# ---- spi_frame_serializer ----
==> spi_frame_serializer/metal_stack.png <==
Bar = 20 µm.
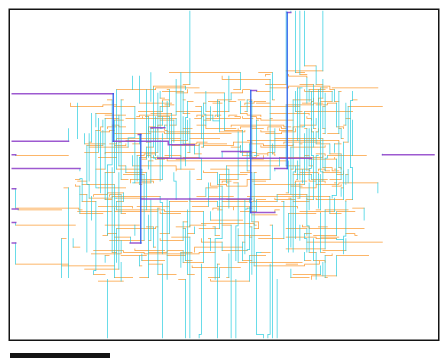
==> spi_frame_serializer/registers.png <==
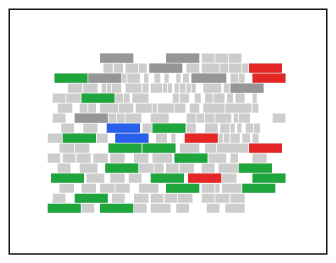
==> spi_frame_serializer/clock_map.png <==
Bar = 20 µm.
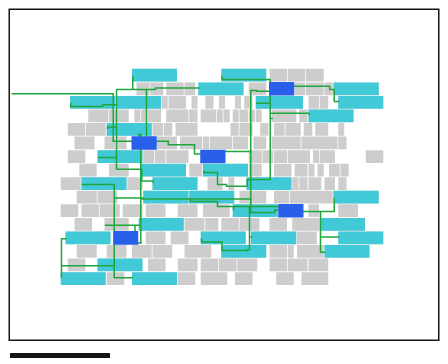
File: config.mk
export PLATFORM = sky130hd
export DESIGN_NAME = spi_frame_serializer
export DESIGN_NICKNAME = d
export VERILOG_FILES = /design/src/rtl/spi_frame_serializer.sv
export SDC_FILE = /design/constraint.sdc
export NUM_CORES = 1
export LEC_CHECK = 0
export CAP_MARGIN = 20
export CORE_ASPECT_RATIO = 0.7
export CORE_MARGIN = 10
export CORE_UTILIZATION = 55
export CTS_BUF_LIST = sky130_fd_sc_hd__clkbuf_4 sky130_fd_sc_hd__clkbuf_8
export CTS_CLUSTER_SIZE = 8
export DETAILED_ROUTE_END_ITERATION = 6
export PLACE_DENSITY = 0.81
export SYNTH_ARGS = -nofsm -noshare
export SYNTH_HDL_FRONTEND = slang
export SYNTH_SLANG_ARGS = --single-unit
File: constraint.sdc
create_clock -name clk -period 2.3 [get_ports clk]
set_input_delay 0.46 -clock clk [delete_from_list [all_inputs] [get_ports clk]]
set_output_delay 0.46 -clock clk [all_outputs]
set_load 0.02 [all_outputs]
File: src/rtl/spi_frame_serializer.sv
// spi_frame_serializer
//   Accepts one command frame (opcode, address, optional payload) per valid/ready handshake
//   and shifts it out on a generated SPI clock, framed by an active-low chip select.
//   The field order on the wire is always opcode, address, payload. LSB_FIRST only
//   reverses the bit order inside each field.
//
// Ports
//   clk        system clock
//   rst_n      asynchronous active-low reset
//   valid_in   frame request
//   ready_out  block can accept a frame
//   opcode     opcode field
//   addr       address field
//   data       payload field, sent only when data_en is high
//   data_en    append the payload to the frame
//   spi_clk    generated serial clock, idles at CPOL
//   spi_cs_n   chip select, active low
//   mosi       serial data out
//   busy       frame in progress
//   done       one-cycle pulse at the end of a frame
module spi_frame_serializer #(
    parameter int unsigned OPCODEW   = 2,
    parameter int unsigned ADDRW     = 8,
    parameter int unsigned DATAW     = 8,
    parameter int unsigned CLKDIV    = 2,
    parameter bit          LSB_FIRST = 1'b0,
    parameter bit          CPOL      = 1'b0
) (
    input  logic               clk,
    input  logic               rst_n,
    input  logic               valid_in,
    output logic               ready_out,
    input  logic [OPCODEW-1:0] opcode,
    input  logic [ADDRW-1:0]   addr,
    input  logic [DATAW-1:0]   data,
    input  logic               data_en,
    output logic               spi_clk,
    output logic               spi_cs_n,
    output logic               mosi,
    output logic               busy,
    output logic               done
);

    localparam int unsigned FrameW  = OPCODEW + ADDRW + DATAW;
    localparam int unsigned BitCntW = $clog2(FrameW + 1);
    localparam int unsigned DivCntW = $clog2(CLKDIV + 1);

    // Bit counter holds the number of bits still to send after the one on mosi.
    localparam logic [BitCntW-1:0] LongLast  = BitCntW'(FrameW - 1);
    localparam logic [BitCntW-1:0] ShortLast = BitCntW'(OPCODEW + ADDRW - 1);
    localparam logic [DivCntW-1:0] DivLast   = DivCntW'(CLKDIV - 1);

    typedef enum logic [1:0] {StIdle, StShift, StHold} state_e;

    state_e               state_q, state_d;
    logic [FrameW-1:0]    shreg_q, shreg_d;
    logic [BitCntW-1:0]   bit_cnt_q, bit_cnt_d;
    logic [DivCntW-1:0]   div_cnt_q, div_cnt_d;
    logic                 spi_clk_q, spi_clk_d;
    logic                 cs_n_q, cs_n_d;
    logic                 mosi_q, mosi_d;
    logic                 ready_q, ready_d;
    logic                 busy_q, busy_d;
    logic                 done_q, done_d;

    logic [OPCODEW-1:0]   op_ord;
    logic [ADDRW-1:0]     addr_ord;
    logic [DATAW-1:0]     data_ord;
    logic [FrameW-1:0]    frame;
    logic                 div_last;

    // Each field is reordered so the next bit to send is always at the frame MSB.
    always_comb begin
        for (int i = 0; i < int'(OPCODEW); i++) begin
            op_ord[i] = LSB_FIRST ? opcode[int'(OPCODEW) - 1 - i] : opcode[i];
        end
        for (int i = 0; i < int'(ADDRW); i++) begin
            addr_ord[i] = LSB_FIRST ? addr[int'(ADDRW) - 1 - i] : addr[i];
        end
        for (int i = 0; i < int'(DATAW); i++) begin
            data_ord[i] = LSB_FIRST ? data[int'(DATAW) - 1 - i] : data[i];
        end
        frame = {op_ord, addr_ord, data_ord};
    end

    assign div_last = (div_cnt_q == DivLast);

    always_comb begin
        state_d   = state_q;
        shreg_d   = shreg_q;
        bit_cnt_d = bit_cnt_q;
        div_cnt_d = div_cnt_q;
        spi_clk_d = spi_clk_q;
        cs_n_d    = cs_n_q;
        mosi_d    = mosi_q;
        ready_d   = ready_q;
        busy_d    = busy_q;
        done_d    = 1'b0;

        unique case (state_q)
            StIdle: begin
                if (valid_in && ready_q) begin
                    state_d   = StShift;
                    mosi_d    = frame[FrameW-1];
                    shreg_d   = {frame[FrameW-2:0], 1'b0};
                    bit_cnt_d = data_en ? LongLast : ShortLast;
                    div_cnt_d = '0;
                    spi_clk_d = CPOL;
                    cs_n_d    = 1'b0;
                    ready_d   = 1'b0;
                    busy_d    = 1'b1;
                end
            end

            StShift: begin
                if (div_last) begin
                    div_cnt_d = '0;
                    if (spi_clk_q == CPOL) begin
                        // Leading edge: the peripheral samples mosi here.
                        spi_clk_d = ~CPOL;
                    end else begin
                        // Trailing edge closes the bit period; mosi only moves here.
                        spi_clk_d = CPOL;
                        if (bit_cnt_q == '0) begin
                            state_d = StHold;
                        end else begin
                            mosi_d    = shreg_q[FrameW-1];
                            shreg_d   = {shreg_q[FrameW-2:0], 1'b0};
                            bit_cnt_d = bit_cnt_q - BitCntW'(1);
                        end
                    end
                end else begin
                    div_cnt_d = div_cnt_q + DivCntW'(1);
                end
            end

            StHold: begin
                if (div_last) begin
                    div_cnt_d = '0;
                    state_d   = StIdle;
                    cs_n_d    = 1'b1;
                    mosi_d    = 1'b0;
                    done_d    = 1'b1;
                    ready_d   = 1'b1;
                    busy_d    = 1'b0;
                end else begin
                    div_cnt_d = div_cnt_q + DivCntW'(1);
                end
            end

            default: begin
                state_d = StIdle;
            end
        endcase
    end

    always_ff @(posedge clk or negedge rst_n) begin
        if (!rst_n) begin
            state_q   <= StIdle;
            shreg_q   <= '0;
            bit_cnt_q <= '0;
            div_cnt_q <= '0;
            spi_clk_q <= CPOL;
            cs_n_q    <= 1'b1;
            mosi_q    <= 1'b0;
            ready_q   <= 1'b1;
            busy_q    <= 1'b0;
            done_q    <= 1'b0;
        end else begin
            state_q   <= state_d;
            shreg_q   <= shreg_d;
            bit_cnt_q <= bit_cnt_d;
            div_cnt_q <= div_cnt_d;
            spi_clk_q <= spi_clk_d;
            cs_n_q    <= cs_n_d;
            mosi_q    <= mosi_d;
            ready_q   <= ready_d;
            busy_q    <= busy_d;
            done_q    <= done_d;
        end
    end

    assign ready_out = ready_q;
    assign busy      = busy_q;
    assign spi_clk   = spi_clk_q;
    assign spi_cs_n  = cs_n_q;
    assign mosi      = mosi_q;
    assign done      = done_q;

endmodule

==> results.json <==
{
  "outcome": "finished, final reports clean",
  "fp.dieH_um": 66.1,
  "worstSetupPathDepth": 6,
  "grt_setup_unrepaired": "no",
  "number_of_flip_flops_and_latches_in_the_synthesized_netlist": 31,
  "total_power_mw": 2.98,
  "p_int_mw": 1.91,
  "dr.first_iter.drc_count": 71,
  "leakage_nw": 0.943,
  "syn-cell-area_um2": 1670,
  "synth.area.top_cells": "dfrtp_1 (45%), mux2_2 (18%), mux2_4 (6.3%), ha_1 (4.5%), o21ai_0 (2.1%)",
  "clk_pin_slew_ns": 0.06,
  "synth_nets": 166,
  "largest_register_ffs": 17,
  "grt_pass1_wl_mm": 6.29,
  "finalClockSkew_ns": 0.00370,
  "yosys-stat-cells": 138,
  "post-place-ws_ns": 0.143,
  "most_frequent_logic_cells_in_the_routed_design": "dfrtp_1 (30), clkdlybuf4s50_1 (27), mux2_2 (26), inv_1 (9)",
  "fraction_of_the_yosys_area_taken_by_sequential_cells_pct": 46.5,
  "final-setup-viol-count": 0,
  "netlist.top_cell.by_area": "dfrtp_1",
  "max-vdd-ir-drop_uv": 795,
  "drc_errors": 0,
  "final_core_utilization_pct": 74.5,
  "fp.coreArea_um2": 2840,
  "core_util_floorplan_pct": 58.8,
  "vias": 1184
}
## Picture notes: spi_frame_serializer/metal_stack.png
Key: met4 = blue [wire length 87.0 µm]; met1 = orange [wire length 1580 µm]; met3 = purple [wire length 149 µm]; met2 = cyan [wire length 1800 µm]

## Picture notes: spi_frame_serializer/registers.png
Key: bit_cnt_q = red [flops 5, where east]; state_q = blue [flops 2]; shreg_q = green [flops 17]
Another 7 sequential cells are not colored.

## Picture notes: spi_frame_serializer/clock_map.png
Key: clock wires = green [length 427 µm]; cells driving clock nets = blue [count 5]; flip-flops = cyan [count 31]
There are 6 routed clock nets.

## cell type report
class	count	area, µm²
fill	196	724
timing repair buffer	35	343
clock buffer	8	104
sequential	31	777
tap	36	45.0
multi-input combinational	92	816
inverter	9	33.8
## power groups by stage
| stage | combinational, mW | clock (mW) | sequential (mW) |
|---|---|---|---|
| 6_report | 1.54 | 0.488 | 0.956 |
| 5_1_grt | 1.69 | 0.517 | 0.982 |
| 4_1_cts | 1.50 | 0.491 | 0.953 |
| 3_5_place_dp | 1.48 | 0 | 0.958 |
| 3_3_place_gp | 1.42 | 0 | 0.941 |
| 2_1_floorplan | 1.15 | 0 | 0.941 |

# ---- apb4_master ----
`src/rtl/apb4_master.sv`:
```
// ============================================================================
// Module   : apb4_master
// Brief    : Valid/ready request/response to APB4 initiator, one transfer at a
//            time, with wait-state support, PSLVERR capture and ACCESS timeout.
// Revision : 1.0
// ============================================================================
`default_nettype none

module apb4_master #(
  parameter int ADDR_WIDTH = 32,
  parameter int DATA_WIDTH = 32,
  parameter int TIMEOUT    = 255
) (
  input  logic                    clk_i,
  input  logic                    rst_i,
  input  logic                    req_valid_i,
  output logic                    req_ready_o,
  input  logic                    req_write_i,
  input  logic [ADDR_WIDTH-1:0]   req_addr_i,
  input  logic [DATA_WIDTH-1:0]   req_wdata_i,
  input  logic [DATA_WIDTH/8-1:0] req_strb_i,
  input  logic [2:0]              req_prot_i,
  output logic                    rsp_valid_o,
  input  logic                    rsp_ready_i,
  output logic [DATA_WIDTH-1:0]   rsp_rdata_o,
  output logic                    rsp_err_o,
  output logic                    rsp_timeout_o,
  output logic [ADDR_WIDTH-1:0]   paddr_o,
  output logic [2:0]              pprot_o,
  output logic                    psel_o,
  output logic                    penable_o,
  output logic                    pwrite_o,
  output logic [DATA_WIDTH-1:0]   pwdata_o,
  output logic [DATA_WIDTH/8-1:0] pstrb_o,
  input  logic                    pready_i,
  input  logic [DATA_WIDTH-1:0]   prdata_i,
  input  logic                    pslverr_i
);

  localparam int STRB_WIDTH = DATA_WIDTH / 8;
  localparam int CNT_WIDTH  = (TIMEOUT > 0) ? $clog2(TIMEOUT + 1) : 1;
  localparam bit TMO_EN     = (TIMEOUT > 0);

  localparam logic [CNT_WIDTH-1:0] CNT_MAX  = {CNT_WIDTH{1'b1}};
  localparam logic [CNT_WIDTH-1:0] CNT_LAST = (TIMEOUT > 0) ? CNT_WIDTH'(TIMEOUT - 1) : '0;

  localparam logic [1:0] S_IDLE   = 2'd0;
  localparam logic [1:0] S_SETUP  = 2'd1;
  localparam logic [1:0] S_ACCESS = 2'd2;
  localparam logic [1:0] S_RESP   = 2'd3;

  logic [1:0]            state_q,       state_d;
  logic [CNT_WIDTH-1:0]  cnt_q,         cnt_d;
  logic [ADDR_WIDTH-1:0] paddr_q,       paddr_d;
  logic [2:0]            pprot_q,       pprot_d;
  logic                  pwrite_q,      pwrite_d;
  logic [DATA_WIDTH-1:0] pwdata_q,      pwdata_d;
  logic [STRB_WIDTH-1:0] pstrb_q,       pstrb_d;
  logic                  psel_q,        psel_d;
  logic                  penable_q,     penable_d;
  logic                  rsp_valid_q,   rsp_valid_d;
  logic [DATA_WIDTH-1:0] rsp_rdata_q,   rsp_rdata_d;
  logic                  rsp_err_q,     rsp_err_d;
  logic                  rsp_timeout_q, rsp_timeout_d;

  logic accept;
  logic timeout_hit;

  assign accept      = req_valid_i && (state_q == S_IDLE);
  // The cycle that would bring the wait count up to TIMEOUT is the last one allowed.
  assign timeout_hit = TMO_EN && (cnt_q == CNT_LAST);

  always_comb begin
    state_d       = state_q;
    cnt_d         = cnt_q;
    paddr_d       = paddr_q;
    pprot_d       = pprot_q;
    pwrite_d      = pwrite_q;
    pwdata_d      = pwdata_q;
    pstrb_d       = pstrb_q;
    rsp_rdata_d   = rsp_rdata_q;
    rsp_err_d     = rsp_err_q;
    rsp_timeout_d = rsp_timeout_q;

    case (state_q)
      S_IDLE: begin
        if (accept) begin
          paddr_d  = req_addr_i;
          pprot_d  = req_prot_i;
          pwrite_d = req_write_i;
          pwdata_d = req_wdata_i;
          pstrb_d  = req_write_i ? req_strb_i : '0;
          cnt_d    = '0;
          state_d  = S_SETUP;
        end
      end
      S_SETUP: begin
        state_d = S_ACCESS;
      end
      S_ACCESS: begin
        if (pready_i) begin
          rsp_rdata_d   = pwrite_q ? '0 : prdata_i;
          rsp_err_d     = pslverr_i;
          rsp_timeout_d = 1'b0;
          state_d       = S_RESP;
        end else begin
          if (cnt_q != CNT_MAX) begin
            cnt_d = cnt_q + 1'b1;
          end
          if (timeout_hit) begin
            rsp_rdata_d   = '0;
            rsp_err_d     = 1'b1;
            rsp_timeout_d = 1'b1;
            state_d       = S_RESP;
          end
        end
      end
      S_RESP: begin
        if (rsp_ready_i) begin
          state_d = S_IDLE;
        end
      end
      default: begin
        state_d = S_IDLE;
      end
    endcase

    // Bus controls are registered from the next state so they are glitch-free.
    psel_d      = (state_d == S_SETUP) || (state_d == S_ACCESS);
    penable_d   = (state_d == S_ACCESS);
    rsp_valid_d = (state_d == S_RESP);
  end

  always_ff @(posedge clk_i or posedge rst_i) begin
    if (rst_i) begin
      state_q       <= S_IDLE;
      cnt_q         <= '0;
      paddr_q       <= '0;
      pprot_q       <= '0;
      pwrite_q      <= 1'b0;
      pwdata_q      <= '0;
      pstrb_q       <= '0;
      psel_q        <= 1'b0;
      penable_q     <= 1'b0;
      rsp_valid_q   <= 1'b0;
      rsp_rdata_q   <= '0;
      rsp_err_q     <= 1'b0;
      rsp_timeout_q <= 1'b0;
    end else begin
      state_q       <= state_d;
      cnt_q         <= cnt_d;
      paddr_q       <= paddr_d;
      pprot_q       <= pprot_d;
      pwrite_q      <= pwrite_d;
      pwdata_q      <= pwdata_d;
      pstrb_q       <= pstrb_d;
      psel_q        <= psel_d;
      penable_q     <= penable_d;
      rsp_valid_q   <= rsp_valid_d;
      rsp_rdata_q   <= rsp_rdata_d;
      rsp_err_q     <= rsp_err_d;
      rsp_timeout_q <= rsp_timeout_d;
    end
  end

  // Gated with reset so the ready output reads 0 while reset is held.
  assign req_ready_o   = (state_q == S_IDLE) && !rst_i;
  assign rsp_valid_o   = rsp_valid_q;
  assign rsp_rdata_o   = rsp_rdata_q;
  assign rsp_err_o     = rsp_err_q;
  assign rsp_timeout_o = rsp_timeout_q;
  assign paddr_o       = paddr_q;
  assign pprot_o       = pprot_q;
  assign psel_o        = psel_q;
  assign penable_o     = penable_q;
  assign pwrite_o      = pwrite_q;
  assign pwdata_o      = pwdata_q;
  assign pstrb_o       = pstrb_q;

endmodule

`default_nettype wire

```
`config.mk`:
```
export PLATFORM = sky130hd
export DESIGN_NAME = apb4_master
export DESIGN_NICKNAME = d
export VERILOG_FILES = /design/src/rtl/apb4_master.sv
export SDC_FILE = /design/constraint.sdc
export NUM_CORES = 1
export LEC_CHECK = 0
export CORE_MARGIN = 2
export CORE_UTILIZATION = 44
export DETAILED_ROUTE_END_ITERATION = 8
export PLACE_DENSITY = 0.85
export RECOVER_POWER = 25
export SLEW_MARGIN = 10
export SYNTH_ARGS = -nofsm -noshare
export SYNTH_HDL_FRONTEND = slang
export SYNTH_SLANG_ARGS = --single-unit
export TNS_END_PERCENT = 50
```
`constraint.sdc`:
```
create_clock -name clk_i -period 9.68 [get_ports clk_i]
set_clock_uncertainty 0.15 [all_clocks]
set_input_delay 1.452 -clock clk_i [delete_from_list [all_inputs] [get_ports clk_i]]
set_output_delay 1.452 -clock clk_i [all_outputs]
set_load 0.005 [all_outputs]
```
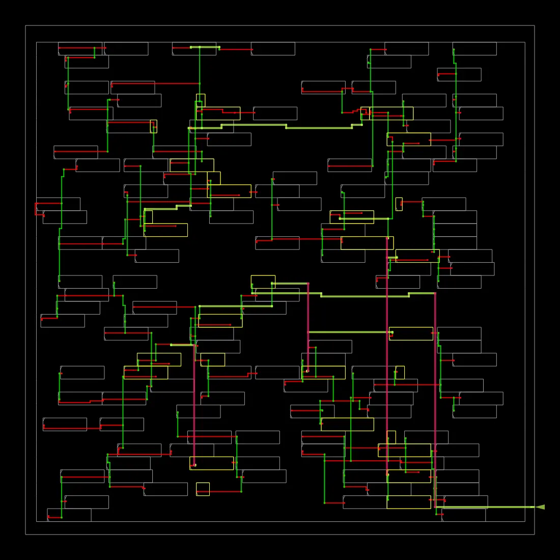
(apb4_master/final_clocks.png)
number of CTS-inserted buffers: 17
clock buffer count: 20
power attributed to the clock group: 0.603 mW
Seq Cell Count: 119

==> results.json <==
{
  "cpPeakStageDelay_ns": 2.24,
  "flow.area_growth_from_synthesis_pct": 60.3,
  "log.warning_count": 28,
  "core_util_floorplan_pct": 45.1,
  "synth-edff-count": 0,
  "cp_max_fo": 77,
  "setup.reg_to_reg.worst_slack_ns": 5.65,
  "cts_resized": 0,
  "routed_wirelength_mm": 12.7,
  "final_min_period_over_clock_period_pct": 51.6,
  "proportion_of_register_bits_with_asynchronous_set_or_reset_after_synthesis_pct": 100,
  "top_area_cell_class": "sequential cells",
  "top_reg_cell_synth": "dfrtp_1",
  "synth.top_cells.by_count": "nand2_1 (222), dfrtp_1 (119), a22o_1 (32), clkbuf_1 (13), buf_2 (11)",
  "number_of_multi_input_combinational_cells_in_the_layout": 310,
  "violated_checks": "max-capacitance violations, max-slew violations",
  "synth.yosys.chip_area_um2": 4660,
  "floorplan.die_area_um2": 11400,
  "seq-cell-share_pct": 39.9,
  "switching_share_pct": 29.7,
  "power.share.sequential_pct": 37.1,
  "timing_hold_violations_final": 0,
  "min_delay_startpoint": "pstrb_o[3]",
  "comb_group_mw": 0.843,
  "final-setup-viol-count": 0,
  "leakage_nw": 3.53,
  "crit_path_cell_trace": "dlygate4sd3_1 > nor2b_1 > and2_2 > clkbuf_1 > nand3_1 > nand2_1",
  "power_switching_mw": 0.683,
  "post-synth-top-area-fraction_pct": 63.9,
  "worstSetupPathDepth": 6,
  "outcome": "finished, violations left",
  "nets": 790,
  "timing.critical_path.arrival_ns": 5.28,
  "yosys-stat-cells": 460,
  "n_all_buffers": 222,
  "cp-startpoint": "req_valid_i",
  "final-max-slew-violation-count": 137,
  "maxcap_violations": 2,
  "fraction_of_the_yosys_area_taken_by_sequential_cells_pct": 63.9,
  "comb-cell-share_pct": 20.3,
  "final-nonclk-buf-share_pct": 29.6,
  "power.largest_group": "registers",
  "num_antenna_cells": 0,
  "clock-root-buffer": "clkbuf_8",
  "layout.cells.most_common": "nand2_1"
}
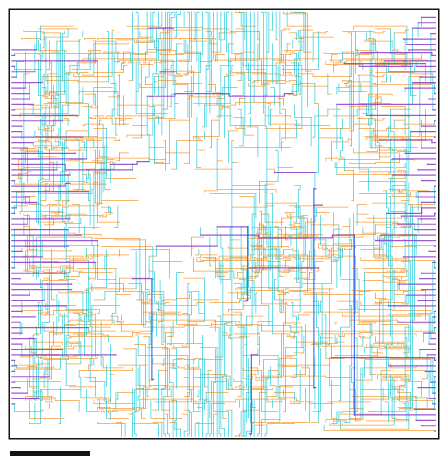
(apb4_master/metal_stack.png)
Bar = 20 µm.
Key: met2 = cyan [wire length 6120 µm]; met3 = purple [wire length 1200 µm]; met1 = orange [wire length 5230 µm]; met4 = blue [wire length 158 µm]

kinds of logic (layout without fill, tap and decap cells):
| logic type | Yosys count | after routing |
|---|---|---|
| compound gates | 54 | 54 |
| fa+ha+maj | 4 | 4 |
| buf+inv | 31 | 258 |
| flops | 119 | 119 |
| mux | 2 | 2 |
| simple gates | 250 | 250 |
metal layers:
layer | GRT usage [%] | share of wire (%) | vias to the layer above
met5 | 0 | 0 | -
met4 | 8.53 | 1.2 | 0
met3 | 9.73 | 9.5 | 13
met2 | 38.2 | 48 | 171
met1 | 28.5 | 41 | 1919
li1 | - | - | 1931

# ---- mux_demux_assembler ----
==> mux_demux_assembler/pins.png <==
Pins as bars across the die edge, other pins in gray.
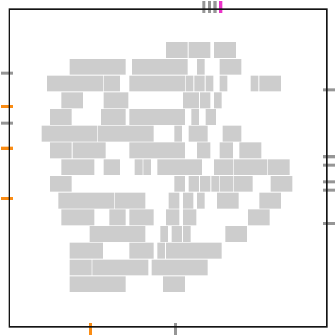
==> mux_demux_assembler/zoom.png <==
Region (3, 3) to (23, 23) µm. Cells in gray, sequential cells in the stronger gray; small squares are vias.
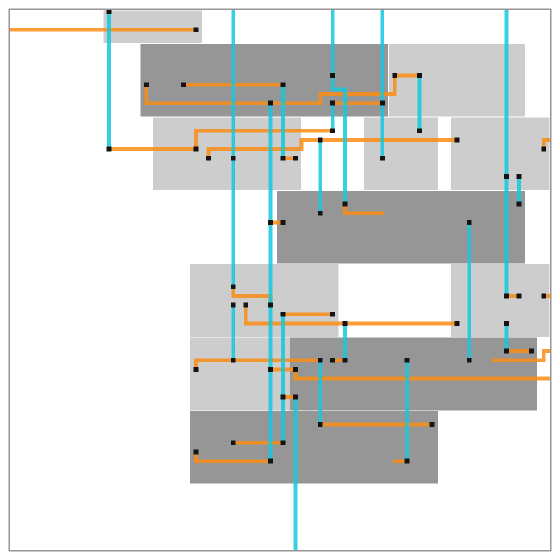
==> mux_demux_assembler/clock_map.png <==
Bar = 20 µm.
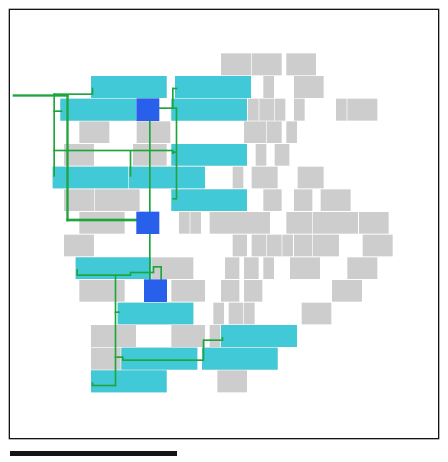
===== src/rtl/mux_demux_assembler.sv =====
// 1:4 lane demultiplexer and word assembler with a valid/ready output register.
// Optional MUX_DEMUX_DUP_ERR_EN: drop duplicate-lane writes and flag them on dup_err.
module mux_demux_assembler #(
    parameter int WIDTH = 1
) (
    input  logic               clk,
    input  logic               rst_n,
    input  logic               in_valid,
    output logic               in_ready,
    input  logic [WIDTH-1:0]   d,
    input  logic               sel2,
    input  logic               sel1,
    output logic [4*WIDTH-1:0] y,
    output logic               out_valid,
    input  logic               out_ready,
    output logic [3:0]         lanes_filled
`ifdef MUX_DEMUX_DUP_ERR_EN
    ,
    output logic               dup_err
`endif
);

    typedef enum logic {
        FILL = 1'b0,
        HOLD = 1'b1
    } state_t;

    state_t                  state;
    logic [3:0][WIDTH-1:0]   fill_buf;
    logic [3:0][WIDTH-1:0]   nxt_buf;
    logic [3:0]              nxt_flags;
    logic [3:0]              lane_oh;
    logic [1:0]              lane;
    logic                    accept;
    logic                    wr_en;
    logic                    complete;
    logic                    drain;
`ifdef MUX_DEMUX_DUP_ERR_EN
    logic                    dup;
`endif

    assign in_ready = (state == FILL);

    // Select 00 addresses the top lane, 11 the bottom lane.
    always_comb begin
        lane    = 2'd3 - {sel2, sel1};
        lane_oh = 4'b0001 << lane;
        accept  = in_valid & in_ready;
`ifdef MUX_DEMUX_DUP_ERR_EN
        dup     = accept & (|(lanes_filled & lane_oh));
        wr_en   = accept & ~dup;
`else
        wr_en   = accept;
`endif
        nxt_buf = fill_buf;
        if (wr_en) begin
            nxt_buf[lane] = d;
        end
        nxt_flags = accept ? (lanes_filled | lane_oh) : lanes_filled;
        complete  = accept & (&nxt_flags);
        drain     = out_valid & out_ready;
    end

    always_ff @(posedge clk or negedge rst_n) begin
        if (!rst_n) begin
            state        <= FILL;
            fill_buf     <= '0;
            lanes_filled <= '0;
            y            <= '0;
            out_valid    <= 1'b0;
        end else begin
            unique case (state)
                FILL: begin
                    fill_buf <= nxt_buf;
                    if (complete) begin
                        if (!out_valid || out_ready) begin
                            y            <= nxt_buf;
                            out_valid    <= 1'b1;
                            lanes_filled <= '0;
                        end else begin
                            lanes_filled <= nxt_flags;
                            state        <= HOLD;
                        end
                    end else begin
                        lanes_filled <= nxt_flags;
                        if (drain) begin
                            out_valid <= 1'b0;
                        end
                    end
                end
                HOLD: begin
                    // Parked word replaces y as the old one is taken.
                    if (drain) begin
                        y            <= fill_buf;
                        lanes_filled <= '0;
                        state        <= FILL;
                    end
                end
                default: state <= FILL;
            endcase
        end
    end

`ifdef MUX_DEMUX_DUP_ERR_EN
    always_ff @(posedge clk or negedge rst_n) begin
        if (!rst_n) begin
            dup_err <= 1'b0;
        end else if (dup) begin
            dup_err <= 1'b1;
        end
    end
`endif

endmodule


===== config.mk =====
export PLATFORM = sky130hd
export DESIGN_NAME = mux_demux_assembler
export DESIGN_NICKNAME = d
export VERILOG_FILES = /design/src/rtl/mux_demux_assembler.sv
export SDC_FILE = /design/constraint.sdc
export NUM_CORES = 1
export LEC_CHECK = 0
export CORE_MARGIN = 5
export CORE_UTILIZATION = 40
export DETAILED_ROUTE_END_ITERATION = 10
export PLACE_DENSITY = 0.64
export SETUP_SLACK_MARGIN = 0.3
export SLEW_MARGIN = 30
export SYNTH_ARGS = -nofsm -noshare
export SYNTH_HDL_FRONTEND = slang
export SYNTH_SLANG_ARGS = --single-unit

===== constraint.sdc =====
create_clock -name clk -period 4 [get_ports clk]
set_clock_uncertainty 0.2 [all_clocks]
set_input_delay 1.2 -clock clk [delete_from_list [all_inputs] [get_ports clk]]
set_output_delay 1.2 -clock clk [all_outputs]
set_load 0.01 [all_outputs]

==> results.json <==
{
  "outcome": "finished, final reports clean",
  "place.port_buffers": 16,
  "top_reg_cell_synth": "dfrtp_1",
  "fp.dieH_um": 51.4,
  "global_route.usage.met3_pct": 2.04,
  "switching_share_pct": 33.5,
  "nets": 88,
  "cts.sinks": 14,
  "critical_path_type": "in -> reg",
  "final_cells": 97,
  "setup.worst_path.end_class": "register",
  "detailed_place.area_um2": 867,
  "drt_first_pass_iters": 4,
  "synth_nets": 67,
  "syn-mean-instance-area_um2": 11.4,
  "grt.met2_usage_pct": 16.9,
  "timing_hold_violations_final": 0,
  "worstHoldPathCells": 1,
  "synth.yosys.chip_area_um2": 686,
  "wl_met2_um": 584,
  "synth-edff-count": 0,
  "worstMarginPinSlew_ns": 0.578,
  "grt_pass1_vias": 514,
  "clock_tree_area_fraction_pct": 4.02
}
Notes on mux_demux_assembler/pins.png above:
Key: y = orange [pins 4, direction output, edge 3 west, 1 south]; out_ready = magenta [pins 1, direction input, edge north]
All pins by edge: 6 east, 5 west, 4 north, 2 south.

Notes on mux_demux_assembler/zoom.png above:
Key: met2 = cyan; met1 = orange
Netlist names of flops here include fill_buf (2), y (2). Most frequent: dfrtp_1 (4), mux2_1 (2), mux2_4 (2). Sequential cells in the window: 4. 11 logic cells have their middle in the window.

Notes on mux_demux_assembler/clock_map.png above:
Key: cells driving clock nets = blue [count 3]; clock wires = green [length 151 µm]; flip-flops = cyan [count 14]
There are 4 routed clock nets.
power attributed to the clock group: 0.0962 mW
clock network power share: 14.2%
clock latency on the worst-skew pair: 0.27 ns

## stage by stage
step           total power, mW  worst slack [ns]  util [%]  hold slack (ns)
2_1_floorplan            0.446              1.46         -            0.255
3_3_place_gp             0.587             0.784      51.9            0.272
3_5_place_dp             0.588             0.771      51.9            0.275
4_1_cts                  0.689              1.05      54.1            0.293
5_1_grt                  0.727             0.946      54.1            0.311
6_report                 0.679              1.06      54.1            0.292
## critical path, cell delays in order
cell and delay [ns]:
clkdlybuf4s50_1 0.52, and4b_1 0.32, a311oi_2 0.07, a211oi_4 0.45, mux2_4 0.34

# ---- puf_measure_sequencer ----
==> puf_measure_sequencer/registers.png <==
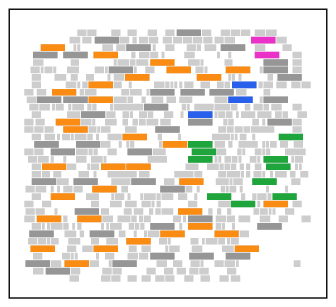
`config.mk`:
```
export PLATFORM = sky130hd
export DESIGN_NAME = puf_measure_sequencer
export DESIGN_NICKNAME = d
export VERILOG_FILES = /design/src/rtl/puf_pkg.sv /design/src/rtl/puf_phase_timer.sv /design/src/rtl/puf_measure_sequencer.sv
export SDC_FILE = /design/constraint.sdc
export NUM_CORES = 1
export LEC_CHECK = 0
export CORE_ASPECT_RATIO = 0.9
export CORE_MARGIN = 5
export CORE_UTILIZATION = 46
export CTS_BUF_LIST = sky130_fd_sc_hd__clkbuf_8
export DETAILED_ROUTE_END_ITERATION = 10
export PLACE_DENSITY_LB_ADDON = 0.1
export SLEW_MARGIN = 20
export SYNTH_ARGS = -nofsm -noshare
export SYNTH_HDL_FRONTEND = slang
export SYNTH_HIERARCHICAL = 1
export SYNTH_SLANG_ARGS = --single-unit
```
`constraint.sdc`:
```
create_clock -name clk -period 2.87 [get_ports clk]
set_input_delay 0.574 -clock clk [delete_from_list [all_inputs] [get_ports clk]]
set_output_delay 0.574 -clock clk [all_outputs]
set_load 0.01 [all_outputs]
```
`src/rtl/puf_pkg.sv`:
```
// Shared types and constants for the ring-oscillator PUF measurement sequencer.
package puf_pkg;

  // Sequencer states; each measurement phase walks CLR -> RUN -> SETTLE -> CAP.
  typedef enum logic [2:0] {
    IDLE   = 3'd0,
    CLR    = 3'd1,
    RUN    = 3'd2,
    SETTLE = 3'd3,
    CAP    = 3'd4,
    CMP    = 3'd5
  } state_e;

  // Phase selector: which oscillator of the challenge pair is being measured.
  localparam logic PH_A = 1'b0;
  localparam logic PH_B = 1'b1;

  // Default widths of the oscillator select and of the captured counts.
  localparam int DEF_MUX_W = 2;
  localparam int DEF_CNT_W = 32;

endpackage

```
`src/rtl/puf_phase_timer.sv`:
```
// Loadable down-counter with a zero flag, used to time each sequencer state.
module puf_phase_timer #(
  parameter int W = 2
) (
  input  logic         clk,
  input  logic         rst_n,
  input  logic         load_i,
  input  logic [W-1:0] load_val_i,
  output logic         zero_o
);

  logic [W-1:0] cnt_q;
  logic [W-1:0] cnt_d;

  // Reload on request, otherwise count down and park at zero.
  always_comb begin
    cnt_d = cnt_q;
    if (load_i) begin
      cnt_d = load_val_i;
    end else if (cnt_q != '0) begin
      cnt_d = cnt_q - W'(1);
    end
  end

  // Counter register.
  always_ff @(posedge clk or negedge rst_n) begin
    if (!rst_n) begin
      cnt_q <= '0;
    end else begin
      cnt_q <= cnt_d;
    end
  end

  assign zero_o = (cnt_q == '0);

endmodule

```
`src/rtl/puf_measure_sequencer.sv`:
```
// Drives a fullChain ring-oscillator PUF through two gated measurement windows
// (oscillator A then oscillator B) and compares the captured counts into a
// response bit. Every output is registered and derived from the next state, so
// each output is valid in the same cycle as the state it belongs to.
module puf_measure_sequencer
  import puf_pkg::*;
#(
  parameter int MUX_W         = DEF_MUX_W,
  parameter int CNT_W         = DEF_CNT_W,
  parameter int CLEAR_CYCLES  = 2,
  parameter int WINDOW_CYCLES = 1024,
  parameter int SETTLE_CYCLES = 4
) (
  input  logic               clk,
  input  logic               rst_n,
  input  logic               start,
  input  logic               abort,
  input  logic [2*MUX_W-1:0] challenge,
  input  logic [CNT_W-1:0]   count_in,
  output logic [MUX_W-1:0]   mux_enable,
  output logic               puf_enable,
  output logic               reset_counter,
  output logic               busy,
  output logic               done,
  output logic               response,
  output logic               tie,
  output logic [CNT_W-1:0]   count_a,
  output logic [CNT_W-1:0]   count_b
);

  // The timer holds (duration - 1), so it only needs to reach the largest duration minus one.
  localparam int MAX_CW  = (CLEAR_CYCLES > WINDOW_CYCLES) ? CLEAR_CYCLES : WINDOW_CYCLES;
  localparam int MAX_CYC = (MAX_CW > SETTLE_CYCLES) ? MAX_CW : SETTLE_CYCLES;
  localparam int TW      = (MAX_CYC > 1) ? $clog2(MAX_CYC) : 1;

  state_e             state_q, state_d;
  logic               phase_q, phase_d;
  logic [MUX_W-1:0]   sel_b_q;
  logic [MUX_W-1:0]   mux_q, mux_d;
  logic               puf_q, rstc_q, busy_q, done_q, resp_q, tie_q;
  logic [CNT_W-1:0]   cnt_a_q, cnt_b_q;
  logic               tmr_load, tmr_zero;
  logic [TW-1:0]      tmr_val;

  puf_phase_timer #(
    .W (TW)
  ) u_timer (
    .clk        (clk),
    .rst_n      (rst_n),
    .load_i     (tmr_load),
    .load_val_i (tmr_val),
    .zero_o     (tmr_zero)
  );

  // Next-state, phase, timer reload and the select to present on CLR entry.
  always_comb begin
    state_d  = state_q;
    phase_d  = phase_q;
    tmr_val  = '0;
    mux_d    = sel_b_q;
    case (state_q)
      IDLE: begin
        if (start && !abort) begin
          state_d = CLR;
          phase_d = PH_A;
        end
      end
      CLR:    if (tmr_zero) state_d = RUN;
      RUN:    if (tmr_zero) state_d = SETTLE;
      SETTLE: if (tmr_zero) state_d = CAP;
      CAP: begin
        if (phase_q == PH_A) begin
          state_d = CLR;
          phase_d = PH_B;
        end else begin
          state_d = CMP;
        end
      end
      CMP:     state_d = IDLE;
      default: state_d = IDLE;
    endcase

    // Abort beats everything, including a start arriving in the same cycle.
    if (abort && (state_q != IDLE)) begin
      state_d = IDLE;
    end

    // Phase A's select comes straight from the challenge being accepted now.
    if (state_q == IDLE) begin
      mux_d = challenge[MUX_W-1:0];
    end

    tmr_load = (state_d != state_q);
    case (state_d)
      CLR:     tmr_val = TW'(CLEAR_CYCLES - 1);
      RUN:     tmr_val = TW'(WINDOW_CYCLES - 1);
      SETTLE:  tmr_val = TW'(SETTLE_CYCLES - 1);
      default: tmr_val = '0;
    endcase
  end

  // State and phase registers.
  always_ff @(posedge clk or negedge rst_n) begin
    if (!rst_n) begin
      state_q <= IDLE;
      phase_q <= PH_A;
    end else begin
      state_q <= state_d;
      phase_q <= phase_d;
    end
  end

  // Registered outputs, captured counts and the latched B select.
  always_ff @(posedge clk or negedge rst_n) begin
    if (!rst_n) begin
      sel_b_q <= '0;
      mux_q   <= '0;
      puf_q   <= 1'b0;
      rstc_q  <= 1'b0;
      busy_q  <= 1'b0;
      done_q  <= 1'b0;
      resp_q  <= 1'b0;
      tie_q   <= 1'b0;
      cnt_a_q <= '0;
      cnt_b_q <= '0;
    end else begin
      rstc_q <= (state_d == CLR);
      puf_q  <= (state_d == RUN);
      busy_q <= (state_d != IDLE);
      done_q <= (state_d == CMP);
      if ((state_q == IDLE) && (state_d == CLR)) begin
        sel_b_q <= challenge[2*MUX_W-1:MUX_W];
      end
      // The select only moves when a clear window opens, never mid-measurement.
      if ((state_d == CLR) && (state_q != CLR)) begin
        mux_q <= mux_d;
      end
      if (state_d == CAP) begin
        if (phase_q == PH_A) begin
          cnt_a_q <= count_in;
        end else begin
          cnt_b_q <= count_in;
        end
      end
      if (state_d == CMP) begin
        resp_q <= (cnt_a_q > cnt_b_q);
        tie_q  <= (cnt_a_q == cnt_b_q);
      end
    end
  end

  assign mux_enable    = mux_q;
  assign puf_enable    = puf_q;
  assign reset_counter = rstc_q;
  assign busy          = busy_q;
  assign done          = done_q;
  assign response      = resp_q;
  assign tie           = tie_q;
  assign count_a       = cnt_a_q;
  assign count_b       = cnt_b_q;

endmodule
```
==> results.json <==
{
  "crit_path_cell_trace": "nor4_4 > nand3_1 > inv_2 > nor2_1 > a221oi_2 > o21ai_1 > buf_4 > nor3_2 > mux2_2",
  "xor_area_share_pct": 1.33,
  "fill_cells": 821,
  "tally_of_yosys_warning_messages": 6,
  "flow.area_growth_from_synthesis_pct": 32.1,
  "class_of_the_worst_hold_path": "in -> async",
  "power.density_cell_area_nw_per_um2": 511,
  "cp-startpoint": "u_timer/cnt_q[3]",
  "final-setup-viol-count": 0,
  "clock_tree_area_fraction_pct": 3.44,
  "wl_met2_mm": 4.98,
  "clockBufferDepth": 2,
  "post_synth_main_logic_family": "AND-OR/OR-AND gates",
  "vias": 3361,
  "timing.critical_path.arrival_ns": 2.82,
  "log.warning_count": 26,
  "postLayoutCellArea_um2": 6070,
  "detail_route.vias_per_cell": 5.12,
  "outcome": "finished, final reports clean",
  "top_layer_used": "met4",
  "final_min_period_over_clock_period_pct": 90.3,
  "final_cells": 657,
  "numCtsBuffers": 9,
  "fin_tns_setup_ns": 0,
  "worstMarginPinSlew_ns": 0.565,
  "yosys.area_share.aoi_pct": 12.5,
  "most_frequent_logic_cells_in_the_routed_design": "clkdlybuf4s50_1 (110), dfrtp_1 (88), nand2_1 (48), inv_1 (40), mux2_2 (36)",
  "synth.yosys.chip_area_um2": 4600,
  "proportion_of_register_bits_with_asynchronous_set_or_reset_after_synthesis_pct": 100,
  "post-place-cells": 643,
  "grt_antenna_before_repair": 0,
  "cpPeakStageDelay_ns": 0.45,
  "nets": 601,
  "num_io_pins": 112,
  "die.size.x_um": 115,
  "drc_errors": 0,
  "top_reg_cell_synth": "dfrtp_1",
  "critical-path-slowest-cell": "dfrtp_1",
  "fraction_of_the_yosys_area_taken_by_sequential_cells_pct": 47.9
}
Notes on puf_measure_sequencer/registers.png above:
Key: count_b = orange [flops 32]; state_q = blue [flops 3]; u_timer/cnt_q = green [flops 10, where east]; sel_b_q = magenta [flops 2]
Another 41 sequential cells are not colored.

[power by group]
part	internal [mW]	total (mW)	switching, mW	leakage [nW]
clock network	0.502	0.924	0.422	0.106
registers	1.36	1.47	0.115	1.00
logic	0.374	0.707	0.333	1.76
total	2.23	3.10	0.871	2.86
[worst paths after layout]
kind / slack [ns] / to / depth (start not counted)
min reg2reg: 0.50 / tie / 2
max reg2reg: 0.28 / mux_enable[0] / 9
max in group asynchronous: 2.01 / count_b[3] / 2
min in group clk: 0.50 / tie / 2
min: 0.20 / count_b[24] / 1
max: 0.28 / mux_enable[0] / 9

# ---- uart_rx_param ----
==> config.mk <==
export PLATFORM = sky130hd
export DESIGN_NAME = uart_rx_param
export DESIGN_NICKNAME = d
export VERILOG_FILES = /design/src/rtl/uart_rx_param.sv
export SDC_FILE = /design/constraint.sdc
export NUM_CORES = 1
export LEC_CHECK = 0
export CAP_MARGIN = 15
export CORE_ASPECT_RATIO = 2
export CORE_UTILIZATION = 43
export CTS_CLUSTER_DIAMETER = 150
export CTS_CLUSTER_SIZE = 12
export DETAILED_ROUTE_END_ITERATION = 8
export GPL_TIMING_DRIVEN = 0
export PLACE_DENSITY_LB_ADDON = 0.12
export SYNTH_ARGS = -nofsm -noshare
export SYNTH_HDL_FRONTEND = slang
export SYNTH_SLANG_ARGS = --single-unit
==> constraint.sdc <==
create_clock -name clk -period 2.9 [get_ports clk]
set_input_delay 0.29 -clock clk [delete_from_list [all_inputs] [get_ports clk]]
set_output_delay 0.29 -clock clk [all_outputs]
set_load 0.005 [all_outputs]
==> src/rtl/uart_rx_param.sv <==
// uart_rx_param: parametrised UART receiver with input filter, parity/framing checks and
// a receive FIFO behind a valid/wait handshake.
// Optional feature: define UART_RX_BREAK_DET_EN to add the brk output and suppress break frames.
module uart_rx_param #(
    parameter int unsigned PULSEW     = 434,
    parameter int unsigned DATA_BITS  = 8,
    parameter int unsigned PARITY     = 0,
    parameter int unsigned STOP_BITS  = 1,
    parameter int unsigned FILT_DIV   = 4,
    parameter int unsigned FIFO_DEPTH = 4
) (
    input  logic                 clk,
    input  logic                 srst,
    input  logic                 uarti,
    output logic [DATA_BITS-1:0] datao,
    output logic                 valido,
    input  logic                 waito,
    output logic                 perro,
    output logic                 ferro,
    output logic                 ovr,
`ifdef UART_RX_BREAK_DET_EN
    output logic                 brk,
`endif
    output logic                 busy
);

    localparam int unsigned PtrW = $clog2(FIFO_DEPTH);
    localparam int unsigned EntW = DATA_BITS + 2;
    localparam int unsigned DivW = (FILT_DIV > 1) ? $clog2(FILT_DIV) : 1;
    localparam int unsigned IdxW = 4;
    // Reload with PULSEW-1: the zero cycle itself is part of the bit period.
    localparam logic [15:0] BitReload  = 16'(PULSEW - 1);
    localparam logic [15:0] HalfReload = 16'(PULSEW / 2);

    typedef enum logic [2:0] {
        StIdle,
        StStart,
        StData,
        StParity,
        StStop,
        StBrkw
    } state_e;

    // ------------------------------------------------------------------
    // Input synchroniser and majority filter
    // ------------------------------------------------------------------
    logic            sync1_q, sync2_q;
    logic [DivW-1:0] div_q, div_d;
    logic [4:0]      hist_q, hist_d;
    logic            uf_q, uf_d;
    logic            filt_tick;
    logic [2:0]      ones;

    // Sample history every FILT_DIV cycles; filtered line is the majority of 5 samples
    always_comb begin
        filt_tick = (div_q == DivW'(FILT_DIV - 1));
        div_d     = filt_tick ? '0 : div_q + DivW'(1);
        hist_d    = filt_tick ? {hist_q[3:0], sync2_q} : hist_q;
        ones      = '0;
        for (int i = 0; i < 5; i++) begin
            ones = ones + {2'b00, hist_q[i]};
        end
        uf_d = (ones >= 3'd3);
    end

    // Synchroniser, divider, history and filtered line registers
    always_ff @(posedge clk) begin
        if (srst) begin
            sync1_q <= 1'b1;
            sync2_q <= 1'b1;
            div_q   <= '0;
            hist_q  <= 5'b11111;
            uf_q    <= 1'b1;
        end else begin
            sync1_q <= uarti;
            sync2_q <= sync1_q;
            div_q   <= div_d;
            hist_q  <= hist_d;
            uf_q    <= uf_d;
        end
    end

    // ------------------------------------------------------------------
    // Receive FSM
    // ------------------------------------------------------------------
    state_e               state_q, state_d;
    logic [15:0]          cnt_q, cnt_d;
    logic [IdxW-1:0]      idx_q, idx_d;
    logic [DATA_BITS-1:0] shift_q, shift_d;
    logic                 perr_q, perr_d;
    logic                 ferr_q, ferr_d;
    logic                 second_q, second_d;
    logic                 busy_q;
    logic                 at_zero;
    logic                 frame_done;
    logic                 frame_brk;
    logic                 frame_ferr;
    logic                 push_req;

    // Next-state logic: one sample per bit, taken when the down-counter reads zero
    always_comb begin
        state_d    = state_q;
        cnt_d      = cnt_q;
        idx_d      = idx_q;
        shift_d    = shift_q;
        perr_d     = perr_q;
        ferr_d     = ferr_q;
        second_d   = second_q;
        frame_done = 1'b0;
        frame_ferr = 1'b0;
        at_zero    = (cnt_q == 16'd0);

        unique case (state_q)
            StIdle: begin
                if (!uf_q) begin
                    cnt_d   = HalfReload;
                    state_d = StStart;
                end
            end
            StStart: begin
                if (!at_zero) begin
                    cnt_d = cnt_q - 16'd1;
                end else if (uf_q) begin
                    state_d = StIdle;
                end else begin
                    cnt_d    = BitReload;
                    idx_d    = '0;
                    perr_d   = 1'b0;
                    ferr_d   = 1'b0;
                    second_d = 1'b0;
                    state_d  = StData;
                end
            end
            StData: begin
                if (!at_zero) begin
                    cnt_d = cnt_q - 16'd1;
                end else begin
                    shift_d = {uf_q, shift_q[DATA_BITS-1:1]};
                    idx_d   = idx_q + 4'd1;
                    cnt_d   = BitReload;
                    if (idx_q == IdxW'(DATA_BITS - 1)) begin
                        state_d = (PARITY != 0) ? StParity : StStop;
                    end
                end
            end
            StParity: begin
                if (!at_zero) begin
                    cnt_d = cnt_q - 16'd1;
                end else begin
                    perr_d  = (((^shift_q) ^ uf_q) != (PARITY == 1));
                    cnt_d   = BitReload;
                    state_d = StStop;
                end
            end
            StStop: begin
                if (!at_zero) begin
                    cnt_d = cnt_q - 16'd1;
                end else begin
                    ferr_d = ferr_q | ~uf_q;
                    if (STOP_BITS == 2 && !second_q) begin
                        second_d = 1'b1;
                        cnt_d    = BitReload;
                    end else begin
                        frame_done = 1'b1;
                        frame_ferr = ferr_d;
                        // Completing at mid-stop lets the next start edge be seen at once
                        state_d    = (uf_q && !frame_brk) ? StIdle : StBrkw;
                    end
                end
            end
            StBrkw: begin
                if (uf_q) begin
                    state_d = StIdle;
                end
            end
            default: state_d = StIdle;
        endcase
    end

    // FSM state, counters and frame accumulators
    always_ff @(posedge clk) begin
        if (srst) begin
            state_q  <= StIdle;
            cnt_q    <= '0;
            idx_q    <= '0;
            shift_q  <= '0;
            perr_q   <= 1'b0;
            ferr_q   <= 1'b0;
            second_q <= 1'b0;
            busy_q   <= 1'b0;
        end else begin
            state_q  <= state_d;
            cnt_q    <= cnt_d;
            idx_q    <= idx_d;
            shift_q  <= shift_d;
            perr_q   <= perr_d;
            ferr_q   <= ferr_d;
            second_q <= second_d;
            busy_q   <= (state_d != StIdle);
        end
    end

    assign busy = busy_q;

`ifdef UART_RX_BREAK_DET_EN
    logic par_bit_q, par_bit_d;
    logic stop1_q, stop1_d;
    logic brk_q;

    // Remember the parity bit and first stop sample so an all-zero frame reads as a break
    always_comb begin
        par_bit_d = par_bit_q;
        stop1_d   = stop1_q;
        if (at_zero && state_q == StParity) begin
            par_bit_d = uf_q;
        end
        if (at_zero && state_q == StStop && !second_q) begin
            stop1_d = uf_q;
        end
        frame_brk = frame_done && (shift_q == '0) && !par_bit_q &&
                    !(second_q ? stop1_q : uf_q);
    end

    // Break tracking registers and one-cycle break pulse
    always_ff @(posedge clk) begin
        if (srst) begin
            par_bit_q <= 1'b0;
            stop1_q   <= 1'b1;
            brk_q     <= 1'b0;
        end else begin
            par_bit_q <= par_bit_d;
            stop1_q   <= stop1_d;
            brk_q     <= frame_brk;
        end
    end

    assign brk      = brk_q;
    assign push_req = frame_done && !frame_brk;
`else
    assign frame_brk = 1'b0;
    assign push_req  = frame_done;
`endif

    // ------------------------------------------------------------------
    // Receive FIFO
    // ------------------------------------------------------------------
    logic [EntW-1:0] mem_q [FIFO_DEPTH];
    logic [PtrW:0]   wr_q, wr_d, rd_q, rd_d;
    logic            empty, full, pop, push;
    logic            ovr_d, ovr_q;
    logic [EntW-1:0] push_data;

    // Pointer update; a push into a full FIFO survives only if a pop frees a slot this cycle
    always_comb begin
        empty     = (wr_q == rd_q);
        full      = (wr_q[PtrW] != rd_q[PtrW]) && (wr_q[PtrW-1:0] == rd_q[PtrW-1:0]);
        pop       = !empty && !waito;
        push      = push_req && (!full || pop);
        ovr_d     = push_req && full && !pop;
        push_data = {perr_d, frame_ferr, shift_q};
        wr_d      = push ? wr_q + 1'b1 : wr_q;
        rd_d      = pop ? rd_q + 1'b1 : rd_q;
    end

    // FIFO pointers and overrun pulse
    always_ff @(posedge clk) begin
        if (srst) begin
            wr_q  <= '0;
            rd_q  <= '0;
            ovr_q <= 1'b0;
        end else begin
            wr_q  <= wr_d;
            rd_q  <= rd_d;
            ovr_q <= ovr_d;
        end
    end

    // FIFO storage; contents are masked at the outputs while empty, so no reset is needed
    always_ff @(posedge clk) begin
        if (push) begin
            mem_q[wr_q[PtrW-1:0]] <= push_data;
        end
    end

    assign valido                 = !empty;
    assign {perro, ferro, datao}  = empty ? '0 : mem_q[rd_q[PtrW-1:0]];
    assign ovr                    = ovr_q;

endmodule

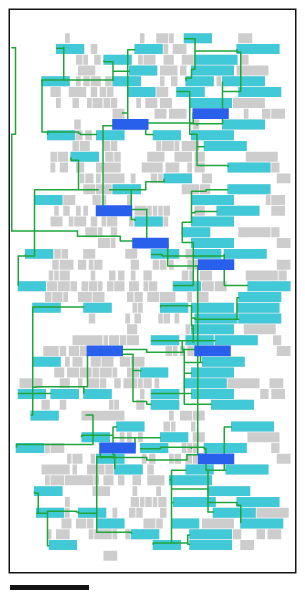
(uart_rx_param/clock_map.png)
Bar = 20 µm.
Key: flip-flops = cyan [count 93]; cells driving clock nets = blue [count 9]; clock wires = green [length 1090 µm]
There are 10 routed clock nets. Position of the flops: spread over the die.
clock latency on the worst-skew pair: 0.34 ns
clock network power share: 45.3%
worst setup skew after layout: 0.00650 ns
power attributed to the clock group: 1.18 mW

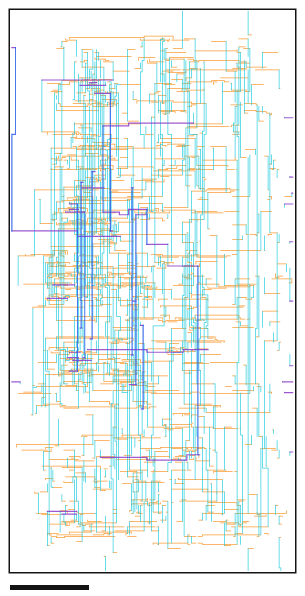
(uart_rx_param/metal_stack.png)
Bar = 20 µm.
Key: met1 = orange [wire length 3280 µm]; met4 = blue [wire length 424 µm]; met2 = cyan [wire length 4860 µm]; met3 = purple [wire length 239 µm]

==> results.json <==
{
  "outcome": "finished, final reports clean",
  "critPathCapture": "datao[4]",
  "final.signal_inverter_count": 16,
  "yosys-stat-cells": 382,
  "synth.area.top_cells": "edfxtp_1 (29%), dfxtp_1 (25%), mux4_2 (5.4%), a21oi_1 (3.7%), ha_1 (3.3%)",
  "num_antenna_cells": 0,
  "xor_area_share_pct": 3.55,
  "cts_resized": 0,
  "class_of_the_worst_hold_path": "reg -> reg",
  "routed_wirelength_mm": 8.80,
  "critical-path-slowest-cell": "dfxtp_1",
  "num-clock-buffers": 10,
  "gr-total-overflow": 0,
  "n_all_buffers": 36,
  "mux_area_share_pct": 6.59,
  "power.density_cell_area_nw_per_um2": 537,
  "timing.final.ws_setup_ns": 0.315,
  "post-place-ws_ns": 0.190,
  "finalCriticalPeriod_ns": 2.58,
  "numCtsBuffers": 9,
  "detail_route.vias_per_cell": 5.40,
  "layout.cells.most_common": "dfxtp_1",
  "post_cts_buffers": 0,
  "drt_first_pass_iters": 7,
  "fp.coreArea_um2": 9450,
  "setup.reg_to_reg.worst_slack_ns": 0.32,
  "r2r-end": "mem_q[0][7]",
  "post_synth_main_logic_family": "simple AND/OR/NAND/NOR gates",
  "cts.sinks": 93,
  "place.port_buffers": 16,
  "syn-cell-area_um2": 4200,
  "fp-row-count": 50,
  "total_power_mw": 2.60,
  "area.sequential_um2": 2260,
  "grt_setup_unrepaired": "no",
  "dr.first_iter.drc_count": 168,
  "worst_hold_path.endpoint": "sync2_q"
}
[report_power, final]
part | leakage [nW] | internal [mW] | switching (mW)
clock network | 0.145 | 0.677 | 0.503
logic | 0.715 | 0.0195 | 0.0376
registers | 0.808 | 1.36 | 0.00370
[state kept, by name, summed over array words and instances, names as in the netlist, 2 cells and up, named ones only]
register and cells:
cnt_q 16, div_q 2, hist_q 5, idx_q 4, mem_q 40, rd_q 3, shift_q 8, state_q 3
wr_q 3
[metal layers]
metal  vias up  part of all wire (%)
met5         -                     0
met4         0                   4.8
met3        26                   2.7
met2        65                    55
met1      1405                    37
li1       1444                     -

# ---- fetch_ctrl ----
==> fetch_ctrl/clock_map.png <==
Bar = 20 µm.
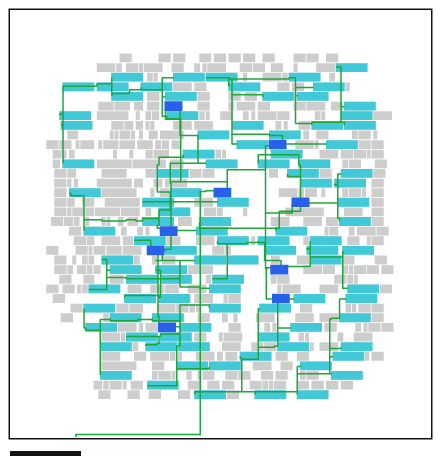
==> fetch_ctrl/registers.png <==
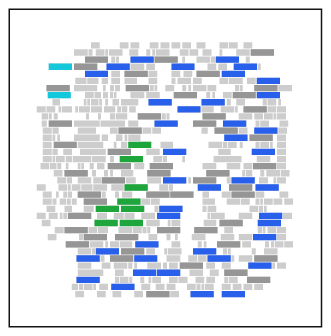
==> fetch_ctrl/final_clocks.png <==
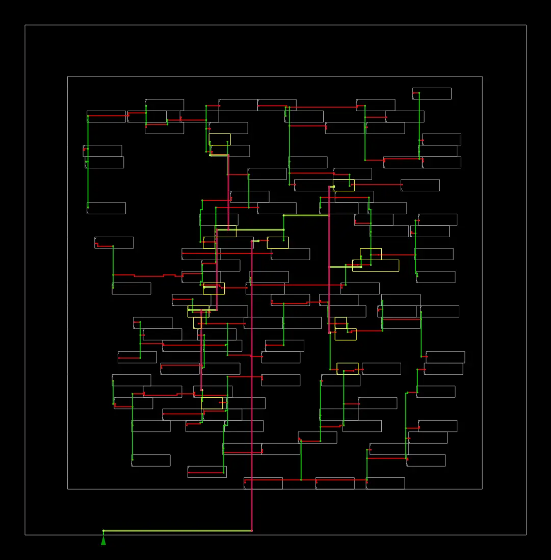
==> config.mk <==
export PLATFORM = sky130hd
export DESIGN_NAME = fetch_ctrl
export DESIGN_NICKNAME = d
export VERILOG_FILES = /design/src/rtl/fetch_pkg.sv /design/src/rtl/fetch_skid_buf.sv /design/src/rtl/fetch_ctrl.sv
export SDC_FILE = /design/constraint.sdc
export NUM_CORES = 1
export LEC_CHECK = 0
export ABC_CLOCK_PERIOD_IN_PS = 4190
export CAP_MARGIN = 40
export CORE_AREA = 10 10 109 111
export DETAILED_ROUTE_END_ITERATION = 8
export DIE_AREA = 0 0 119 121
export PLACE_DENSITY = 0.76
export SETUP_SLACK_MARGIN = 0.2
export SYNTH_ARGS = -nofsm -noshare
export SYNTH_HDL_FRONTEND = slang
export SYNTH_SLANG_ARGS = --single-unit
==> constraint.sdc <==
create_clock -name clk -period 4.19 [get_ports clk]
set_clock_uncertainty 0.2 [all_clocks]
set_input_delay 0.419 -clock clk [delete_from_list [all_inputs] [get_ports clk]]
set_output_delay 0.419 -clock clk [all_outputs]
set_load 0.02 [all_outputs]
==> src/rtl/fetch_pkg.sv <==
// Shared types and defaults for the instruction-fetch sequencer.
package fetch_pkg;

  localparam int WIDTH_D    = 32;
  localparam int PC_W_D     = 8;
  localparam int RESET_PC_D = 0;

  typedef enum logic [1:0] {
    IDLE  = 2'd0,
    RUN   = 2'd1,
    DRAIN = 2'd2
  } fetch_state_e;

  // A new read may start only if, counting the word already in flight and the
  // head leaving this cycle, at most one buffer slot is spoken for. The word
  // issued now lands two cycles later, so this keeps the 2-entry buffer from
  // ever overflowing.
  function automatic logic may_issue(input logic [1:0] cnt,
                                     input logic       req_v,
                                     input logic       pop);
    logic [2:0] used;
    used = {1'b0, cnt} + {2'b00, req_v} - {2'b00, pop};
    return (used <= 3'd1);
  endfunction

endpackage

==> src/rtl/fetch_skid_buf.sv <==
// Two-entry FIFO holding {pc, instruction} words between memory and decode.
// Entry e0 is always the head, so the outputs come straight from a register.
module fetch_skid_buf #(
  parameter int DW = 40
) (
  input  logic          clk,
  input  logic          rst_n,
  input  logic          push,
  input  logic [DW-1:0] din,
  input  logic          pop,
  input  logic          flush,
  output logic          full,
  output logic [1:0]    cnt,
  output logic [DW-1:0] head
);

  logic [DW-1:0] e0;
  logic [DW-1:0] e1;
  logic [1:0]    cnt_q;

  // Occupancy and entry update; flush wins over push/pop, a push into a full
  // buffer without a pop is dropped (the credit rule upstream prevents it).
  always_ff @(posedge clk or negedge rst_n) begin
    if (!rst_n) begin
      e0    <= '0;
      e1    <= '0;
      cnt_q <= 2'd0;
    end else if (flush) begin
      cnt_q <= 2'd0;
    end else begin
      case (cnt_q)
        2'd0: begin
          if (push) begin
            e0    <= din;
            cnt_q <= 2'd1;
          end
        end
        2'd1: begin
          case ({push, pop})
            2'b11: e0 <= din;
            2'b10: begin
              e1    <= din;
              cnt_q <= 2'd2;
            end
            2'b01: cnt_q <= 2'd0;
            default: ;
          endcase
        end
        2'd2: begin
          case ({push, pop})
            2'b11: begin
              e0 <= e1;
              e1 <= din;
            end
            2'b01: begin
              e0    <= e1;
              cnt_q <= 2'd1;
            end
            default: ;
          endcase
        end
        default: cnt_q <= 2'd0;
      endcase
    end
  end

  assign cnt  = cnt_q;
  assign full = (cnt_q == 2'd2);
  assign head = e0;

endmodule

==> src/rtl/fetch_ctrl.sv <==
// Instruction-fetch sequencer: owns the PC, issues one read per cycle to a
// registered-read memory, tracks the single in-flight read and hands words
// to decode through a 2-entry skid buffer.
//
// Decode handshake: a word transfers in a cycle where out_valid and out_ready
// are both 1; out_valid never depends on out_ready, and while out_valid=1 and
// out_ready=0 the head (out_ins/out_pc) holds unless a redirect flushes it.
module fetch_ctrl
  import fetch_pkg::*;
#(
  parameter int              WIDTH    = WIDTH_D,
  parameter int              PC_W     = PC_W_D,
  parameter logic [PC_W-1:0] RESET_PC = PC_W'(RESET_PC_D)
) (
  input  logic             clk,
  input  logic             rst_n,
  input  logic             go,
  input  logic             stop,
  input  logic             redirect_valid,
  input  logic [PC_W-1:0]  redirect_pc,
  output logic [PC_W-1:0]  imem_pc,
  input  logic [WIDTH-1:0] imem_ins,
  output logic             out_valid,
  output logic [WIDTH-1:0] out_ins,
  output logic [PC_W-1:0]  out_pc,
  input  logic             out_ready,
  output logic             busy
);

  fetch_state_e    state;
  logic [PC_W-1:0] fetch_pc;
  logic            req_v;
  logic [PC_W-1:0] req_pc;

  logic [1:0]            cnt;
  logic                  buf_full;
  logic [PC_W+WIDTH-1:0] head;
  logic                  pop;
  logic                  push;
  logic                  hold;
  logic                  issue;

  assign pop  = out_valid & out_ready;
  // A redirect discards the word returning this cycle.
  assign push = req_v & ~redirect_valid;
  // Full with nothing leaving: never start a read.
  assign hold = buf_full & ~pop;
  // Stop takes effect immediately: no new read in the cycle it is seen.
  assign issue = (state == RUN) & ~stop & ~redirect_valid & ~hold &
                 may_issue(cnt, req_v, pop);

  // Control FSM; go is only looked at in IDLE, DRAIN always ends in IDLE.
  always_ff @(posedge clk or negedge rst_n) begin
    if (!rst_n) begin
      state <= IDLE;
    end else begin
      case (state)
        IDLE:    if (go && !stop) state <= RUN;
        RUN:     if (stop) state <= DRAIN;
        DRAIN:   if (!redirect_valid && !req_v && cnt == 2'd0) state <= IDLE;
        default: state <= IDLE;
      endcase
    end
  end

  // Program counter and in-flight read tracker.
  always_ff @(posedge clk or negedge rst_n) begin
    if (!rst_n) begin
      fetch_pc <= RESET_PC;
      req_v    <= 1'b0;
      req_pc   <= '0;
    end else if (redirect_valid) begin
      fetch_pc <= redirect_pc;
      req_v    <= 1'b0;
    end else if (issue) begin
      req_v    <= 1'b1;
      req_pc   <= fetch_pc;
      fetch_pc <= fetch_pc + 1'b1;
    end else begin
      req_v    <= 1'b0;
    end
  end

  fetch_skid_buf #(
    .DW(PC_W + WIDTH)
  ) u_buf (
    .clk  (clk),
    .rst_n(rst_n),
    .push (push),
    .din  ({req_pc, imem_ins}),
    .pop  (pop),
    .flush(redirect_valid),
    .full (buf_full),
    .cnt  (cnt),
    .head (head)
  );

  assign imem_pc   = fetch_pc;
  assign out_valid = (cnt != 2'd0);
  assign out_pc    = head[PC_W+WIDTH-1:WIDTH];
  assign out_ins   = head[WIDTH-1:0];
  assign busy      = (state != IDLE);

endmodule

==> results.json <==
{
  "postLayoutCellArea_um2": 6080,
  "maxClockFrequency_mhz": 275,
  "final-max-slew-violation-count": 0,
  "tally_of_yosys_warning_messages": 0,
  "outcome": "finished, final reports clean",
  "drt_first_pass_iters": 4,
  "core_util_floorplan_pct": 49.7,
  "numCtsBuffers": 9,
  "synth-edff-count": 0,
  "fp.dieH_um": 121,
  "post-place-cells": 588,
  "floorplan.die_area_um2": 14400,
  "r2r-end": "imem_pc[1]",
  "final.signal_inverter_count": 8,
  "fin_tns_setup_ns": 0,
  "max-vdd-ir-drop_uv": 334,
  "post-place-ws_ns": 0.549,
  "comb-cell-share_pct": 35.1,
  "synth.top_cells.by_count": "dfrtp_1 (101), nand2_1 (48), o21ai_0 (44), mux2i_1 (42), mux2_4 (41)",
  "cts.hold.buffers_added": 1,
  "max_slew_headroom_at_the_worst_pin_pct": 48.4
}
Notes on fetch_ctrl/clock_map.png above:
Key: cells driving clock nets = blue [count 9]; flip-flops = cyan [count 101]; clock wires = green [length 1170 µm]
There are 10 routed clock nets.

Notes on fetch_ctrl/registers.png above:
Key: req_pc = green [flops 8]; u_buf.head = blue [flops 40]; u_buf.cnt = cyan [flops 2]
Another 51 sequential cells are not colored.
power consumed by sequential cells: 1.69 mW
register area: 2530 µm²
register share of the cell area: 41.5%
core occupancy in the finished layout: 63.1%

Notes on fetch_ctrl/final_clocks.png above:
clock latency on the worst-skew pair: 0.35 ns
clock buffer count: 10
power attributed to the clock group: 0.604 mW
Seq Cell Count: 101
number of clock sinks: 101

worst max-delay path, delay by kind of cell (launching register included):
kind / cells / cell delay (ns)
buffers and inverters: 2 / 0.19
muxes: 2 / 0.58
DFF: 1 / 0.58
AOI/OAI and AO/OA: 1 / 0.37
adders and majority gates: 3 / 0.93
and+or+nand+nor: 2 / 0.53
xor gates and xnor gates: 1 / 0.16
layer usage:
metal / vias up / global-route usage [%]
met5: - / 0
met4: 0 / 5.88
met3: 13 / 3.21
met2: 71 / 24.6
met1: 1555 / 19.0
li1: 1491 / -

# ---- jk_vector_reg ----
==> jk_vector_reg/metal_stack.png <==
Bar = 20 µm.
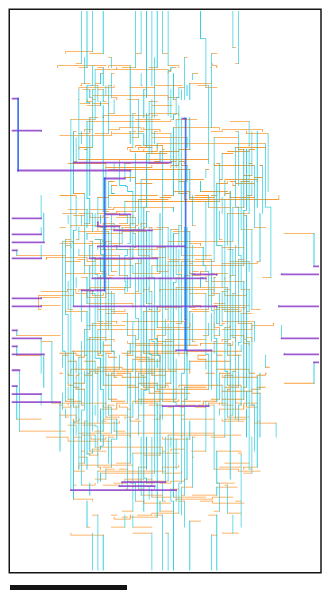
==> jk_vector_reg/clock_map.png <==
Bar = 20 µm.
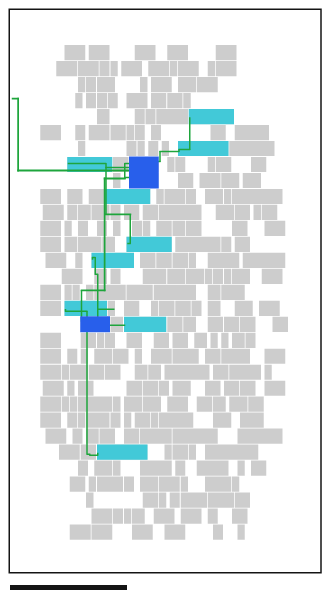
==> jk_vector_reg/pins.png <==
Pins as bars across the die edge, other pins in gray.
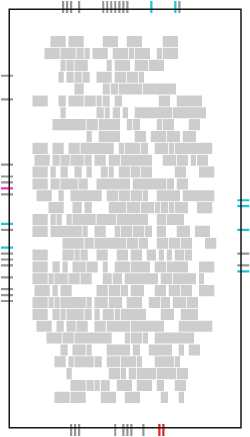
$ cat src/rtl/jk_vector_reg.sv
// WIDTH-bit register with per-bit JK update plus count-up, count-down and parallel-load modes.
// Define JK_SAT_EN to make the counters saturate instead of wrapping.
module jk_vector_reg #(
    parameter int unsigned           WIDTH     = 8,
    parameter logic [WIDTH-1:0]      RESET_VAL = '0
) (
    input  logic             clk,
    input  logic             RESET,
    input  logic             en,
    input  logic [1:0]       mode,
    input  logic [WIDTH-1:0] j,
    input  logic [WIDTH-1:0] k,
    input  logic [WIDTH-1:0] d,
    output logic [WIDTH-1:0] q,
    output logic [WIDTH-1:0] qbar,
    output logic             tc,
    output logic             chg
);

    localparam logic [1:0] MODE_JK = 2'b00;
    localparam logic [1:0] MODE_UP = 2'b01;
    localparam logic [1:0] MODE_DN = 2'b10;
    localparam logic [1:0] MODE_LD = 2'b11;

    logic [WIDTH-1:0] q_q, q_d;
    logic             chg_q, chg_d;
    logic             at_max, at_min;

    assign at_max = (q_q == {WIDTH{1'b1}});
    assign at_min = (q_q == {WIDTH{1'b0}});

    // Next-state selection; en=0 leaves q_d == q_q so chg falls to 0.
    always_comb begin
        q_d = q_q;
        if (en) begin
            case (mode)
                MODE_JK: q_d = (j & ~q_q) | (~k & q_q);
`ifdef JK_SAT_EN
                MODE_UP: q_d = at_max ? q_q : q_q + WIDTH'(1);
                MODE_DN: q_d = at_min ? q_q : q_q - WIDTH'(1);
`else
                MODE_UP: q_d = q_q + WIDTH'(1);
                MODE_DN: q_d = q_q - WIDTH'(1);
`endif
                MODE_LD: q_d = d;
                default: q_d = q_q;
            endcase
        end
        chg_d = (q_d != q_q);
    end

    always_ff @(posedge clk) begin
        if (RESET) begin
            q_q   <= RESET_VAL;
            chg_q <= 1'b0;
        end else begin
            q_q   <= q_d;
            chg_q <= chg_d;
        end
    end

    assign q    = q_q;
    assign qbar = ~q_q;
    assign chg  = chg_q;
    assign tc   = en & ~RESET & (((mode == MODE_UP) & at_max) | ((mode == MODE_DN) & at_min));

endmodule

$ cat config.mk
export PLATFORM = sky130hd
export DESIGN_NAME = jk_vector_reg
export DESIGN_NICKNAME = d
export VERILOG_FILES = /design/src/rtl/jk_vector_reg.sv
export SDC_FILE = /design/constraint.sdc
export NUM_CORES = 1
export LEC_CHECK = 0
export CAP_MARGIN = 20
export CORE_ASPECT_RATIO = 2
export CORE_MARGIN = 5
export CORE_UTILIZATION = 40
export CTS_CLUSTER_SIZE = 28
export DETAILED_ROUTE_END_ITERATION = 10
export PLACE_DENSITY_LB_ADDON = 0.2
export SLEW_MARGIN = 20
export SYNTH_ARGS = -nofsm -noshare
export SYNTH_HDL_FRONTEND = slang
export SYNTH_SLANG_ARGS = --single-unit
$ cat constraint.sdc
create_clock -name clk -period 2.2 [get_ports clk]
set_clock_uncertainty 0.05 [all_clocks]
set_input_delay 0.22 -clock clk [delete_from_list [all_inputs] [get_ports clk]]
set_output_delay 0.22 -clock clk [all_outputs]
set_load 0.03 [all_outputs]
==> results.json <==
{
  "outcome": "finished, violations left",
  "violated_checks": "negative setup slack",
  "timing.final.ws_setup_ns": -0.0427,
  "proportion_of_register_bits_with_asynchronous_set_or_reset_after_synthesis_pct": 0,
  "syn-cell-area_um2": 1470,
  "final_cells": 326,
  "global_routing_s_busiest_layer": "met2",
  "number_of_flip_flops_and_latches_in_the_synthesized_netlist": 9,
  "critical-path-slowest-cell": "dfxtp_4",
  "num-clock-buffers": 4,
  "die.size.x_um": 52.8,
  "post-place-cells": 315,
  "grt_pass1_vias": 1697,
  "floorplan.die_area_um2": 5050,
  "cp-startpoint": "q[3]",
  "final-setup-viol-count": 1,
  "post-synth-top-count-cell": "nand2_1",
  "post_synth_main_logic_family": "AND-OR/OR-AND gates",
  "clock_insertion_delay_worst_skew_ns": 0.24,
  "r2r-start": "q[3]",
  "grt.met2_usage_pct": 38.8,
  "dr.first_iter.drc_count": 58,
  "power_switching_mw": 0.386,
  "post_cts_buffers": 3,
  "power.density_cell_area_nw_per_um2": 413,
  "worst_setup_path_start_kind": "register",
  "maxClockFrequency_mhz": 446,
  "timing_hold_violations_final": 0,
  "finalCriticalPeriod_ns": 2.24,
  "leakage_nw": 0.961,
  "grt.met1_usage_pct": 21.6
}
## Picture notes: jk_vector_reg/metal_stack.png
Key: met2 = cyan [wire length 2920 µm]; met4 = blue [wire length 70.7 µm]; met3 = purple [wire length 266 µm]; met1 = orange [wire length 1820 µm]
mean routed wirelength per cell: 15.6 µm
total routing usage reported by global routing: 20.0%
detailed-route via count: 1763
drt total wl: 5.08 mm

## Picture notes: jk_vector_reg/clock_map.png
Key: cells driving clock nets = blue [count 3]; flip-flops = cyan [count 9]; clock wires = green [length 174 µm]
There are 4 routed clock nets.

## Picture notes: jk_vector_reg/pins.png
Key: chg = magenta [pins 1, direction output, edge west]; q = cyan [pins 8, direction output, edge 4 east, 2 north, 2 west]; mode = red [pins 2, direction input, edge south]
All pins by edge: 17 west, 14 north, 10 south, 6 east.

==> routing by layer <==
| layer | vias up | wire length, µm | share of wire (%) |
|---|---|---|---|
| met2 | 55 | 2920 | 57 |
| met4 | 0 | 70 | 1.4 |
| met5 | - | 0 | 0 |
| li1 | 873 | - | - |
| met3 | 6 | 265 | 5.2 |
| met1 | 829 | 1820 | 36 |
==> critical path: cells and delay by family (launching register included) <==
family,cells,cell delay (ns)
DFF,1,0.38
and+or+nand+nor,3,0.68
AOI/OAI and AO/OA,4,0.61
buffers and inverters,3,0.40

# ---- mm_c_drain ----
==> mm_c_drain/clock_map.png <==
Bar = 20 µm.
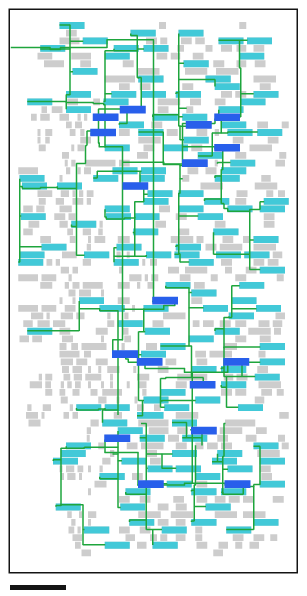
==> mm_c_drain/metal_stack.png <==
Bar = 20 µm.
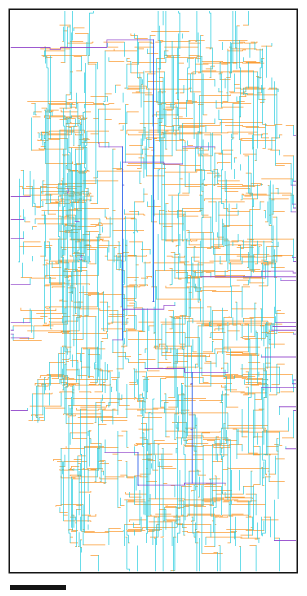
## src/rtl/mm.sv

```systemverilog
// mm: shared constants, element type and drain-state encoding for the matrix-multiply block
package mm;
  localparam int MM_N  = 8;
  localparam int MM_CW = 19;
  localparam int MM_AW = 6;
  typedef logic signed [18:0] mm_c_t;
  typedef enum logic [1:0] {IDLE, ISSUE, FLUSH, DONE} mm_drain_state_e;
endpackage

```

## src/rtl/mm_drain_fifo.sv

```systemverilog
// mm_drain_fifo: small synchronous FIFO holding {index, element} beats for the drain stream
module mm_drain_fifo #(
  parameter int DEPTH = 4,
  parameter int W     = 25
) (
  input  logic                       clk,
  input  logic                       reset_n,
  input  logic                       push_i,
  input  logic [W-1:0]               din_i,
  input  logic                       pop_i,
  output logic [W-1:0]               dout_o,
  output logic [$clog2(DEPTH+1)-1:0] count_o,
  output logic                       full_o,
  output logic                       empty_o
);
  localparam int PW = $clog2(DEPTH);
  localparam int CW = $clog2(DEPTH+1);
  logic [W-1:0]  mem_q [DEPTH];
  logic [PW-1:0] rd_q, wr_q;
  logic [CW-1:0] cnt_q;
  assign dout_o  = mem_q[rd_q];
  assign count_o = cnt_q;
  assign full_o  = cnt_q == CW'(DEPTH);
  assign empty_o = cnt_q == '0;
  // storage and circular pointers; a same-cycle push and pop leaves the count unchanged
  always_ff @(posedge clk or negedge reset_n) begin
    if (!reset_n) begin
      for (int i = 0; i < DEPTH; i++) mem_q[i] <= '0;
      rd_q  <= '0;
      wr_q  <= '0;
      cnt_q <= '0;
    end else begin
      if (push_i) begin
        mem_q[wr_q] <= din_i;
        wr_q        <= wr_q == PW'(DEPTH-1) ? '0 : wr_q + PW'(1);
      end
      if (pop_i) rd_q <= rd_q == PW'(DEPTH-1) ? '0 : rd_q + PW'(1);
      cnt_q <= cnt_q + CW'(push_i) - CW'(pop_i);
    end
  end
endmodule

```

## src/rtl/mm_c_drain.sv

```systemverilog
// mm_c_drain: sweeps the C result RAM after done and streams 64 elements with credit-based issue
module mm_c_drain import mm::*; #(
  parameter int N          = MM_N,
  parameter int DW         = MM_CW,
  parameter int RD_LAT     = 2,
  parameter int FIFO_DEPTH = 4
) (
  input  logic                 clk,
  input  logic                 reset_n,
  input  logic                 done,
  input  logic                 col_major,
  output logic                 load_mem,
  output logic [MM_AW-1:0]     addrC,
  input  logic signed [DW-1:0] rdC,
  output logic                 m_valid,
  input  logic                 m_ready,
  output logic signed [DW-1:0] m_data,
  output logic [MM_AW-1:0]     m_idx,
  output logic                 m_last,
  output logic                 busy,
  output logic                 drain_done
);
  localparam int AW = MM_AW;
  localparam int CW = $clog2(FIFO_DEPTH+1);
  localparam int IW = $clog2(RD_LAT+1);
  localparam logic [AW-1:0] LAST = AW'(N*N-1);
  mm_drain_state_e state_q, state_d;
  logic            done_q, col_q, col_d;
  logic [AW-1:0]   k_q, k_d, beat_q, beat_d, addr_q, addr_n;
  logic [RD_LAT-1:0] vld_q;
  logic [AW-1:0]   tag_q [RD_LAT];
  logic [IW-1:0]   inflight;
  logic [CW-1:0]   cnt;
  logic            issue, push, pop, full, empty;
  logic [DW+AW-1:0] head;
  assign inflight   = IW'($countones(vld_q));
  assign m_valid    = !empty;
  assign pop        = m_valid && m_ready;
  assign push       = vld_q[RD_LAT-1];
  assign addr_n     = col_q ? AW'((int'(k_q) % N) * N + int'(k_q) / N) : k_q;
  assign issue      = state_q == ISSUE && !(full && !pop) &&
                      int'(inflight) + int'(cnt) - int'(pop) < FIFO_DEPTH;
  assign addrC      = issue ? addr_n : addr_q;
  assign load_mem   = state_q == ISSUE || state_q == FLUSH;
  assign busy       = load_mem;
  assign drain_done = state_q == DONE;
  assign m_data     = head[DW-1:0];
  assign m_idx      = head[DW+AW-1:DW];
  assign m_last     = m_valid && beat_q == LAST;
  mm_drain_fifo #(.DEPTH(FIFO_DEPTH), .W(DW+AW)) u_fifo (
    .clk     (clk),
    .reset_n (reset_n),
    .push_i  (push),
    .din_i   ({tag_q[RD_LAT-1], rdC}),
    .pop_i   (pop),
    .dout_o  (head),
    .count_o (cnt),
    .full_o  (full),
    .empty_o (empty)
  );
  // drain sequencing: start on a done rising edge in IDLE only, finish once nothing is left in flight or buffered
  always_comb begin
    state_d = state_q;
    k_d     = k_q;
    col_d   = col_q;
    beat_d  = pop ? beat_q + AW'(1) : beat_q;
    case (state_q)
      IDLE: if (done && !done_q) begin
        state_d = ISSUE;
        col_d   = col_major;
        k_d     = '0;
        beat_d  = '0;
      end
      ISSUE: if (issue) begin
        k_d     = k_q + AW'(1);
        state_d = k_q == LAST ? FLUSH : ISSUE;
      end
      FLUSH: state_d = inflight == '0 && (empty || (cnt == CW'(1) && pop)) ? DONE : FLUSH;
      default: state_d = IDLE;
    endcase
  end
  // state, counters, held address and the read-latency tag pipeline
  always_ff @(posedge clk or negedge reset_n) begin
    if (!reset_n) begin
      state_q <= IDLE;
      done_q  <= 1'b0;
      col_q   <= 1'b0;
      k_q     <= '0;
      beat_q  <= '0;
      addr_q  <= '0;
      vld_q   <= '0;
      for (int i = 0; i < RD_LAT; i++) tag_q[i] <= '0;
    end else begin
      state_q  <= state_d;
      done_q   <= done;
      col_q    <= col_d;
      k_q      <= k_d;
      beat_q   <= beat_d;
      addr_q   <= addrC;
      vld_q[0] <= issue;
      tag_q[0] <= addr_n;
      for (int i = 1; i < RD_LAT; i++) begin
        vld_q[i] <= vld_q[i-1];
        tag_q[i] <= tag_q[i-1];
      end
    end
  end
endmodule

```

## config.mk

```make
export PLATFORM = sky130hd
export DESIGN_NAME = mm_c_drain
export DESIGN_NICKNAME = d
export VERILOG_FILES = /design/src/rtl/mm.sv /design/src/rtl/mm_drain_fifo.sv /design/src/rtl/mm_c_drain.sv
export SDC_FILE = /design/constraint.sdc
export NUM_CORES = 1
export LEC_CHECK = 0
export CAP_MARGIN = 20
export CELL_PAD_IN_SITES_DETAIL_PLACEMENT = 1
export CELL_PAD_IN_SITES_GLOBAL_PLACEMENT = 2
export CORE_AREA = 2 2 100 198
export CTS_CLUSTER_DIAMETER = 60
export CTS_CLUSTER_SIZE = 8
export DETAILED_ROUTE_END_ITERATION = 10
export DIE_AREA = 0 0 102 200
export PLACE_DENSITY_LB_ADDON = 0.12
export SYNTH_ARGS = -nofsm -noshare
export SYNTH_HDL_FRONTEND = slang
export SYNTH_SLANG_ARGS = --single-unit
```

## constraint.sdc

```tcl
create_clock -name clk -period 4.94 [get_ports clk]
set_input_delay 1.482 -clock clk [delete_from_list [all_inputs] [get_ports clk]]
set_output_delay 1.482 -clock clk [all_outputs]
set_load 0.1 [all_outputs]
```

==> results.json <==
{
  "fa_ha_area_share_pct": 4.16,
  "floorplan.die_area_um2": 20400,
  "wl_met2_mm": 8.35,
  "flow.area_growth_from_synthesis_pct": 26.2,
  "finalClockSkew_ns": 0.00921,
  "synth.top_cells.by_count": "dfrtp_1 (143), mux2_2 (106), mux4_2 (25), nand2_1 (21)",
  "post_cts_buffers": 5,
  "cts.sinks": 143,
  "fin_tns_setup_ns": 0,
  "drc_errors": 0,
  "post_synth_main_logic_family": "multiplexers",
  "grt_antenna_before_repair": 0,
  "cts_tree": "built",
  "outcome": "finished, final reports clean",
  "cts.hold.buffers_added": 0,
  "post-synth-top-area-fraction_pct": 55.1,
  "top_reg_cell_synth": "dfrtp_1",
  "r2r-start": "vld_q[1]",
  "cpPeakStageDelay_ns": 0.32
}
About mm_c_drain/clock_map.png:
Key: clock wires = green [length 1960 µm]; flip-flops = cyan [count 143]; cells driving clock nets = blue [count 17]
There are 18 routed clock nets. Position of the flops: spread over the die.

About mm_c_drain/metal_stack.png:
Key: met3 = purple [wire length 372 µm]; met4 = blue [wire length 213 µm]; met2 = cyan [wire length 8350 µm]; met1 = orange [wire length 5600 µm]
drt total wl: 14.5 mm
mean routed wirelength per cell: 18.4 µm
total routing usage reported by global routing: 15.5%
detailed-route via count: 3871

==> worst register-to-register path, delay by kind of cell (launching register included) <==
family          cells  cell delay (ns)
compound gates      2             0.59
fa+ha+maj           3             0.65
buf+inv             4             0.50
flops               1             0.52
simple gates        4             0.73

# ---- pipe_hazard_ctrl ----
--- src/rtl/mips_pkg.sv ---
// Shared pipeline types: hazard-controller action encoding and scoreboard entry.
package mips_pkg;

    localparam int REG_W = 5;

    typedef enum logic [1:0] {
        HZ_RUN    = 2'd0,
        HZ_STALL  = 2'd1,
        HZ_FLUSH  = 2'd2,
        HZ_FREEZE = 2'd3
    } hz_state_e;

    typedef struct packed {
        logic             valid;
        logic [REG_W-1:0] dest;
    } sb_entry_t;

endpackage

--- src/rtl/hazard_scoreboard.sv ---
// In-flight register-write scoreboard (EX, MEM, WB) with RAW match comparators.
// HAZARD_RF_BYPASS_EN: register file writes before reads, so WB is not compared.
module hazard_scoreboard
    import mips_pkg::*;
#(
    parameter int REG_W = mips_pkg::REG_W
) (
    input  logic             clk,
    input  logic             rst,
    input  logic             shift_en,
    input  logic             new_vld,
    input  logic [REG_W-1:0] new_dest,
    input  logic [REG_W-1:0] rs,
    input  logic [REG_W-1:0] rt,
    output logic             match_rs,
    output logic             match_rt
);

`ifdef HAZARD_RF_BYPASS_EN
    localparam int NCMP = 2;
`else
    localparam int NCMP = 3;
`endif

    // [0]=EX, [1]=MEM, [2]=WB
    sb_entry_t [2:0] sb_q;
    sb_entry_t       sb_new;

    always_comb begin
        sb_new       = '0;
        sb_new.valid = new_vld;
        sb_new.dest  = new_dest;
    end

    always_ff @(posedge clk or negedge rst) begin
        if (!rst) begin
            sb_q <= '0;
        end else if (shift_en) begin
            sb_q[2] <= sb_q[1];
            sb_q[1] <= sb_q[0];
            sb_q[0] <= sb_new;
        end
    end

    always_comb begin
        match_rs = 1'b0;
        match_rt = 1'b0;
        for (int i = 0; i < NCMP; i++) begin
            if (sb_q[i].valid && (sb_q[i].dest == rs) && (rs != '0)) match_rs = 1'b1;
            if (sb_q[i].valid && (sb_q[i].dest == rt) && (rt != '0)) match_rt = 1'b1;
        end
    end

endmodule

--- src/rtl/pipe_hazard_ctrl.sv ---
// Stall/flush/freeze controller for the non-forwarding 5-stage MIPS pipeline.
// HAZARD_RF_BYPASS_EN (in hazard_scoreboard) shortens the RAW stall to 2 cycles.
module pipe_hazard_ctrl
    import mips_pkg::*;
#(
    parameter int REG_W = mips_pkg::REG_W,
    parameter int CNT_W = 32
) (
    input  logic             clk,
    input  logic             rst,
    input  logic             id_valid,
    input  logic [REG_W-1:0] id_rs,
    input  logic [REG_W-1:0] id_rt,
    input  logic             id_use_rs,
    input  logic             id_use_rt,
    input  logic             id_regwrite,
    input  logic [REG_W-1:0] id_dest,
    input  logic             ex_redirect,
    input  logic             dmem_req,
    input  logic             dmem_ack,
    output logic             pc_en,
    output logic             ifid_en,
    output logic             ifid_flush,
    output logic             idex_bubble,
    output logic             pipe_hold,
    output logic [1:0]       hz_state,
    output logic [CNT_W-1:0] stall_cnt,
    output logic [CNT_W-1:0] flush_cnt,
    output logic [CNT_W-1:0] freeze_cnt
);

    logic       match_rs, match_rt, raw, freeze, new_vld;
    hz_state_e  act, hz_state_q;
    logic [CNT_W-1:0] stall_cnt_q, flush_cnt_q, freeze_cnt_q;

    assign freeze  = dmem_req & ~dmem_ack;
    assign raw     = id_valid & ((id_use_rs & match_rs) | (id_use_rt & match_rt));
    // Only an instruction that actually advances into EX becomes a pending write.
    assign new_vld = (act == HZ_RUN) & id_valid & id_regwrite & (id_dest != '0);

    hazard_scoreboard #(.REG_W(REG_W)) u_sb (
        .clk      (clk),
        .rst      (rst),
        .shift_en (~freeze),
        .new_vld  (new_vld),
        .new_dest (id_dest),
        .rs       (id_rs),
        .rt       (id_rt),
        .match_rs (match_rs),
        .match_rt (match_rt)
    );

    always_comb begin
        if (freeze)           act = HZ_FREEZE;
        else if (ex_redirect) act = HZ_FLUSH;
        else if (raw)         act = HZ_STALL;
        else                  act = HZ_RUN;
    end

    always_comb begin
        pc_en       = 1'b1;
        ifid_en     = 1'b1;
        ifid_flush  = 1'b0;
        idex_bubble = 1'b0;
        pipe_hold   = 1'b0;
        case (act)
            HZ_FREEZE: begin
                pc_en     = 1'b0;
                ifid_en   = 1'b0;
                pipe_hold = 1'b1;
            end
            HZ_FLUSH: begin
                ifid_flush  = 1'b1;
                idex_bubble = 1'b1;
            end
            HZ_STALL: begin
                pc_en       = 1'b0;
                ifid_en     = 1'b0;
                idex_bubble = 1'b1;
            end
            default: ;
        endcase
        // Hold the front end empty while reset is asserted.
        if (!rst) begin
            pc_en       = 1'b0;
            ifid_en     = 1'b0;
            ifid_flush  = 1'b1;
            idex_bubble = 1'b1;
            pipe_hold   = 1'b0;
        end
    end

    always_ff @(posedge clk or negedge rst) begin
        if (!rst) begin
            hz_state_q   <= HZ_RUN;
            stall_cnt_q  <= '0;
            flush_cnt_q  <= '0;
            freeze_cnt_q <= '0;
        end else begin
            hz_state_q <= act;
            case (act)
                HZ_STALL:  stall_cnt_q  <= stall_cnt_q + 1'b1;
                HZ_FLUSH:  flush_cnt_q  <= flush_cnt_q + 1'b1;
                HZ_FREEZE: freeze_cnt_q <= freeze_cnt_q + 1'b1;
                default: ;
            endcase
        end
    end

    assign hz_state   = hz_state_q;
    assign stall_cnt  = stall_cnt_q;
    assign flush_cnt  = flush_cnt_q;
    assign freeze_cnt = freeze_cnt_q;

endmodule

--- config.mk ---
export PLATFORM = sky130hd
export DESIGN_NAME = pipe_hazard_ctrl
export DESIGN_NICKNAME = d
export VERILOG_FILES = /design/src/rtl/mips_pkg.sv /design/src/rtl/hazard_scoreboard.sv /design/src/rtl/pipe_hazard_ctrl.sv
export SDC_FILE = /design/constraint.sdc
export NUM_CORES = 1
export LEC_CHECK = 0
export CAP_MARGIN = 20
export CORE_ASPECT_RATIO = 1.75
export CORE_UTILIZATION = 55
export DETAILED_ROUTE_END_ITERATION = 8
export PLACE_DENSITY = 0.87
export SYNTH_ARGS = -nofsm -noshare
export SYNTH_HDL_FRONTEND = slang
export SYNTH_HIERARCHICAL = 1
export SYNTH_SLANG_ARGS = --single-unit
--- constraint.sdc ---
create_clock -name clk -period 3.9 [get_ports clk]
set_input_delay 0.78 -clock clk [delete_from_list [all_inputs] [get_ports clk]]
set_output_delay 0.78 -clock clk [all_outputs]
set_load 0.02 [all_outputs]
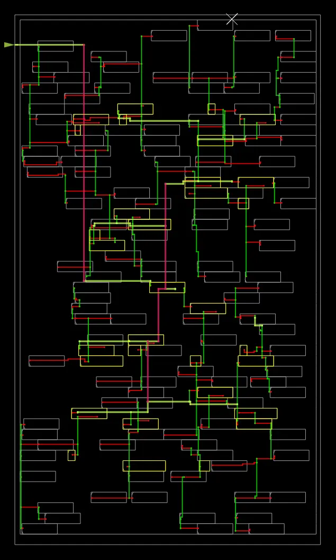
(pipe_hazard_ctrl/final_clocks.png)
power attributed to the clock group: 1.67 mW
clock latency on the worst-skew pair: 0.40 ns

==> results.json <==
{
  "outcome": "finished, violations left",
  "violated_checks": "design-rule violations",
  "number_of_multi_input_combinational_cells_in_the_layout": 373,
  "drtAntennaViolNets": 0,
  "power.share.sequential_pct": 39.6,
  "num_io_pins": 127,
  "dr.first_iter.drc_count": 180,
  "drc_errors": 2,
  "cts.hold.buffers_added": 0,
  "seq-cell-share_pct": 37.2,
  "tapcell.inserted": 127,
  "max-vdd-ir-drop_uv": 386,
  "critPathCapture": "pc_en",
  "cts_resized": 5,
  "grt.met2_usage_pct": 49.3,
  "final.signal_inverter_count": 19,
  "cts.sinks": 116,
  "wl_on_met1_mm": 5.42,
  "fraction_of_the_yosys_area_taken_by_sequential_cells_pct": 50.4,
  "setup.worst_path.end_class": "output pin",
  "drt_first_pass_iters": 6,
  "post-synth-top-count-cell": "dfrtp_1",
  "synth.yosys.chip_area_um2": 5750,
  "final-max-slew-violation-count": 0,
  "place.port_buffers": 126,
  "synth.top_cells.by_count": "dfrtp_1 (116), xor2_1 (76), xnor2_1 (47), nand2_1 (40), nand4_1 (29)",
  "fp.coreArea_um2": 10200,
  "log.warning_count": 26,
  "num_antenna_cells": 0,
  "clock_tree_area_fraction_pct": 8.17,
  "detailedPlacementHpwl_mm": 9.89,
  "grt_setup_unrepaired": "no"
}
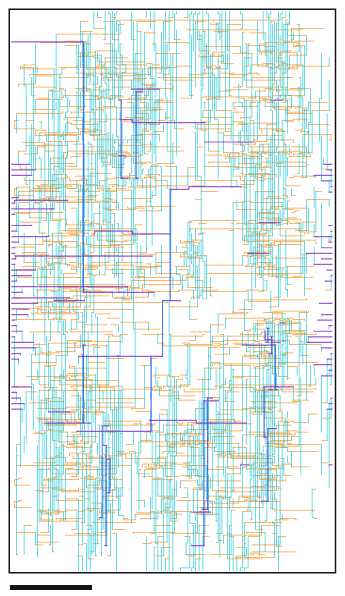
(pipe_hazard_ctrl/metal_stack.png)
Bar = 20 µm.
Key: met4 = blue [wire length 345 µm]; met3 = purple [wire length 546 µm]; met1 = orange [wire length 5420 µm]; met2 = cyan [wire length 7770 µm]
mean routed wirelength per cell: 17.5 µm
detailed-route via count: 4588

[metrics by stage]
step,instances,cell area [µm²]
after floorplan,526,5750
after global placement,772,7150
after detailed placement,772,7150
after CTS,804,7800
after global routing,804,7810
final,804,7810
[logic make-up after synthesis]
logic type      after synthesis  synth area share, %
flops                       116                 50.4
fa+ha+maj                     3                0.652
compound gates                7                0.892
xor+xnor                    123                 18.7
buf+inv                      37                 2.98
simple gates                221                 22.6
mux                          19                 3.72

# ---- hadamard_16pt ----
==> hadamard_16pt/pins.png <==
Pins as bars across the die edge, other pins in gray.
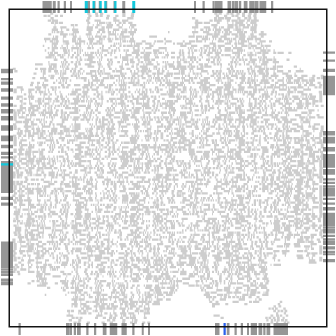
==> hadamard_16pt/final_clocks.png <==
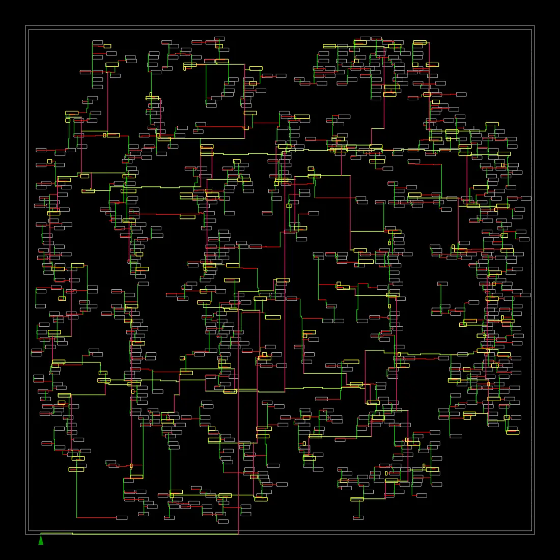
## config.mk

```make
export PLATFORM = sky130hd
export DESIGN_NAME = hadamard_16pt
export DESIGN_NICKNAME = d
export VERILOG_FILES = /design/src/rtl/hadamard_16pt.sv
export SDC_FILE = /design/constraint.sdc
export NUM_CORES = 2
export LEC_CHECK = 0
export CELL_PAD_IN_SITES_DETAIL_PLACEMENT = 1
export CELL_PAD_IN_SITES_GLOBAL_PLACEMENT = 2
export CORE_MARGIN = 2
export CORE_UTILIZATION = 34
export DETAILED_ROUTE_END_ITERATION = 8
export GPL_ROUTABILITY_DRIVEN = 1
export GPL_TIMING_DRIVEN = 0
export PLACE_DENSITY = 0.79
export SLEW_MARGIN = 10
export SYNTH_ARGS = -nofsm -noshare
export SYNTH_HDL_FRONTEND = slang
export SYNTH_SLANG_ARGS = --single-unit
```

## constraint.sdc

```tcl
create_clock -name clk -period 2.11 [get_ports clk]
set_input_delay 0.211 -clock clk [delete_from_list [all_inputs] [get_ports clk]]
set_output_delay 0.211 -clock clk [all_outputs]
set_load 0.02 [all_outputs]
```

## src/rtl/hadamard_16pt.sv

```systemverilog
// -----------------------------------------------------------------------------
// hadamard_16pt
//
// 16-point Walsh-Hadamard transform, natural (Sylvester) ordering:
//   y[k] = sum_{n=0..15} x[n] * (-1)^popcount(k & n)
// A 16-wide input vector goes through an input capture register, four
// registered radix-2 butterfly stages and an output register. It accepts one
// vector per clock. Latency is five edges from the start strobe to valid.
//
// Parameters
//   W         signed width of every input sample and output coefficient
//
// Ports
//   clk       rising-edge clock
//   rst       synchronous active-high reset; discards all vectors in flight
//   start     input strobe; x0..x15 are captured on every edge with start=1
//   x0..x15   signed input samples
//   y0..y15   signed transform outputs, held between results
//   valid     one-cycle pulse; y0..y15 were updated on this edge
//   sat_flag  (HADAMARD_16PT_SAT_EN only) sticky flag, set whenever an
//             output was clamped, cleared by rst
//
// Configuration
//   HADAMARD_16PT_SAT_EN  when defined, the W+4-bit results saturate to the
//                         W-bit signed range. When undefined they wrap to
//                         their low W bits.
// -----------------------------------------------------------------------------
module hadamard_16pt #(
  parameter int W = 9
) (
  input  logic                clk,
  input  logic                rst,
  input  logic                start,
  input  logic signed [W-1:0] x0,
  input  logic signed [W-1:0] x1,
  input  logic signed [W-1:0] x2,
  input  logic signed [W-1:0] x3,
  input  logic signed [W-1:0] x4,
  input  logic signed [W-1:0] x5,
  input  logic signed [W-1:0] x6,
  input  logic signed [W-1:0] x7,
  input  logic signed [W-1:0] x8,
  input  logic signed [W-1:0] x9,
  input  logic signed [W-1:0] x10,
  input  logic signed [W-1:0] x11,
  input  logic signed [W-1:0] x12,
  input  logic signed [W-1:0] x13,
  input  logic signed [W-1:0] x14,
  input  logic signed [W-1:0] x15,
  output logic signed [W-1:0] y0,
  output logic signed [W-1:0] y1,
  output logic signed [W-1:0] y2,
  output logic signed [W-1:0] y3,
  output logic signed [W-1:0] y4,
  output logic signed [W-1:0] y5,
  output logic signed [W-1:0] y6,
  output logic signed [W-1:0] y7,
  output logic signed [W-1:0] y8,
  output logic signed [W-1:0] y9,
  output logic signed [W-1:0] y10,
  output logic signed [W-1:0] y11,
  output logic signed [W-1:0] y12,
  output logic signed [W-1:0] y13,
  output logic signed [W-1:0] y14,
  output logic signed [W-1:0] y15,
  output logic                valid
`ifdef HADAMARD_16PT_SAT_EN
  ,
  output logic                sat_flag
`endif
);

  // Each butterfly stage grows the word by one bit, so nothing can overflow.
  localparam int W1 = W + 1;
  localparam int W2 = W + 2;
  localparam int W3 = W + 3;
  localparam int W4 = W + 4;

  logic signed [W-1:0]  x_arr [16];

  logic signed [W-1:0]  s0_q [16];
  logic signed [W1-1:0] s1_d [16];
  logic signed [W1-1:0] s1_q [16];
  logic signed [W2-1:0] s2_d [16];
  logic signed [W2-1:0] s2_q [16];
  logic signed [W3-1:0] s3_d [16];
  logic signed [W3-1:0] s3_q [16];
  logic signed [W4-1:0] s4_d [16];
  logic signed [W4-1:0] s4_q [16];
  logic signed [W-1:0]  y_d  [16];
  logic signed [W-1:0]  y_q  [16];

  logic v0_q, v1_q, v2_q, v3_q, v4_q, valid_q;

  assign x_arr[0]  = x0;
  assign x_arr[1]  = x1;
  assign x_arr[2]  = x2;
  assign x_arr[3]  = x3;
  assign x_arr[4]  = x4;
  assign x_arr[5]  = x5;
  assign x_arr[6]  = x6;
  assign x_arr[7]  = x7;
  assign x_arr[8]  = x8;
  assign x_arr[9]  = x9;
  assign x_arr[10] = x10;
  assign x_arr[11] = x11;
  assign x_arr[12] = x12;
  assign x_arr[13] = x13;
  assign x_arr[14] = x14;
  assign x_arr[15] = x15;

  // Stage s pairs lane i with lane i|2^(s-1) for every i with that bit clear.
  // The sum stays in the lower lane and the difference goes to the upper
  // lane. This in-place layout gives natural ordering with no bit reversal.
  always_comb begin
    // NOTE: every combinational output gets a default first, so no path can
    // leave it unassigned and infer a latch.
    s1_d = '{default: '0};
    for (int i = 0; i < 16; i++) begin
      if ((i & 1) == 0) begin
        s1_d[i]     = W1'(s0_q[i]) + W1'(s0_q[i | 1]);
        s1_d[i | 1] = W1'(s0_q[i]) - W1'(s0_q[i | 1]);
      end
    end
  end

  always_comb begin
    s2_d = '{default: '0};
    for (int i = 0; i < 16; i++) begin
      if ((i & 2) == 0) begin
        s2_d[i]     = W2'(s1_q[i]) + W2'(s1_q[i | 2]);
        s2_d[i | 2] = W2'(s1_q[i]) - W2'(s1_q[i | 2]);
      end
    end
  end

  always_comb begin
    s3_d = '{default: '0};
    for (int i = 0; i < 16; i++) begin
      if ((i & 4) == 0) begin
        s3_d[i]     = W3'(s2_q[i]) + W3'(s2_q[i | 4]);
        s3_d[i | 4] = W3'(s2_q[i]) - W3'(s2_q[i | 4]);
      end
    end
  end

  always_comb begin
    s4_d = '{default: '0};
    for (int i = 0; i < 16; i++) begin
      if ((i & 8) == 0) begin
        s4_d[i]     = W4'(s3_q[i]) + W4'(s3_q[i | 8]);
        s4_d[i | 8] = W4'(s3_q[i]) - W4'(s3_q[i | 8]);
      end
    end
  end

  // Narrow the full-precision results to W bits.
`ifdef HADAMARD_16PT_SAT_EN
  localparam logic signed [W4-1:0] SAT_MAX = W4'(2 ** (W - 1) - 1);
  localparam logic signed [W4-1:0] SAT_MIN = W4'(-(2 ** (W - 1)));

  logic clamp_any;
  logic sat_flag_q;

  always_comb begin
    y_d       = '{default: '0};
    clamp_any = 1'b0;
    for (int k = 0; k < 16; k++) begin
      if (s4_q[k] > SAT_MAX) begin
        y_d[k]    = SAT_MAX[W-1:0];
        clamp_any = 1'b1;
      end else if (s4_q[k] < SAT_MIN) begin
        y_d[k]    = SAT_MIN[W-1:0];
        clamp_any = 1'b1;
      end else begin
        y_d[k] = s4_q[k][W-1:0];
      end
    end
  end
`else
  // Wrap mode keeps only the low W bits. The discarded high bits are folded
  // into a sink signal so they are not reported as unused.
  logic unused_s4_hi;

  always_comb begin
    y_d          = '{default: '0};
    unused_s4_hi = 1'b0;
    for (int k = 0; k < 16; k++) begin
      y_d[k]       = s4_q[k][W-1:0];
      unused_s4_hi = unused_s4_hi ^ (^s4_q[k][W4-1:W]);
    end
  end
`endif

  // Data lanes in S1..S4 advance every cycle. Only the valid bits decide
  // which results reach the output register.
  always_ff @(posedge clk) begin
    if (rst) begin
      // NOTE: the pipeline arrays are ordinary flops, not RAM. They are
      // reset explicitly so that y reads 0 after reset and no stale lane
      // data can show up.
      s0_q    <= '{default: '0};
      s1_q    <= '{default: '0};
      s2_q    <= '{default: '0};
      s3_q    <= '{default: '0};
      s4_q    <= '{default: '0};
      y_q     <= '{default: '0};
      v0_q    <= 1'b0;
      v1_q    <= 1'b0;
      v2_q    <= 1'b0;
      v3_q    <= 1'b0;
      v4_q    <= 1'b0;
      valid_q <= 1'b0;
    end else begin
      // NOTE: non-blocking assignments here make every stage read the value
      // its predecessor held before this edge, so the assignment order does
      // not matter.
      v0_q <= start;
      if (start) s0_q <= x_arr;
      s1_q    <= s1_d;
      s2_q    <= s2_d;
      s3_q    <= s3_d;
      s4_q    <= s4_d;
      v1_q    <= v0_q;
      v2_q    <= v1_q;
      v3_q    <= v2_q;
      v4_q    <= v3_q;
      valid_q <= v4_q;
      if (v4_q) y_q <= y_d;
    end
  end

`ifdef HADAMARD_16PT_SAT_EN
  // Only clamps on real (valid) vectors count. Bubbles are ignored.
  always_ff @(posedge clk) begin
    if (rst) begin
      sat_flag_q <= 1'b0;
    end else if (v4_q && clamp_any) begin
      sat_flag_q <= 1'b1;
    end
  end

  assign sat_flag = sat_flag_q;
`endif

  assign y0    = y_q[0];
  assign y1    = y_q[1];
  assign y2    = y_q[2];
  assign y3    = y_q[3];
  assign y4    = y_q[4];
  assign y5    = y_q[5];
  assign y6    = y_q[6];
  assign y7    = y_q[7];
  assign y8    = y_q[8];
  assign y9    = y_q[9];
  assign y10   = y_q[10];
  assign y11   = y_q[11];
  assign y12   = y_q[12];
  assign y13   = y_q[13];
  assign y14   = y_q[14];
  assign y15   = y_q[15];
  assign valid = valid_q;

endmodule

```

==> results.json <==
{
  "outcome": "finished, violations left",
  "violated_checks": "negative setup slack",
  "area.sequential_um2": 16300,
  "timing.hold.ws_ns": 0.0953,
  "final_core_utilization_pct": 42.7,
  "critPathRequiredTime_ns": 2.72,
  "cts_resized": 324,
  "final-setup-viol-count": 14,
  "yosys.cell_types.count": 54,
  "syn-cell-area_um2": 46300,
  "mux_area_share_pct": 7.51,
  "top_area_cell_class": "multi-input combinational cells",
  "fin_tns_setup_ns": -0.448,
  "p_int_mw": 41.3,
  "final-nonclk-buf-share_pct": 8.50,
  "cp-startpoint": "s3_q[180]",
  "timing.final.ws_setup_ns": -0.0776,
  "route.detailed.wl_per_inst_um": 23.4,
  "powerSeq_mw": 20.5
}
## Picture notes: hadamard_16pt/pins.png
Key: valid = blue [pins 1, direction output, edge south]; x0 = cyan [pins 9, direction input, edge 8 north, 1 west]
All pins by edge: 91 west, 78 east, 63 south, 60 north.

## Picture notes: hadamard_16pt/final_clocks.png
clock latency on the worst-skew pair: 0.74 ns
Seq Cell Count: 806
number of clock sinks: 806

[cell usage in the layout (no fill, tap or decap), types with 36 or more instances in the layout]
cell type	count
nor4b_1	49
dfxtp_2	44
o21a_1	94
inv_1	430
dfxtp_1	743
a21oi_2	55
nand2b_1	107
clkdlybuf4s50_1	275
nor4_1	63
nor2b_1	95
nor2_1	742
a211oi_1	64
mux2i_1	322
a21oi_1	182
nand2_1	149
nor3_1	109
clkbuf_16	96
o21ai_0	128
or3_1	37
xor2_1	136
fa_1	47
buf_2	93
o21bai_1	36
xnor2_1	96
buf_4	131
ha_1	431
nor3b_1	80
a31oi_1	62
clkbuf_1	81

# ---- muldiv_sequencer ----
==> src/rtl/muldiv_pkg.sv <==
// Shared definitions for the iterative multiply/divide unit: op and state encodings, default width.
package muldiv_pkg;

    localparam int MULDIV_WIDTH = 32;

    localparam logic [1:0] MULDIV_MULTU = 2'b00;
    localparam logic [1:0] MULDIV_MULT  = 2'b01;
    localparam logic [1:0] MULDIV_DIVU  = 2'b10;
    localparam logic [1:0] MULDIV_DIV   = 2'b11;

    typedef enum logic [2:0] {
        IDLE = 3'd0,
        PREP = 3'd1,
        ITER = 3'd2,
        FIX  = 3'd3,
        DONE = 3'd4
    } muldiv_state_t;

    function automatic logic op_is_div(input logic [1:0] op);
        return op[1];
    endfunction

endpackage

==> src/rtl/muldiv_step.sv <==
// One radix-2 iteration: shift-add for multiply, trial-subtract/shift (restoring) for divide.
module muldiv_step
    import muldiv_pkg::*;
#(
    parameter int WIDTH = MULDIV_WIDTH
) (
    input  logic             is_div,
    input  logic [WIDTH-1:0] acc,
    input  logic [WIDTH-1:0] mq,
    input  logic [WIDTH-1:0] b,
    output logic [WIDTH-1:0] acc_nxt,
    output logic [WIDTH-1:0] mq_nxt
);

    logic [WIDTH:0]   sum;
    logic [WIDTH:0]   shifted;
    logic [WIDTH-1:0] diff;
    logic             ge;

    always_comb begin
        sum     = {1'b0, acc} + (mq[0] ? {1'b0, b} : '0);
        shifted = {acc, mq[WIDTH-1]};
        // partial remainder stays below 2*b, so the low WIDTH bits of the difference are exact
        diff    = shifted[WIDTH-1:0] - b;
        ge      = (shifted >= {1'b0, b});
        if (is_div) begin
            acc_nxt = ge ? diff : shifted[WIDTH-1:0];
            mq_nxt  = {mq[WIDTH-2:0], ge};
        end else begin
            acc_nxt = sum[WIDTH:1];
            mq_nxt  = {sum[0], mq[WIDTH-1:1]};
        end
    end

endmodule

==> src/rtl/muldiv_sequencer.sv <==
// Iterative multiply/divide sequencer with HI/LO result registers and pipeline stall.
// Define MULDIV_SIGNED_EN to make op 01/11 signed; otherwise every op is unsigned.
//
// state | meaning
// IDLE  | waiting for start
// PREP  | take operand magnitudes, record result signs, trap divide by zero
// ITER  | WIDTH radix-2 steps, counted down to terminal count
// FIX   | apply recorded signs, write hi/lo on exit
// DONE  | one-cycle done pulse, may accept the next start
module muldiv_sequencer
    import muldiv_pkg::*;
#(
    parameter int WIDTH = MULDIV_WIDTH
) (
    input  logic             clk,
    input  logic             reset,
    input  logic             start,
    input  logic [1:0]       op,
    input  logic [WIDTH-1:0] rs_data,
    input  logic [WIDTH-1:0] rt_data,
    input  logic             read_hilo,
    output logic             busy,
    output logic             done,
    output logic             div_by_zero,
    output logic             stall,
    output logic [WIDTH-1:0] hi,
    output logic [WIDTH-1:0] lo
);

    localparam int CW = $clog2(WIDTH + 1);
    localparam logic [CW-1:0] ITER_N = CW'(WIDTH);
    localparam logic [CW-1:0] CNT_TC = CW'(1);

    muldiv_state_t state, state_nxt;

    logic [1:0]         op_r;
    logic [WIDTH-1:0]   a_r;
    logic [WIDTH-1:0]   b_r;
    logic [WIDTH-1:0]   acc;
    logic [WIDTH-1:0]   mq;
    logic [CW-1:0]      cnt;
    logic               neg_q;
    logic               neg_r;
    logic               dbz_r;

    logic               is_div;
    logic               is_signed;
    logic               div_zero;
    logic [WIDTH-1:0]   mag_a;
    logic [WIDTH-1:0]   mag_b;
    logic [WIDTH-1:0]   acc_nxt;
    logic [WIDTH-1:0]   mq_nxt;
    logic [2*WIDTH-1:0] prod;

`ifdef MULDIV_SIGNED_EN
    assign is_signed = op_r[0];
`else
    logic unused_op0;
    assign unused_op0 = op_r[0];
    assign is_signed  = 1'b0;
`endif

    assign is_div   = op_is_div(op_r);
    assign div_zero = is_div && (b_r == '0);
    assign mag_a    = (is_signed && a_r[WIDTH-1]) ? -a_r : a_r;
    assign mag_b    = (is_signed && b_r[WIDTH-1]) ? -b_r : b_r;
    assign prod     = {acc, mq};

    muldiv_step #(.WIDTH(WIDTH)) u_step (
        .is_div  (is_div),
        .acc     (acc),
        .mq      (mq),
        .b       (b_r),
        .acc_nxt (acc_nxt),
        .mq_nxt  (mq_nxt)
    );

    always_ff @(posedge clk or posedge reset) begin
        if (reset) begin
            state <= IDLE;
        end else begin
            state <= state_nxt;
        end
    end

    always_comb begin
        state_nxt = state;
        case (state)
            IDLE:    if (start) state_nxt = PREP;
            PREP:    state_nxt = div_zero ? DONE : ITER;
            ITER:    if (cnt == CNT_TC) state_nxt = FIX;
            FIX:     state_nxt = DONE;
            DONE:    state_nxt = start ? PREP : IDLE;
            default: state_nxt = IDLE;
        endcase
    end

    always_ff @(posedge clk or posedge reset) begin
        if (reset) begin
            op_r  <= '0;
            a_r   <= '0;
            b_r   <= '0;
            acc   <= '0;
            mq    <= '0;
            cnt   <= '0;
            neg_q <= 1'b0;
            neg_r <= 1'b0;
            dbz_r <= 1'b0;
            hi    <= '0;
            lo    <= '0;
        end else begin
            case (state)
                IDLE, DONE: begin
                    if (start) begin
                        op_r  <= op;
                        a_r   <= rs_data;
                        b_r   <= rt_data;
                        dbz_r <= 1'b0;
                    end
                end
                PREP: begin
                    acc   <= '0;
                    mq    <= mag_a;
                    b_r   <= mag_b;
                    cnt   <= ITER_N;
                    neg_q <= is_signed && (a_r[WIDTH-1] ^ b_r[WIDTH-1]);
                    neg_r <= is_signed && a_r[WIDTH-1];
                    // a zero divisor skips the iterations and returns rs unchanged in hi
                    if (div_zero) begin
                        hi    <= a_r;
                        lo    <= '1;
                        dbz_r <= 1'b1;
                    end
                end
                ITER: begin
                    acc <= acc_nxt;
                    mq  <= mq_nxt;
                    cnt <= cnt - CNT_TC;
                end
                FIX: begin
                    if (is_div) begin
                        lo <= neg_q ? -mq : mq;
                        hi <= neg_r ? -acc : acc;
                    end else begin
                        {hi, lo} <= neg_q ? -prod : prod;
                    end
                end
                default: ;
            endcase
        end
    end

    assign busy        = (state == PREP) || (state == ITER) || (state == FIX);
    assign done        = (state == DONE);
    assign div_by_zero = (state == DONE) && dbz_r;
    assign stall       = busy && (read_hilo || start);

endmodule

==> config.mk <==
export PLATFORM = sky130hd
export DESIGN_NAME = muldiv_sequencer
export DESIGN_NICKNAME = d
export VERILOG_FILES = /design/src/rtl/muldiv_pkg.sv /design/src/rtl/muldiv_step.sv /design/src/rtl/muldiv_sequencer.sv
export SDC_FILE = /design/constraint.sdc
export NUM_CORES = 1
export LEC_CHECK = 0
export ABC_AREA = 1
export CORE_AREA = 2 2 226 228
export DETAILED_ROUTE_END_ITERATION = 16
export DIE_AREA = 0 0 228 230
export GPL_ROUTABILITY_DRIVEN = 0
export PLACE_DENSITY = 0.46
export SLEW_MARGIN = 5
export SYNTH_ARGS = -nofsm -noshare
export SYNTH_HDL_FRONTEND = slang
export SYNTH_HIERARCHICAL = 1
export SYNTH_SLANG_ARGS = --single-unit
==> constraint.sdc <==
create_clock -name clk -period 13 [get_ports clk]
set_clock_uncertainty 0.15 [all_clocks]
set_input_delay 2.6 -clock clk [delete_from_list [all_inputs] [get_ports clk]]
set_output_delay 2.6 -clock clk [all_outputs]
set_load 0.02 [all_outputs]
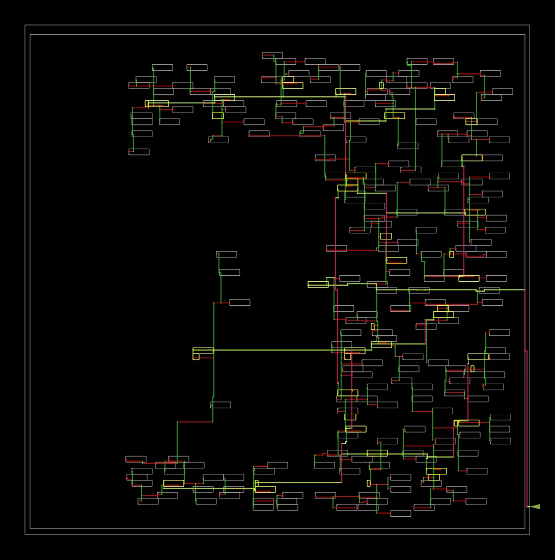
(muldiv_sequencer/final_clocks.png)
power attributed to the clock group: 0.681 mW
clock latency on the worst-skew pair: 0.53 ns
clock buffer count: 40

==> results.json <==
{
  "outcome": "finished, final reports clean",
  "detail_route.vias_per_cell": 4.83,
  "critical_path.top_delay_family": "buffers and inverters",
  "power.largest_group": "combinational cells",
  "die.size.x_um": 228,
  "gr-total-overflow": 0,
  "synth.yosys.chip_area_um2": 14900,
  "top_reg_cell_synth": "dfrtp_1",
  "cp_max_fo": 3,
  "post_cts_buffers": 0,
  "global_route.usage.met3_pct": 1.59,
  "floorplan.die_area_um2": 52400,
  "cp-startpoint": "start",
  "final-nonclk-buf-share_pct": 8.31,
  "clock-root-buffer": "clkbuf_16",
  "grt_antenna_before_repair": 1,
  "seq-cell-share_pct": 29.0,
  "max-vdd-ir-drop_uv": 94.7,
  "grt_pass1_wl_mm": 82.7,
  "postLayoutCellArea_um2": 17600,
  "crit_path_cell_trace": "clkdlybuf4s50_1 > o21a_1 > clkdlybuf4s50_1",
  "worstSetupPathDepth": 3,
  "num_antenna_cells": 0,
  "cpPeakStageDelay_ns": 0.59,
  "clockBufferDepth": 3,
  "cts.hold.buffers_added": 0
}
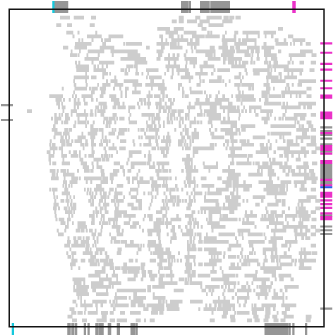
(muldiv_sequencer/pins.png)
Pins as bars across the die edge, other pins in gray.
Key: lo = magenta [pins 32, direction output, edge 30 east, 2 north]; op = cyan [pins 2, direction input, edge 1 south, 1 north]; busy = blue [pins 1, direction output, edge east]
Port Buffer Count: 136
die height: 230 µm

## kinds of logic after synthesis
family	count (synthesis)	synth area share (%)
DFF	203	34.1
adders and majority gates	68	5.82
AOI/OAI and AO/OA	275	10.6
buffers and inverters	405	11.0
xor gates and xnor gates	19	1.12
and+or+nand+nor	1310	37.3
## sequential cells by signal, indices dropped and copies added (netlist names)
| name | cells |
|---|---|
| mq | 32 |
| lo | 32 |
| dbz_r | 1 |
| state | 3 |
| b_r | 32 |
| cnt | 6 |
| op_r | 1 |
| acc | 32 |
| hi | 32 |
| a_r | 32 |

# ---- hp35_rom_loader ----
==> hp35_rom_loader/clock_map.png <==
Bar = 20 µm.
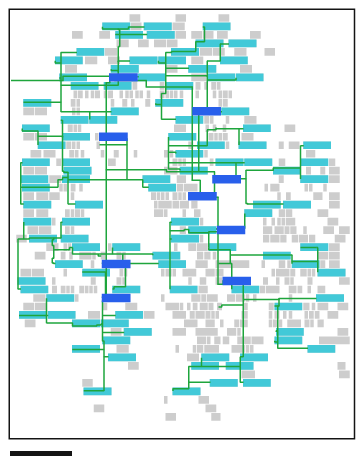
==> hp35_rom_loader/metal_stack.png <==
Bar = 20 µm.
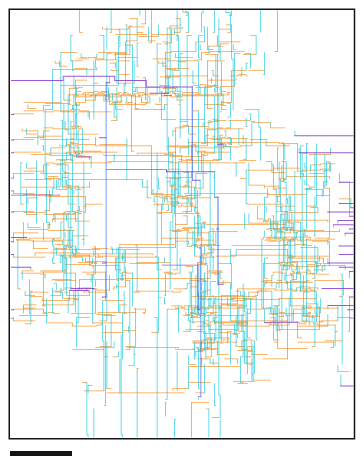
`src/rtl/hp35_rom_loader.sv`:
```
// Serial ROM-image loader: deserialises an externally clocked bit stream into
// 32-bit words and writes them sequentially into SRAM port 0 with a 2-cycle strobe.
module hp35_rom_loader #(
   parameter int WORDS = 256
) (
   input  logic        osc_in,
   input  logic        rst_n,
   input  logic        sload,
   input  logic        wclk,
   input  logic        sdin,
   output logic        sram_csb0,
   output logic        sram_web0,
   output logic [7:0]  sram_addr0,
   output logic [31:0] sram_din0,
   output logic        busy,
   output logic        done,
   output logic        err,
   output logic [8:0]  word_cnt
);

   typedef enum logic [1:0] {IDLE, SHIFT, WR, FIN} state_t;

   localparam logic [8:0] WORDS_L = 9'(WORDS);

   state_t      state, state_nx;
   logic [1:0]  sload_s, wclk_s, sdin_s;
   logic        sload_d, wclk_d;
   logic        sload_rise, sload_fall, bit_ev, bit_val;
   // Only 31 bits are stored: the 32nd bit goes straight into sram_din0.
   logic [30:0] shreg;
   logic [4:0]  bit_cnt;
   logic [1:0]  wr_ph;
   logic        wr_pend, closing, rearm, ovf;
   logic        wr_last, wr_restart, wr_close, start, shifting;

   // sdin shares the two-flop depth of wclk so data and bit event line up
   always_ff @(posedge osc_in or negedge rst_n) begin
      if (!rst_n) begin
         sload_s <= '0;
         wclk_s  <= '0;
         sdin_s  <= '0;
         sload_d <= 1'b0;
         wclk_d  <= 1'b0;
      end else begin
         sload_s <= {sload_s[0], sload};
         wclk_s  <= {wclk_s[0], wclk};
         sdin_s  <= {sdin_s[0], sdin};
         sload_d <= sload_s[1];
         wclk_d  <= wclk_s[1];
      end
   end

   assign sload_rise = sload_s[1] & ~sload_d;
   assign sload_fall = ~sload_s[1] & sload_d;
   assign bit_ev     = wclk_s[1] & ~wclk_d;
   assign bit_val    = sdin_s[1];

   assign shifting   = (state == SHIFT) || (state == WR);
   assign wr_last    = (state == WR) && (wr_ph == 2'd2);
   assign wr_restart = (rearm & ~sload_fall) | sload_rise;
   assign wr_close   = (closing & ~sload_rise) | sload_fall;
   // A re-arm seen during WR is deferred until the strobe has finished
   assign start      = (sload_rise && (state != WR)) || (wr_last && wr_restart);

   always_ff @(posedge osc_in or negedge rst_n) begin
      if (!rst_n) state <= IDLE;
      else        state <= state_nx;
   end

   always_comb begin
      state_nx = state;
      case (state)
         IDLE:  if (sload_rise) state_nx = SHIFT;
         SHIFT: begin
            if (sload_rise)      state_nx = SHIFT;
            else if (sload_fall) state_nx = FIN;
            else if (wr_pend)    state_nx = WR;
         end
         WR: begin
            if (wr_last) begin
               if (wr_restart)    state_nx = SHIFT;
               else if (wr_close) state_nx = FIN;
               else               state_nx = SHIFT;
            end
         end
         FIN: begin
            if (sload_rise)   state_nx = SHIFT;
            else if (wr_pend) state_nx = WR;
            else              state_nx = IDLE;
         end
         default: state_nx = IDLE;
      endcase
   end

   always_comb begin
      sram_csb0 = 1'b1;
      sram_web0 = 1'b1;
      busy      = (state != IDLE);
      if (state == WR && wr_ph != 2'd2) begin
         sram_csb0 = 1'b0;
         sram_web0 = 1'b0;
      end
   end

   always_ff @(posedge osc_in or negedge rst_n) begin
      if (!rst_n) begin
         sram_addr0 <= '0;
         sram_din0  <= '0;
         word_cnt   <= '0;
         done       <= 1'b0;
         err        <= 1'b0;
         shreg      <= '0;
         bit_cnt    <= '0;
         wr_ph      <= '0;
         wr_pend    <= 1'b0;
         closing    <= 1'b0;
         rearm      <= 1'b0;
         ovf        <= 1'b0;
      end else if (start) begin
         sram_addr0 <= '0;
         word_cnt   <= '0;
         done       <= 1'b0;
         err        <= 1'b0;
         shreg      <= '0;
         bit_cnt    <= '0;
         wr_ph      <= '0;
         wr_pend    <= 1'b0;
         closing    <= 1'b0;
         rearm      <= 1'b0;
         ovf        <= 1'b0;
      end else begin
         if (state == WR) begin
            wr_pend <= 1'b0;
            if (wr_last) begin
               wr_ph      <= '0;
               word_cnt   <= word_cnt + 9'd1;
               sram_addr0 <= sram_addr0 + 8'd1;
               closing    <= wr_close;
               rearm      <= 1'b0;
            end else begin
               wr_ph <= wr_ph + 2'd1;
               if (sload_rise) begin
                  rearm   <= 1'b1;
                  closing <= 1'b0;
               end else if (sload_fall) begin
                  closing <= 1'b1;
                  rearm   <= 1'b0;
               end
            end
         end else if (sload_fall) begin
            closing <= 1'b1;
         end

         if (bit_ev && shifting) begin
            shreg   <= {shreg[29:0], bit_val};
            bit_cnt <= bit_cnt + 5'd1;
            if (bit_cnt == 5'd31) begin
               if (word_cnt == WORDS_L) begin
                  ovf <= 1'b1;
                  err <= 1'b1;
               end else begin
                  sram_din0 <= {shreg, bit_val};
                  wr_pend   <= 1'b1;
               end
            end
         end

         if (state == FIN && state_nx == IDLE) begin
            done <= (bit_cnt == 5'd0) && !ovf;
            err  <= (bit_cnt != 5'd0) || ovf;
         end
      end
   end

endmodule

```
`config.mk`:
```
export PLATFORM = sky130hd
export DESIGN_NAME = hp35_rom_loader
export DESIGN_NICKNAME = d
export VERILOG_FILES = /design/src/rtl/hp35_rom_loader.sv
export SDC_FILE = /design/constraint.sdc
export NUM_CORES = 1
export LEC_CHECK = 0
export CAP_MARGIN = 10
export CORE_ASPECT_RATIO = 1.25
export CORE_UTILIZATION = 30
export CTS_CLUSTER_SIZE = 8
export DETAILED_ROUTE_END_ITERATION = 7
export GPL_TIMING_DRIVEN = 0
export HOLD_SLACK_MARGIN = 0.12
export SYNTH_ARGS = -nofsm -noshare
export SYNTH_HDL_FRONTEND = slang
export SYNTH_SLANG_ARGS = --single-unit
```
`constraint.sdc`:
```
create_clock -name osc_in -period 2.75 [get_ports osc_in]
set_clock_uncertainty 0.15 [all_clocks]
set_input_delay 0.4125 -clock osc_in [delete_from_list [all_inputs] [get_ports osc_in]]
set_output_delay 0.4125 -clock osc_in [all_outputs]
set_load 0.05 [all_outputs]
```
==> results.json <==
{
  "timing_hold_violations_final": 0,
  "clk_pin_slew_ns": 0.06,
  "fp.dieH_um": 137,
  "final-max-slew-violation-count": 0,
  "top_layer_used": "met4",
  "clock-root-buffer": "clkbuf_16",
  "gr-total-overflow": 0,
  "syn-cell-area_um2": 4390,
  "fp-row-count": 49,
  "synth.top_cells.by_count": "dfrtp_1 (103), nand2_1 (91), a21oi_1 (38), mux2_2 (30), o21ai_0 (16)",
  "critPathCapture": "sram_csb0",
  "critical_path.top_delay_family": "buffers and inverters",
  "power.share.combinational_pct": 27.6,
  "power.largest_group": "registers",
  "grt_setup_unrepaired": "no",
  "setup.worst_path.end_class": "output pin",
  "final-nonclk-buf-share_pct": 13.0,
  "clockBufferDepth": 2,
  "cts.hold.buffers_added": 1,
  "outcome": "finished, final reports clean",
  "cpPeakStageDelay_ns": 0.56,
  "clock_insertion_delay_worst_skew_ns": 0.33,
  "grt.met2_usage_pct": 21.2,
  "p_int_mw": 2.76,
  "final_core_utilization_pct": 38.5,
  "fin_tns_setup_ns": 0,
  "layout.cells.most_common": "dfrtp_1",
  "clock_tree_area_fraction_pct": 5.28,
  "place.port_buffers": 58,
  "num_io_pins": 59,
  "total_power_mw": 4.19,
  "die.size.x_um": 110,
  "worstMarginPinSlew_ns": 0.689,
  "top_area_cell_class": "sequential cells",
  "post-synth-top-count-cell": "dfrtp_1",
  "num-clock-buffers": 12,
  "final_min_period_over_clock_period_pct": 95.6
}
Notes on hp35_rom_loader/clock_map.png above:
Key: flip-flops = cyan [count 103]; cells driving clock nets = blue [count 9]; clock wires = green [length 1280 µm]
Position of the flops: spread over the die.

Notes on hp35_rom_loader/metal_stack.png above:
Key: met2 = cyan [wire length 4350 µm]; met4 = blue [wire length 188 µm]; met3 = purple [wire length 311 µm]; met1 = orange [wire length 3970 µm]
drt total wl: 8.82 mm
mean routed wirelength per cell: 13.4 µm
total routing usage reported by global routing: 12.7%

==> logic make-up (layout without fill, tap and decap cells) <==
group	count (synthesis)	after routing	synth area share, %
buffers and inverters	32	108	3.31
muxes	33	33	8.47
xor gates and xnor gates	9	9	1.80
AOI/OAI and AO/OA	70	70	9.10
adders and majority gates	14	14	3.99
DFF	103	103	58.8
and+or+nand+nor	141	141	14.6
==> registers in the layout, indices dropped and copies added, names as in the netlist, 2 cells and up <==
register and cells:
sdin_s 2, wr_ph 2, word_cnt 9, state 2, wclk_s 2, sram_addr0 8
sram_din0 32, shreg 31, sload_s 2, bit_cnt 5


==> screenshots <==
Clock network drawn from the DEF.
(a)
Bar = 20 µm.
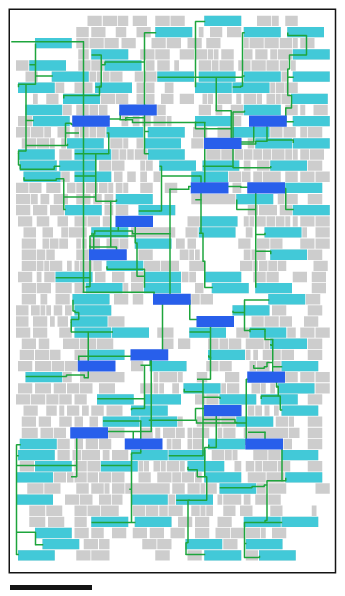
(b)
Bar = 100 µm.
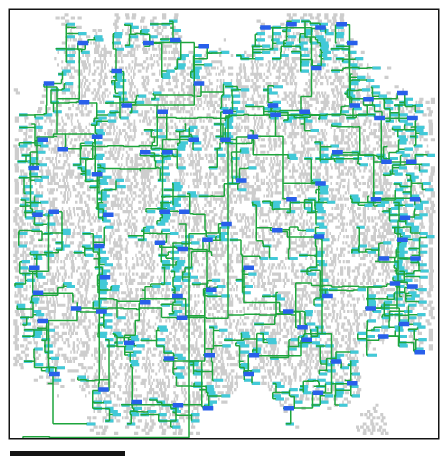
(c)
Bar = 20 µm.
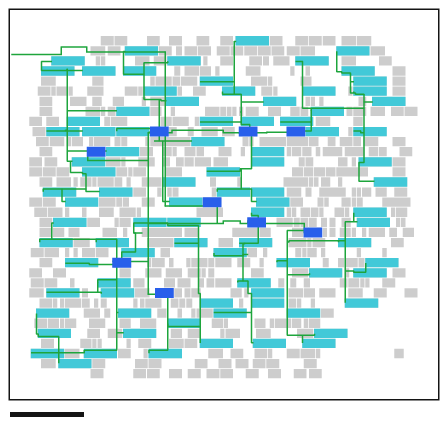
(d)
Bar = 20 µm.
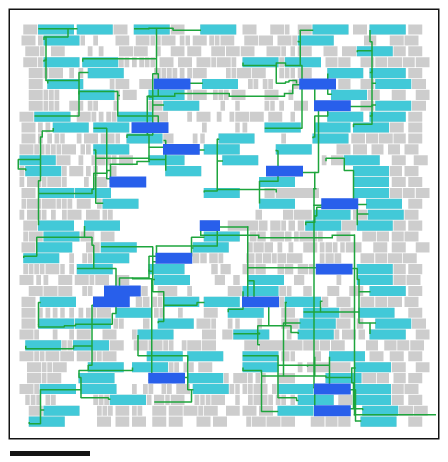
(e)
Bar = 50 µm.
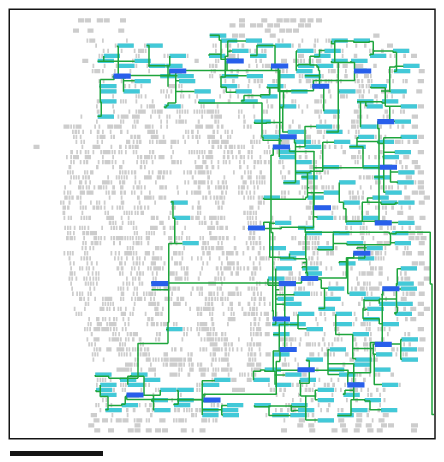
| picture | from |
|---|---|
| (a) | pipe_hazard_ctrl |
| (b) | hadamard_16pt |
| (c) | puf_measure_sequencer |
| (d) | apb4_master |
| (e) | muldiv_sequencer |
- fewest sequential cells: (c)

Key to (c):
Key: clock wires = green [length 1090 µm]; flip-flops = cyan [count 88]; cells driving clock nets = blue [count 9]
There are 10 routed clock nets. Position of the flops: spread over the die.


## Gallery

Register map, names as in the netlist.
panel A
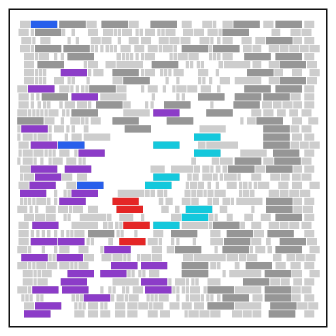
panel B
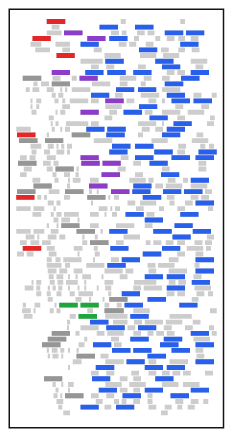
panel C
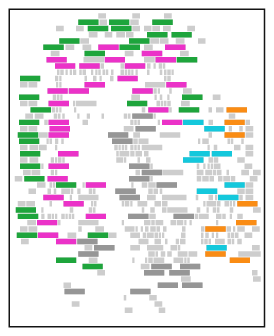
panel D
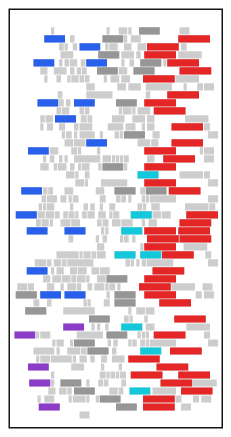
panel E
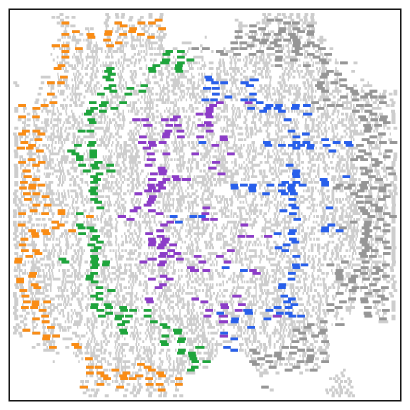
panel F
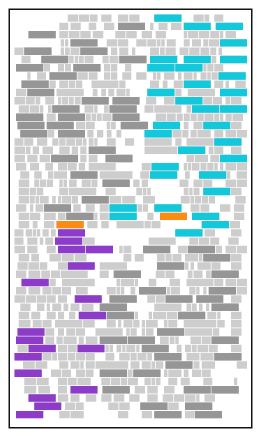
The one with the fewest cells is panel D.
The one with the most sequential cells is panel E.
panel A -> apb4_master
panel C -> hp35_rom_loader
panel D -> uart_rx_param
panel B -> mm_c_drain
panel E -> hadamard_16pt
panel F -> pipe_hazard_ctrl

Power and IR drop assume default switching activity.
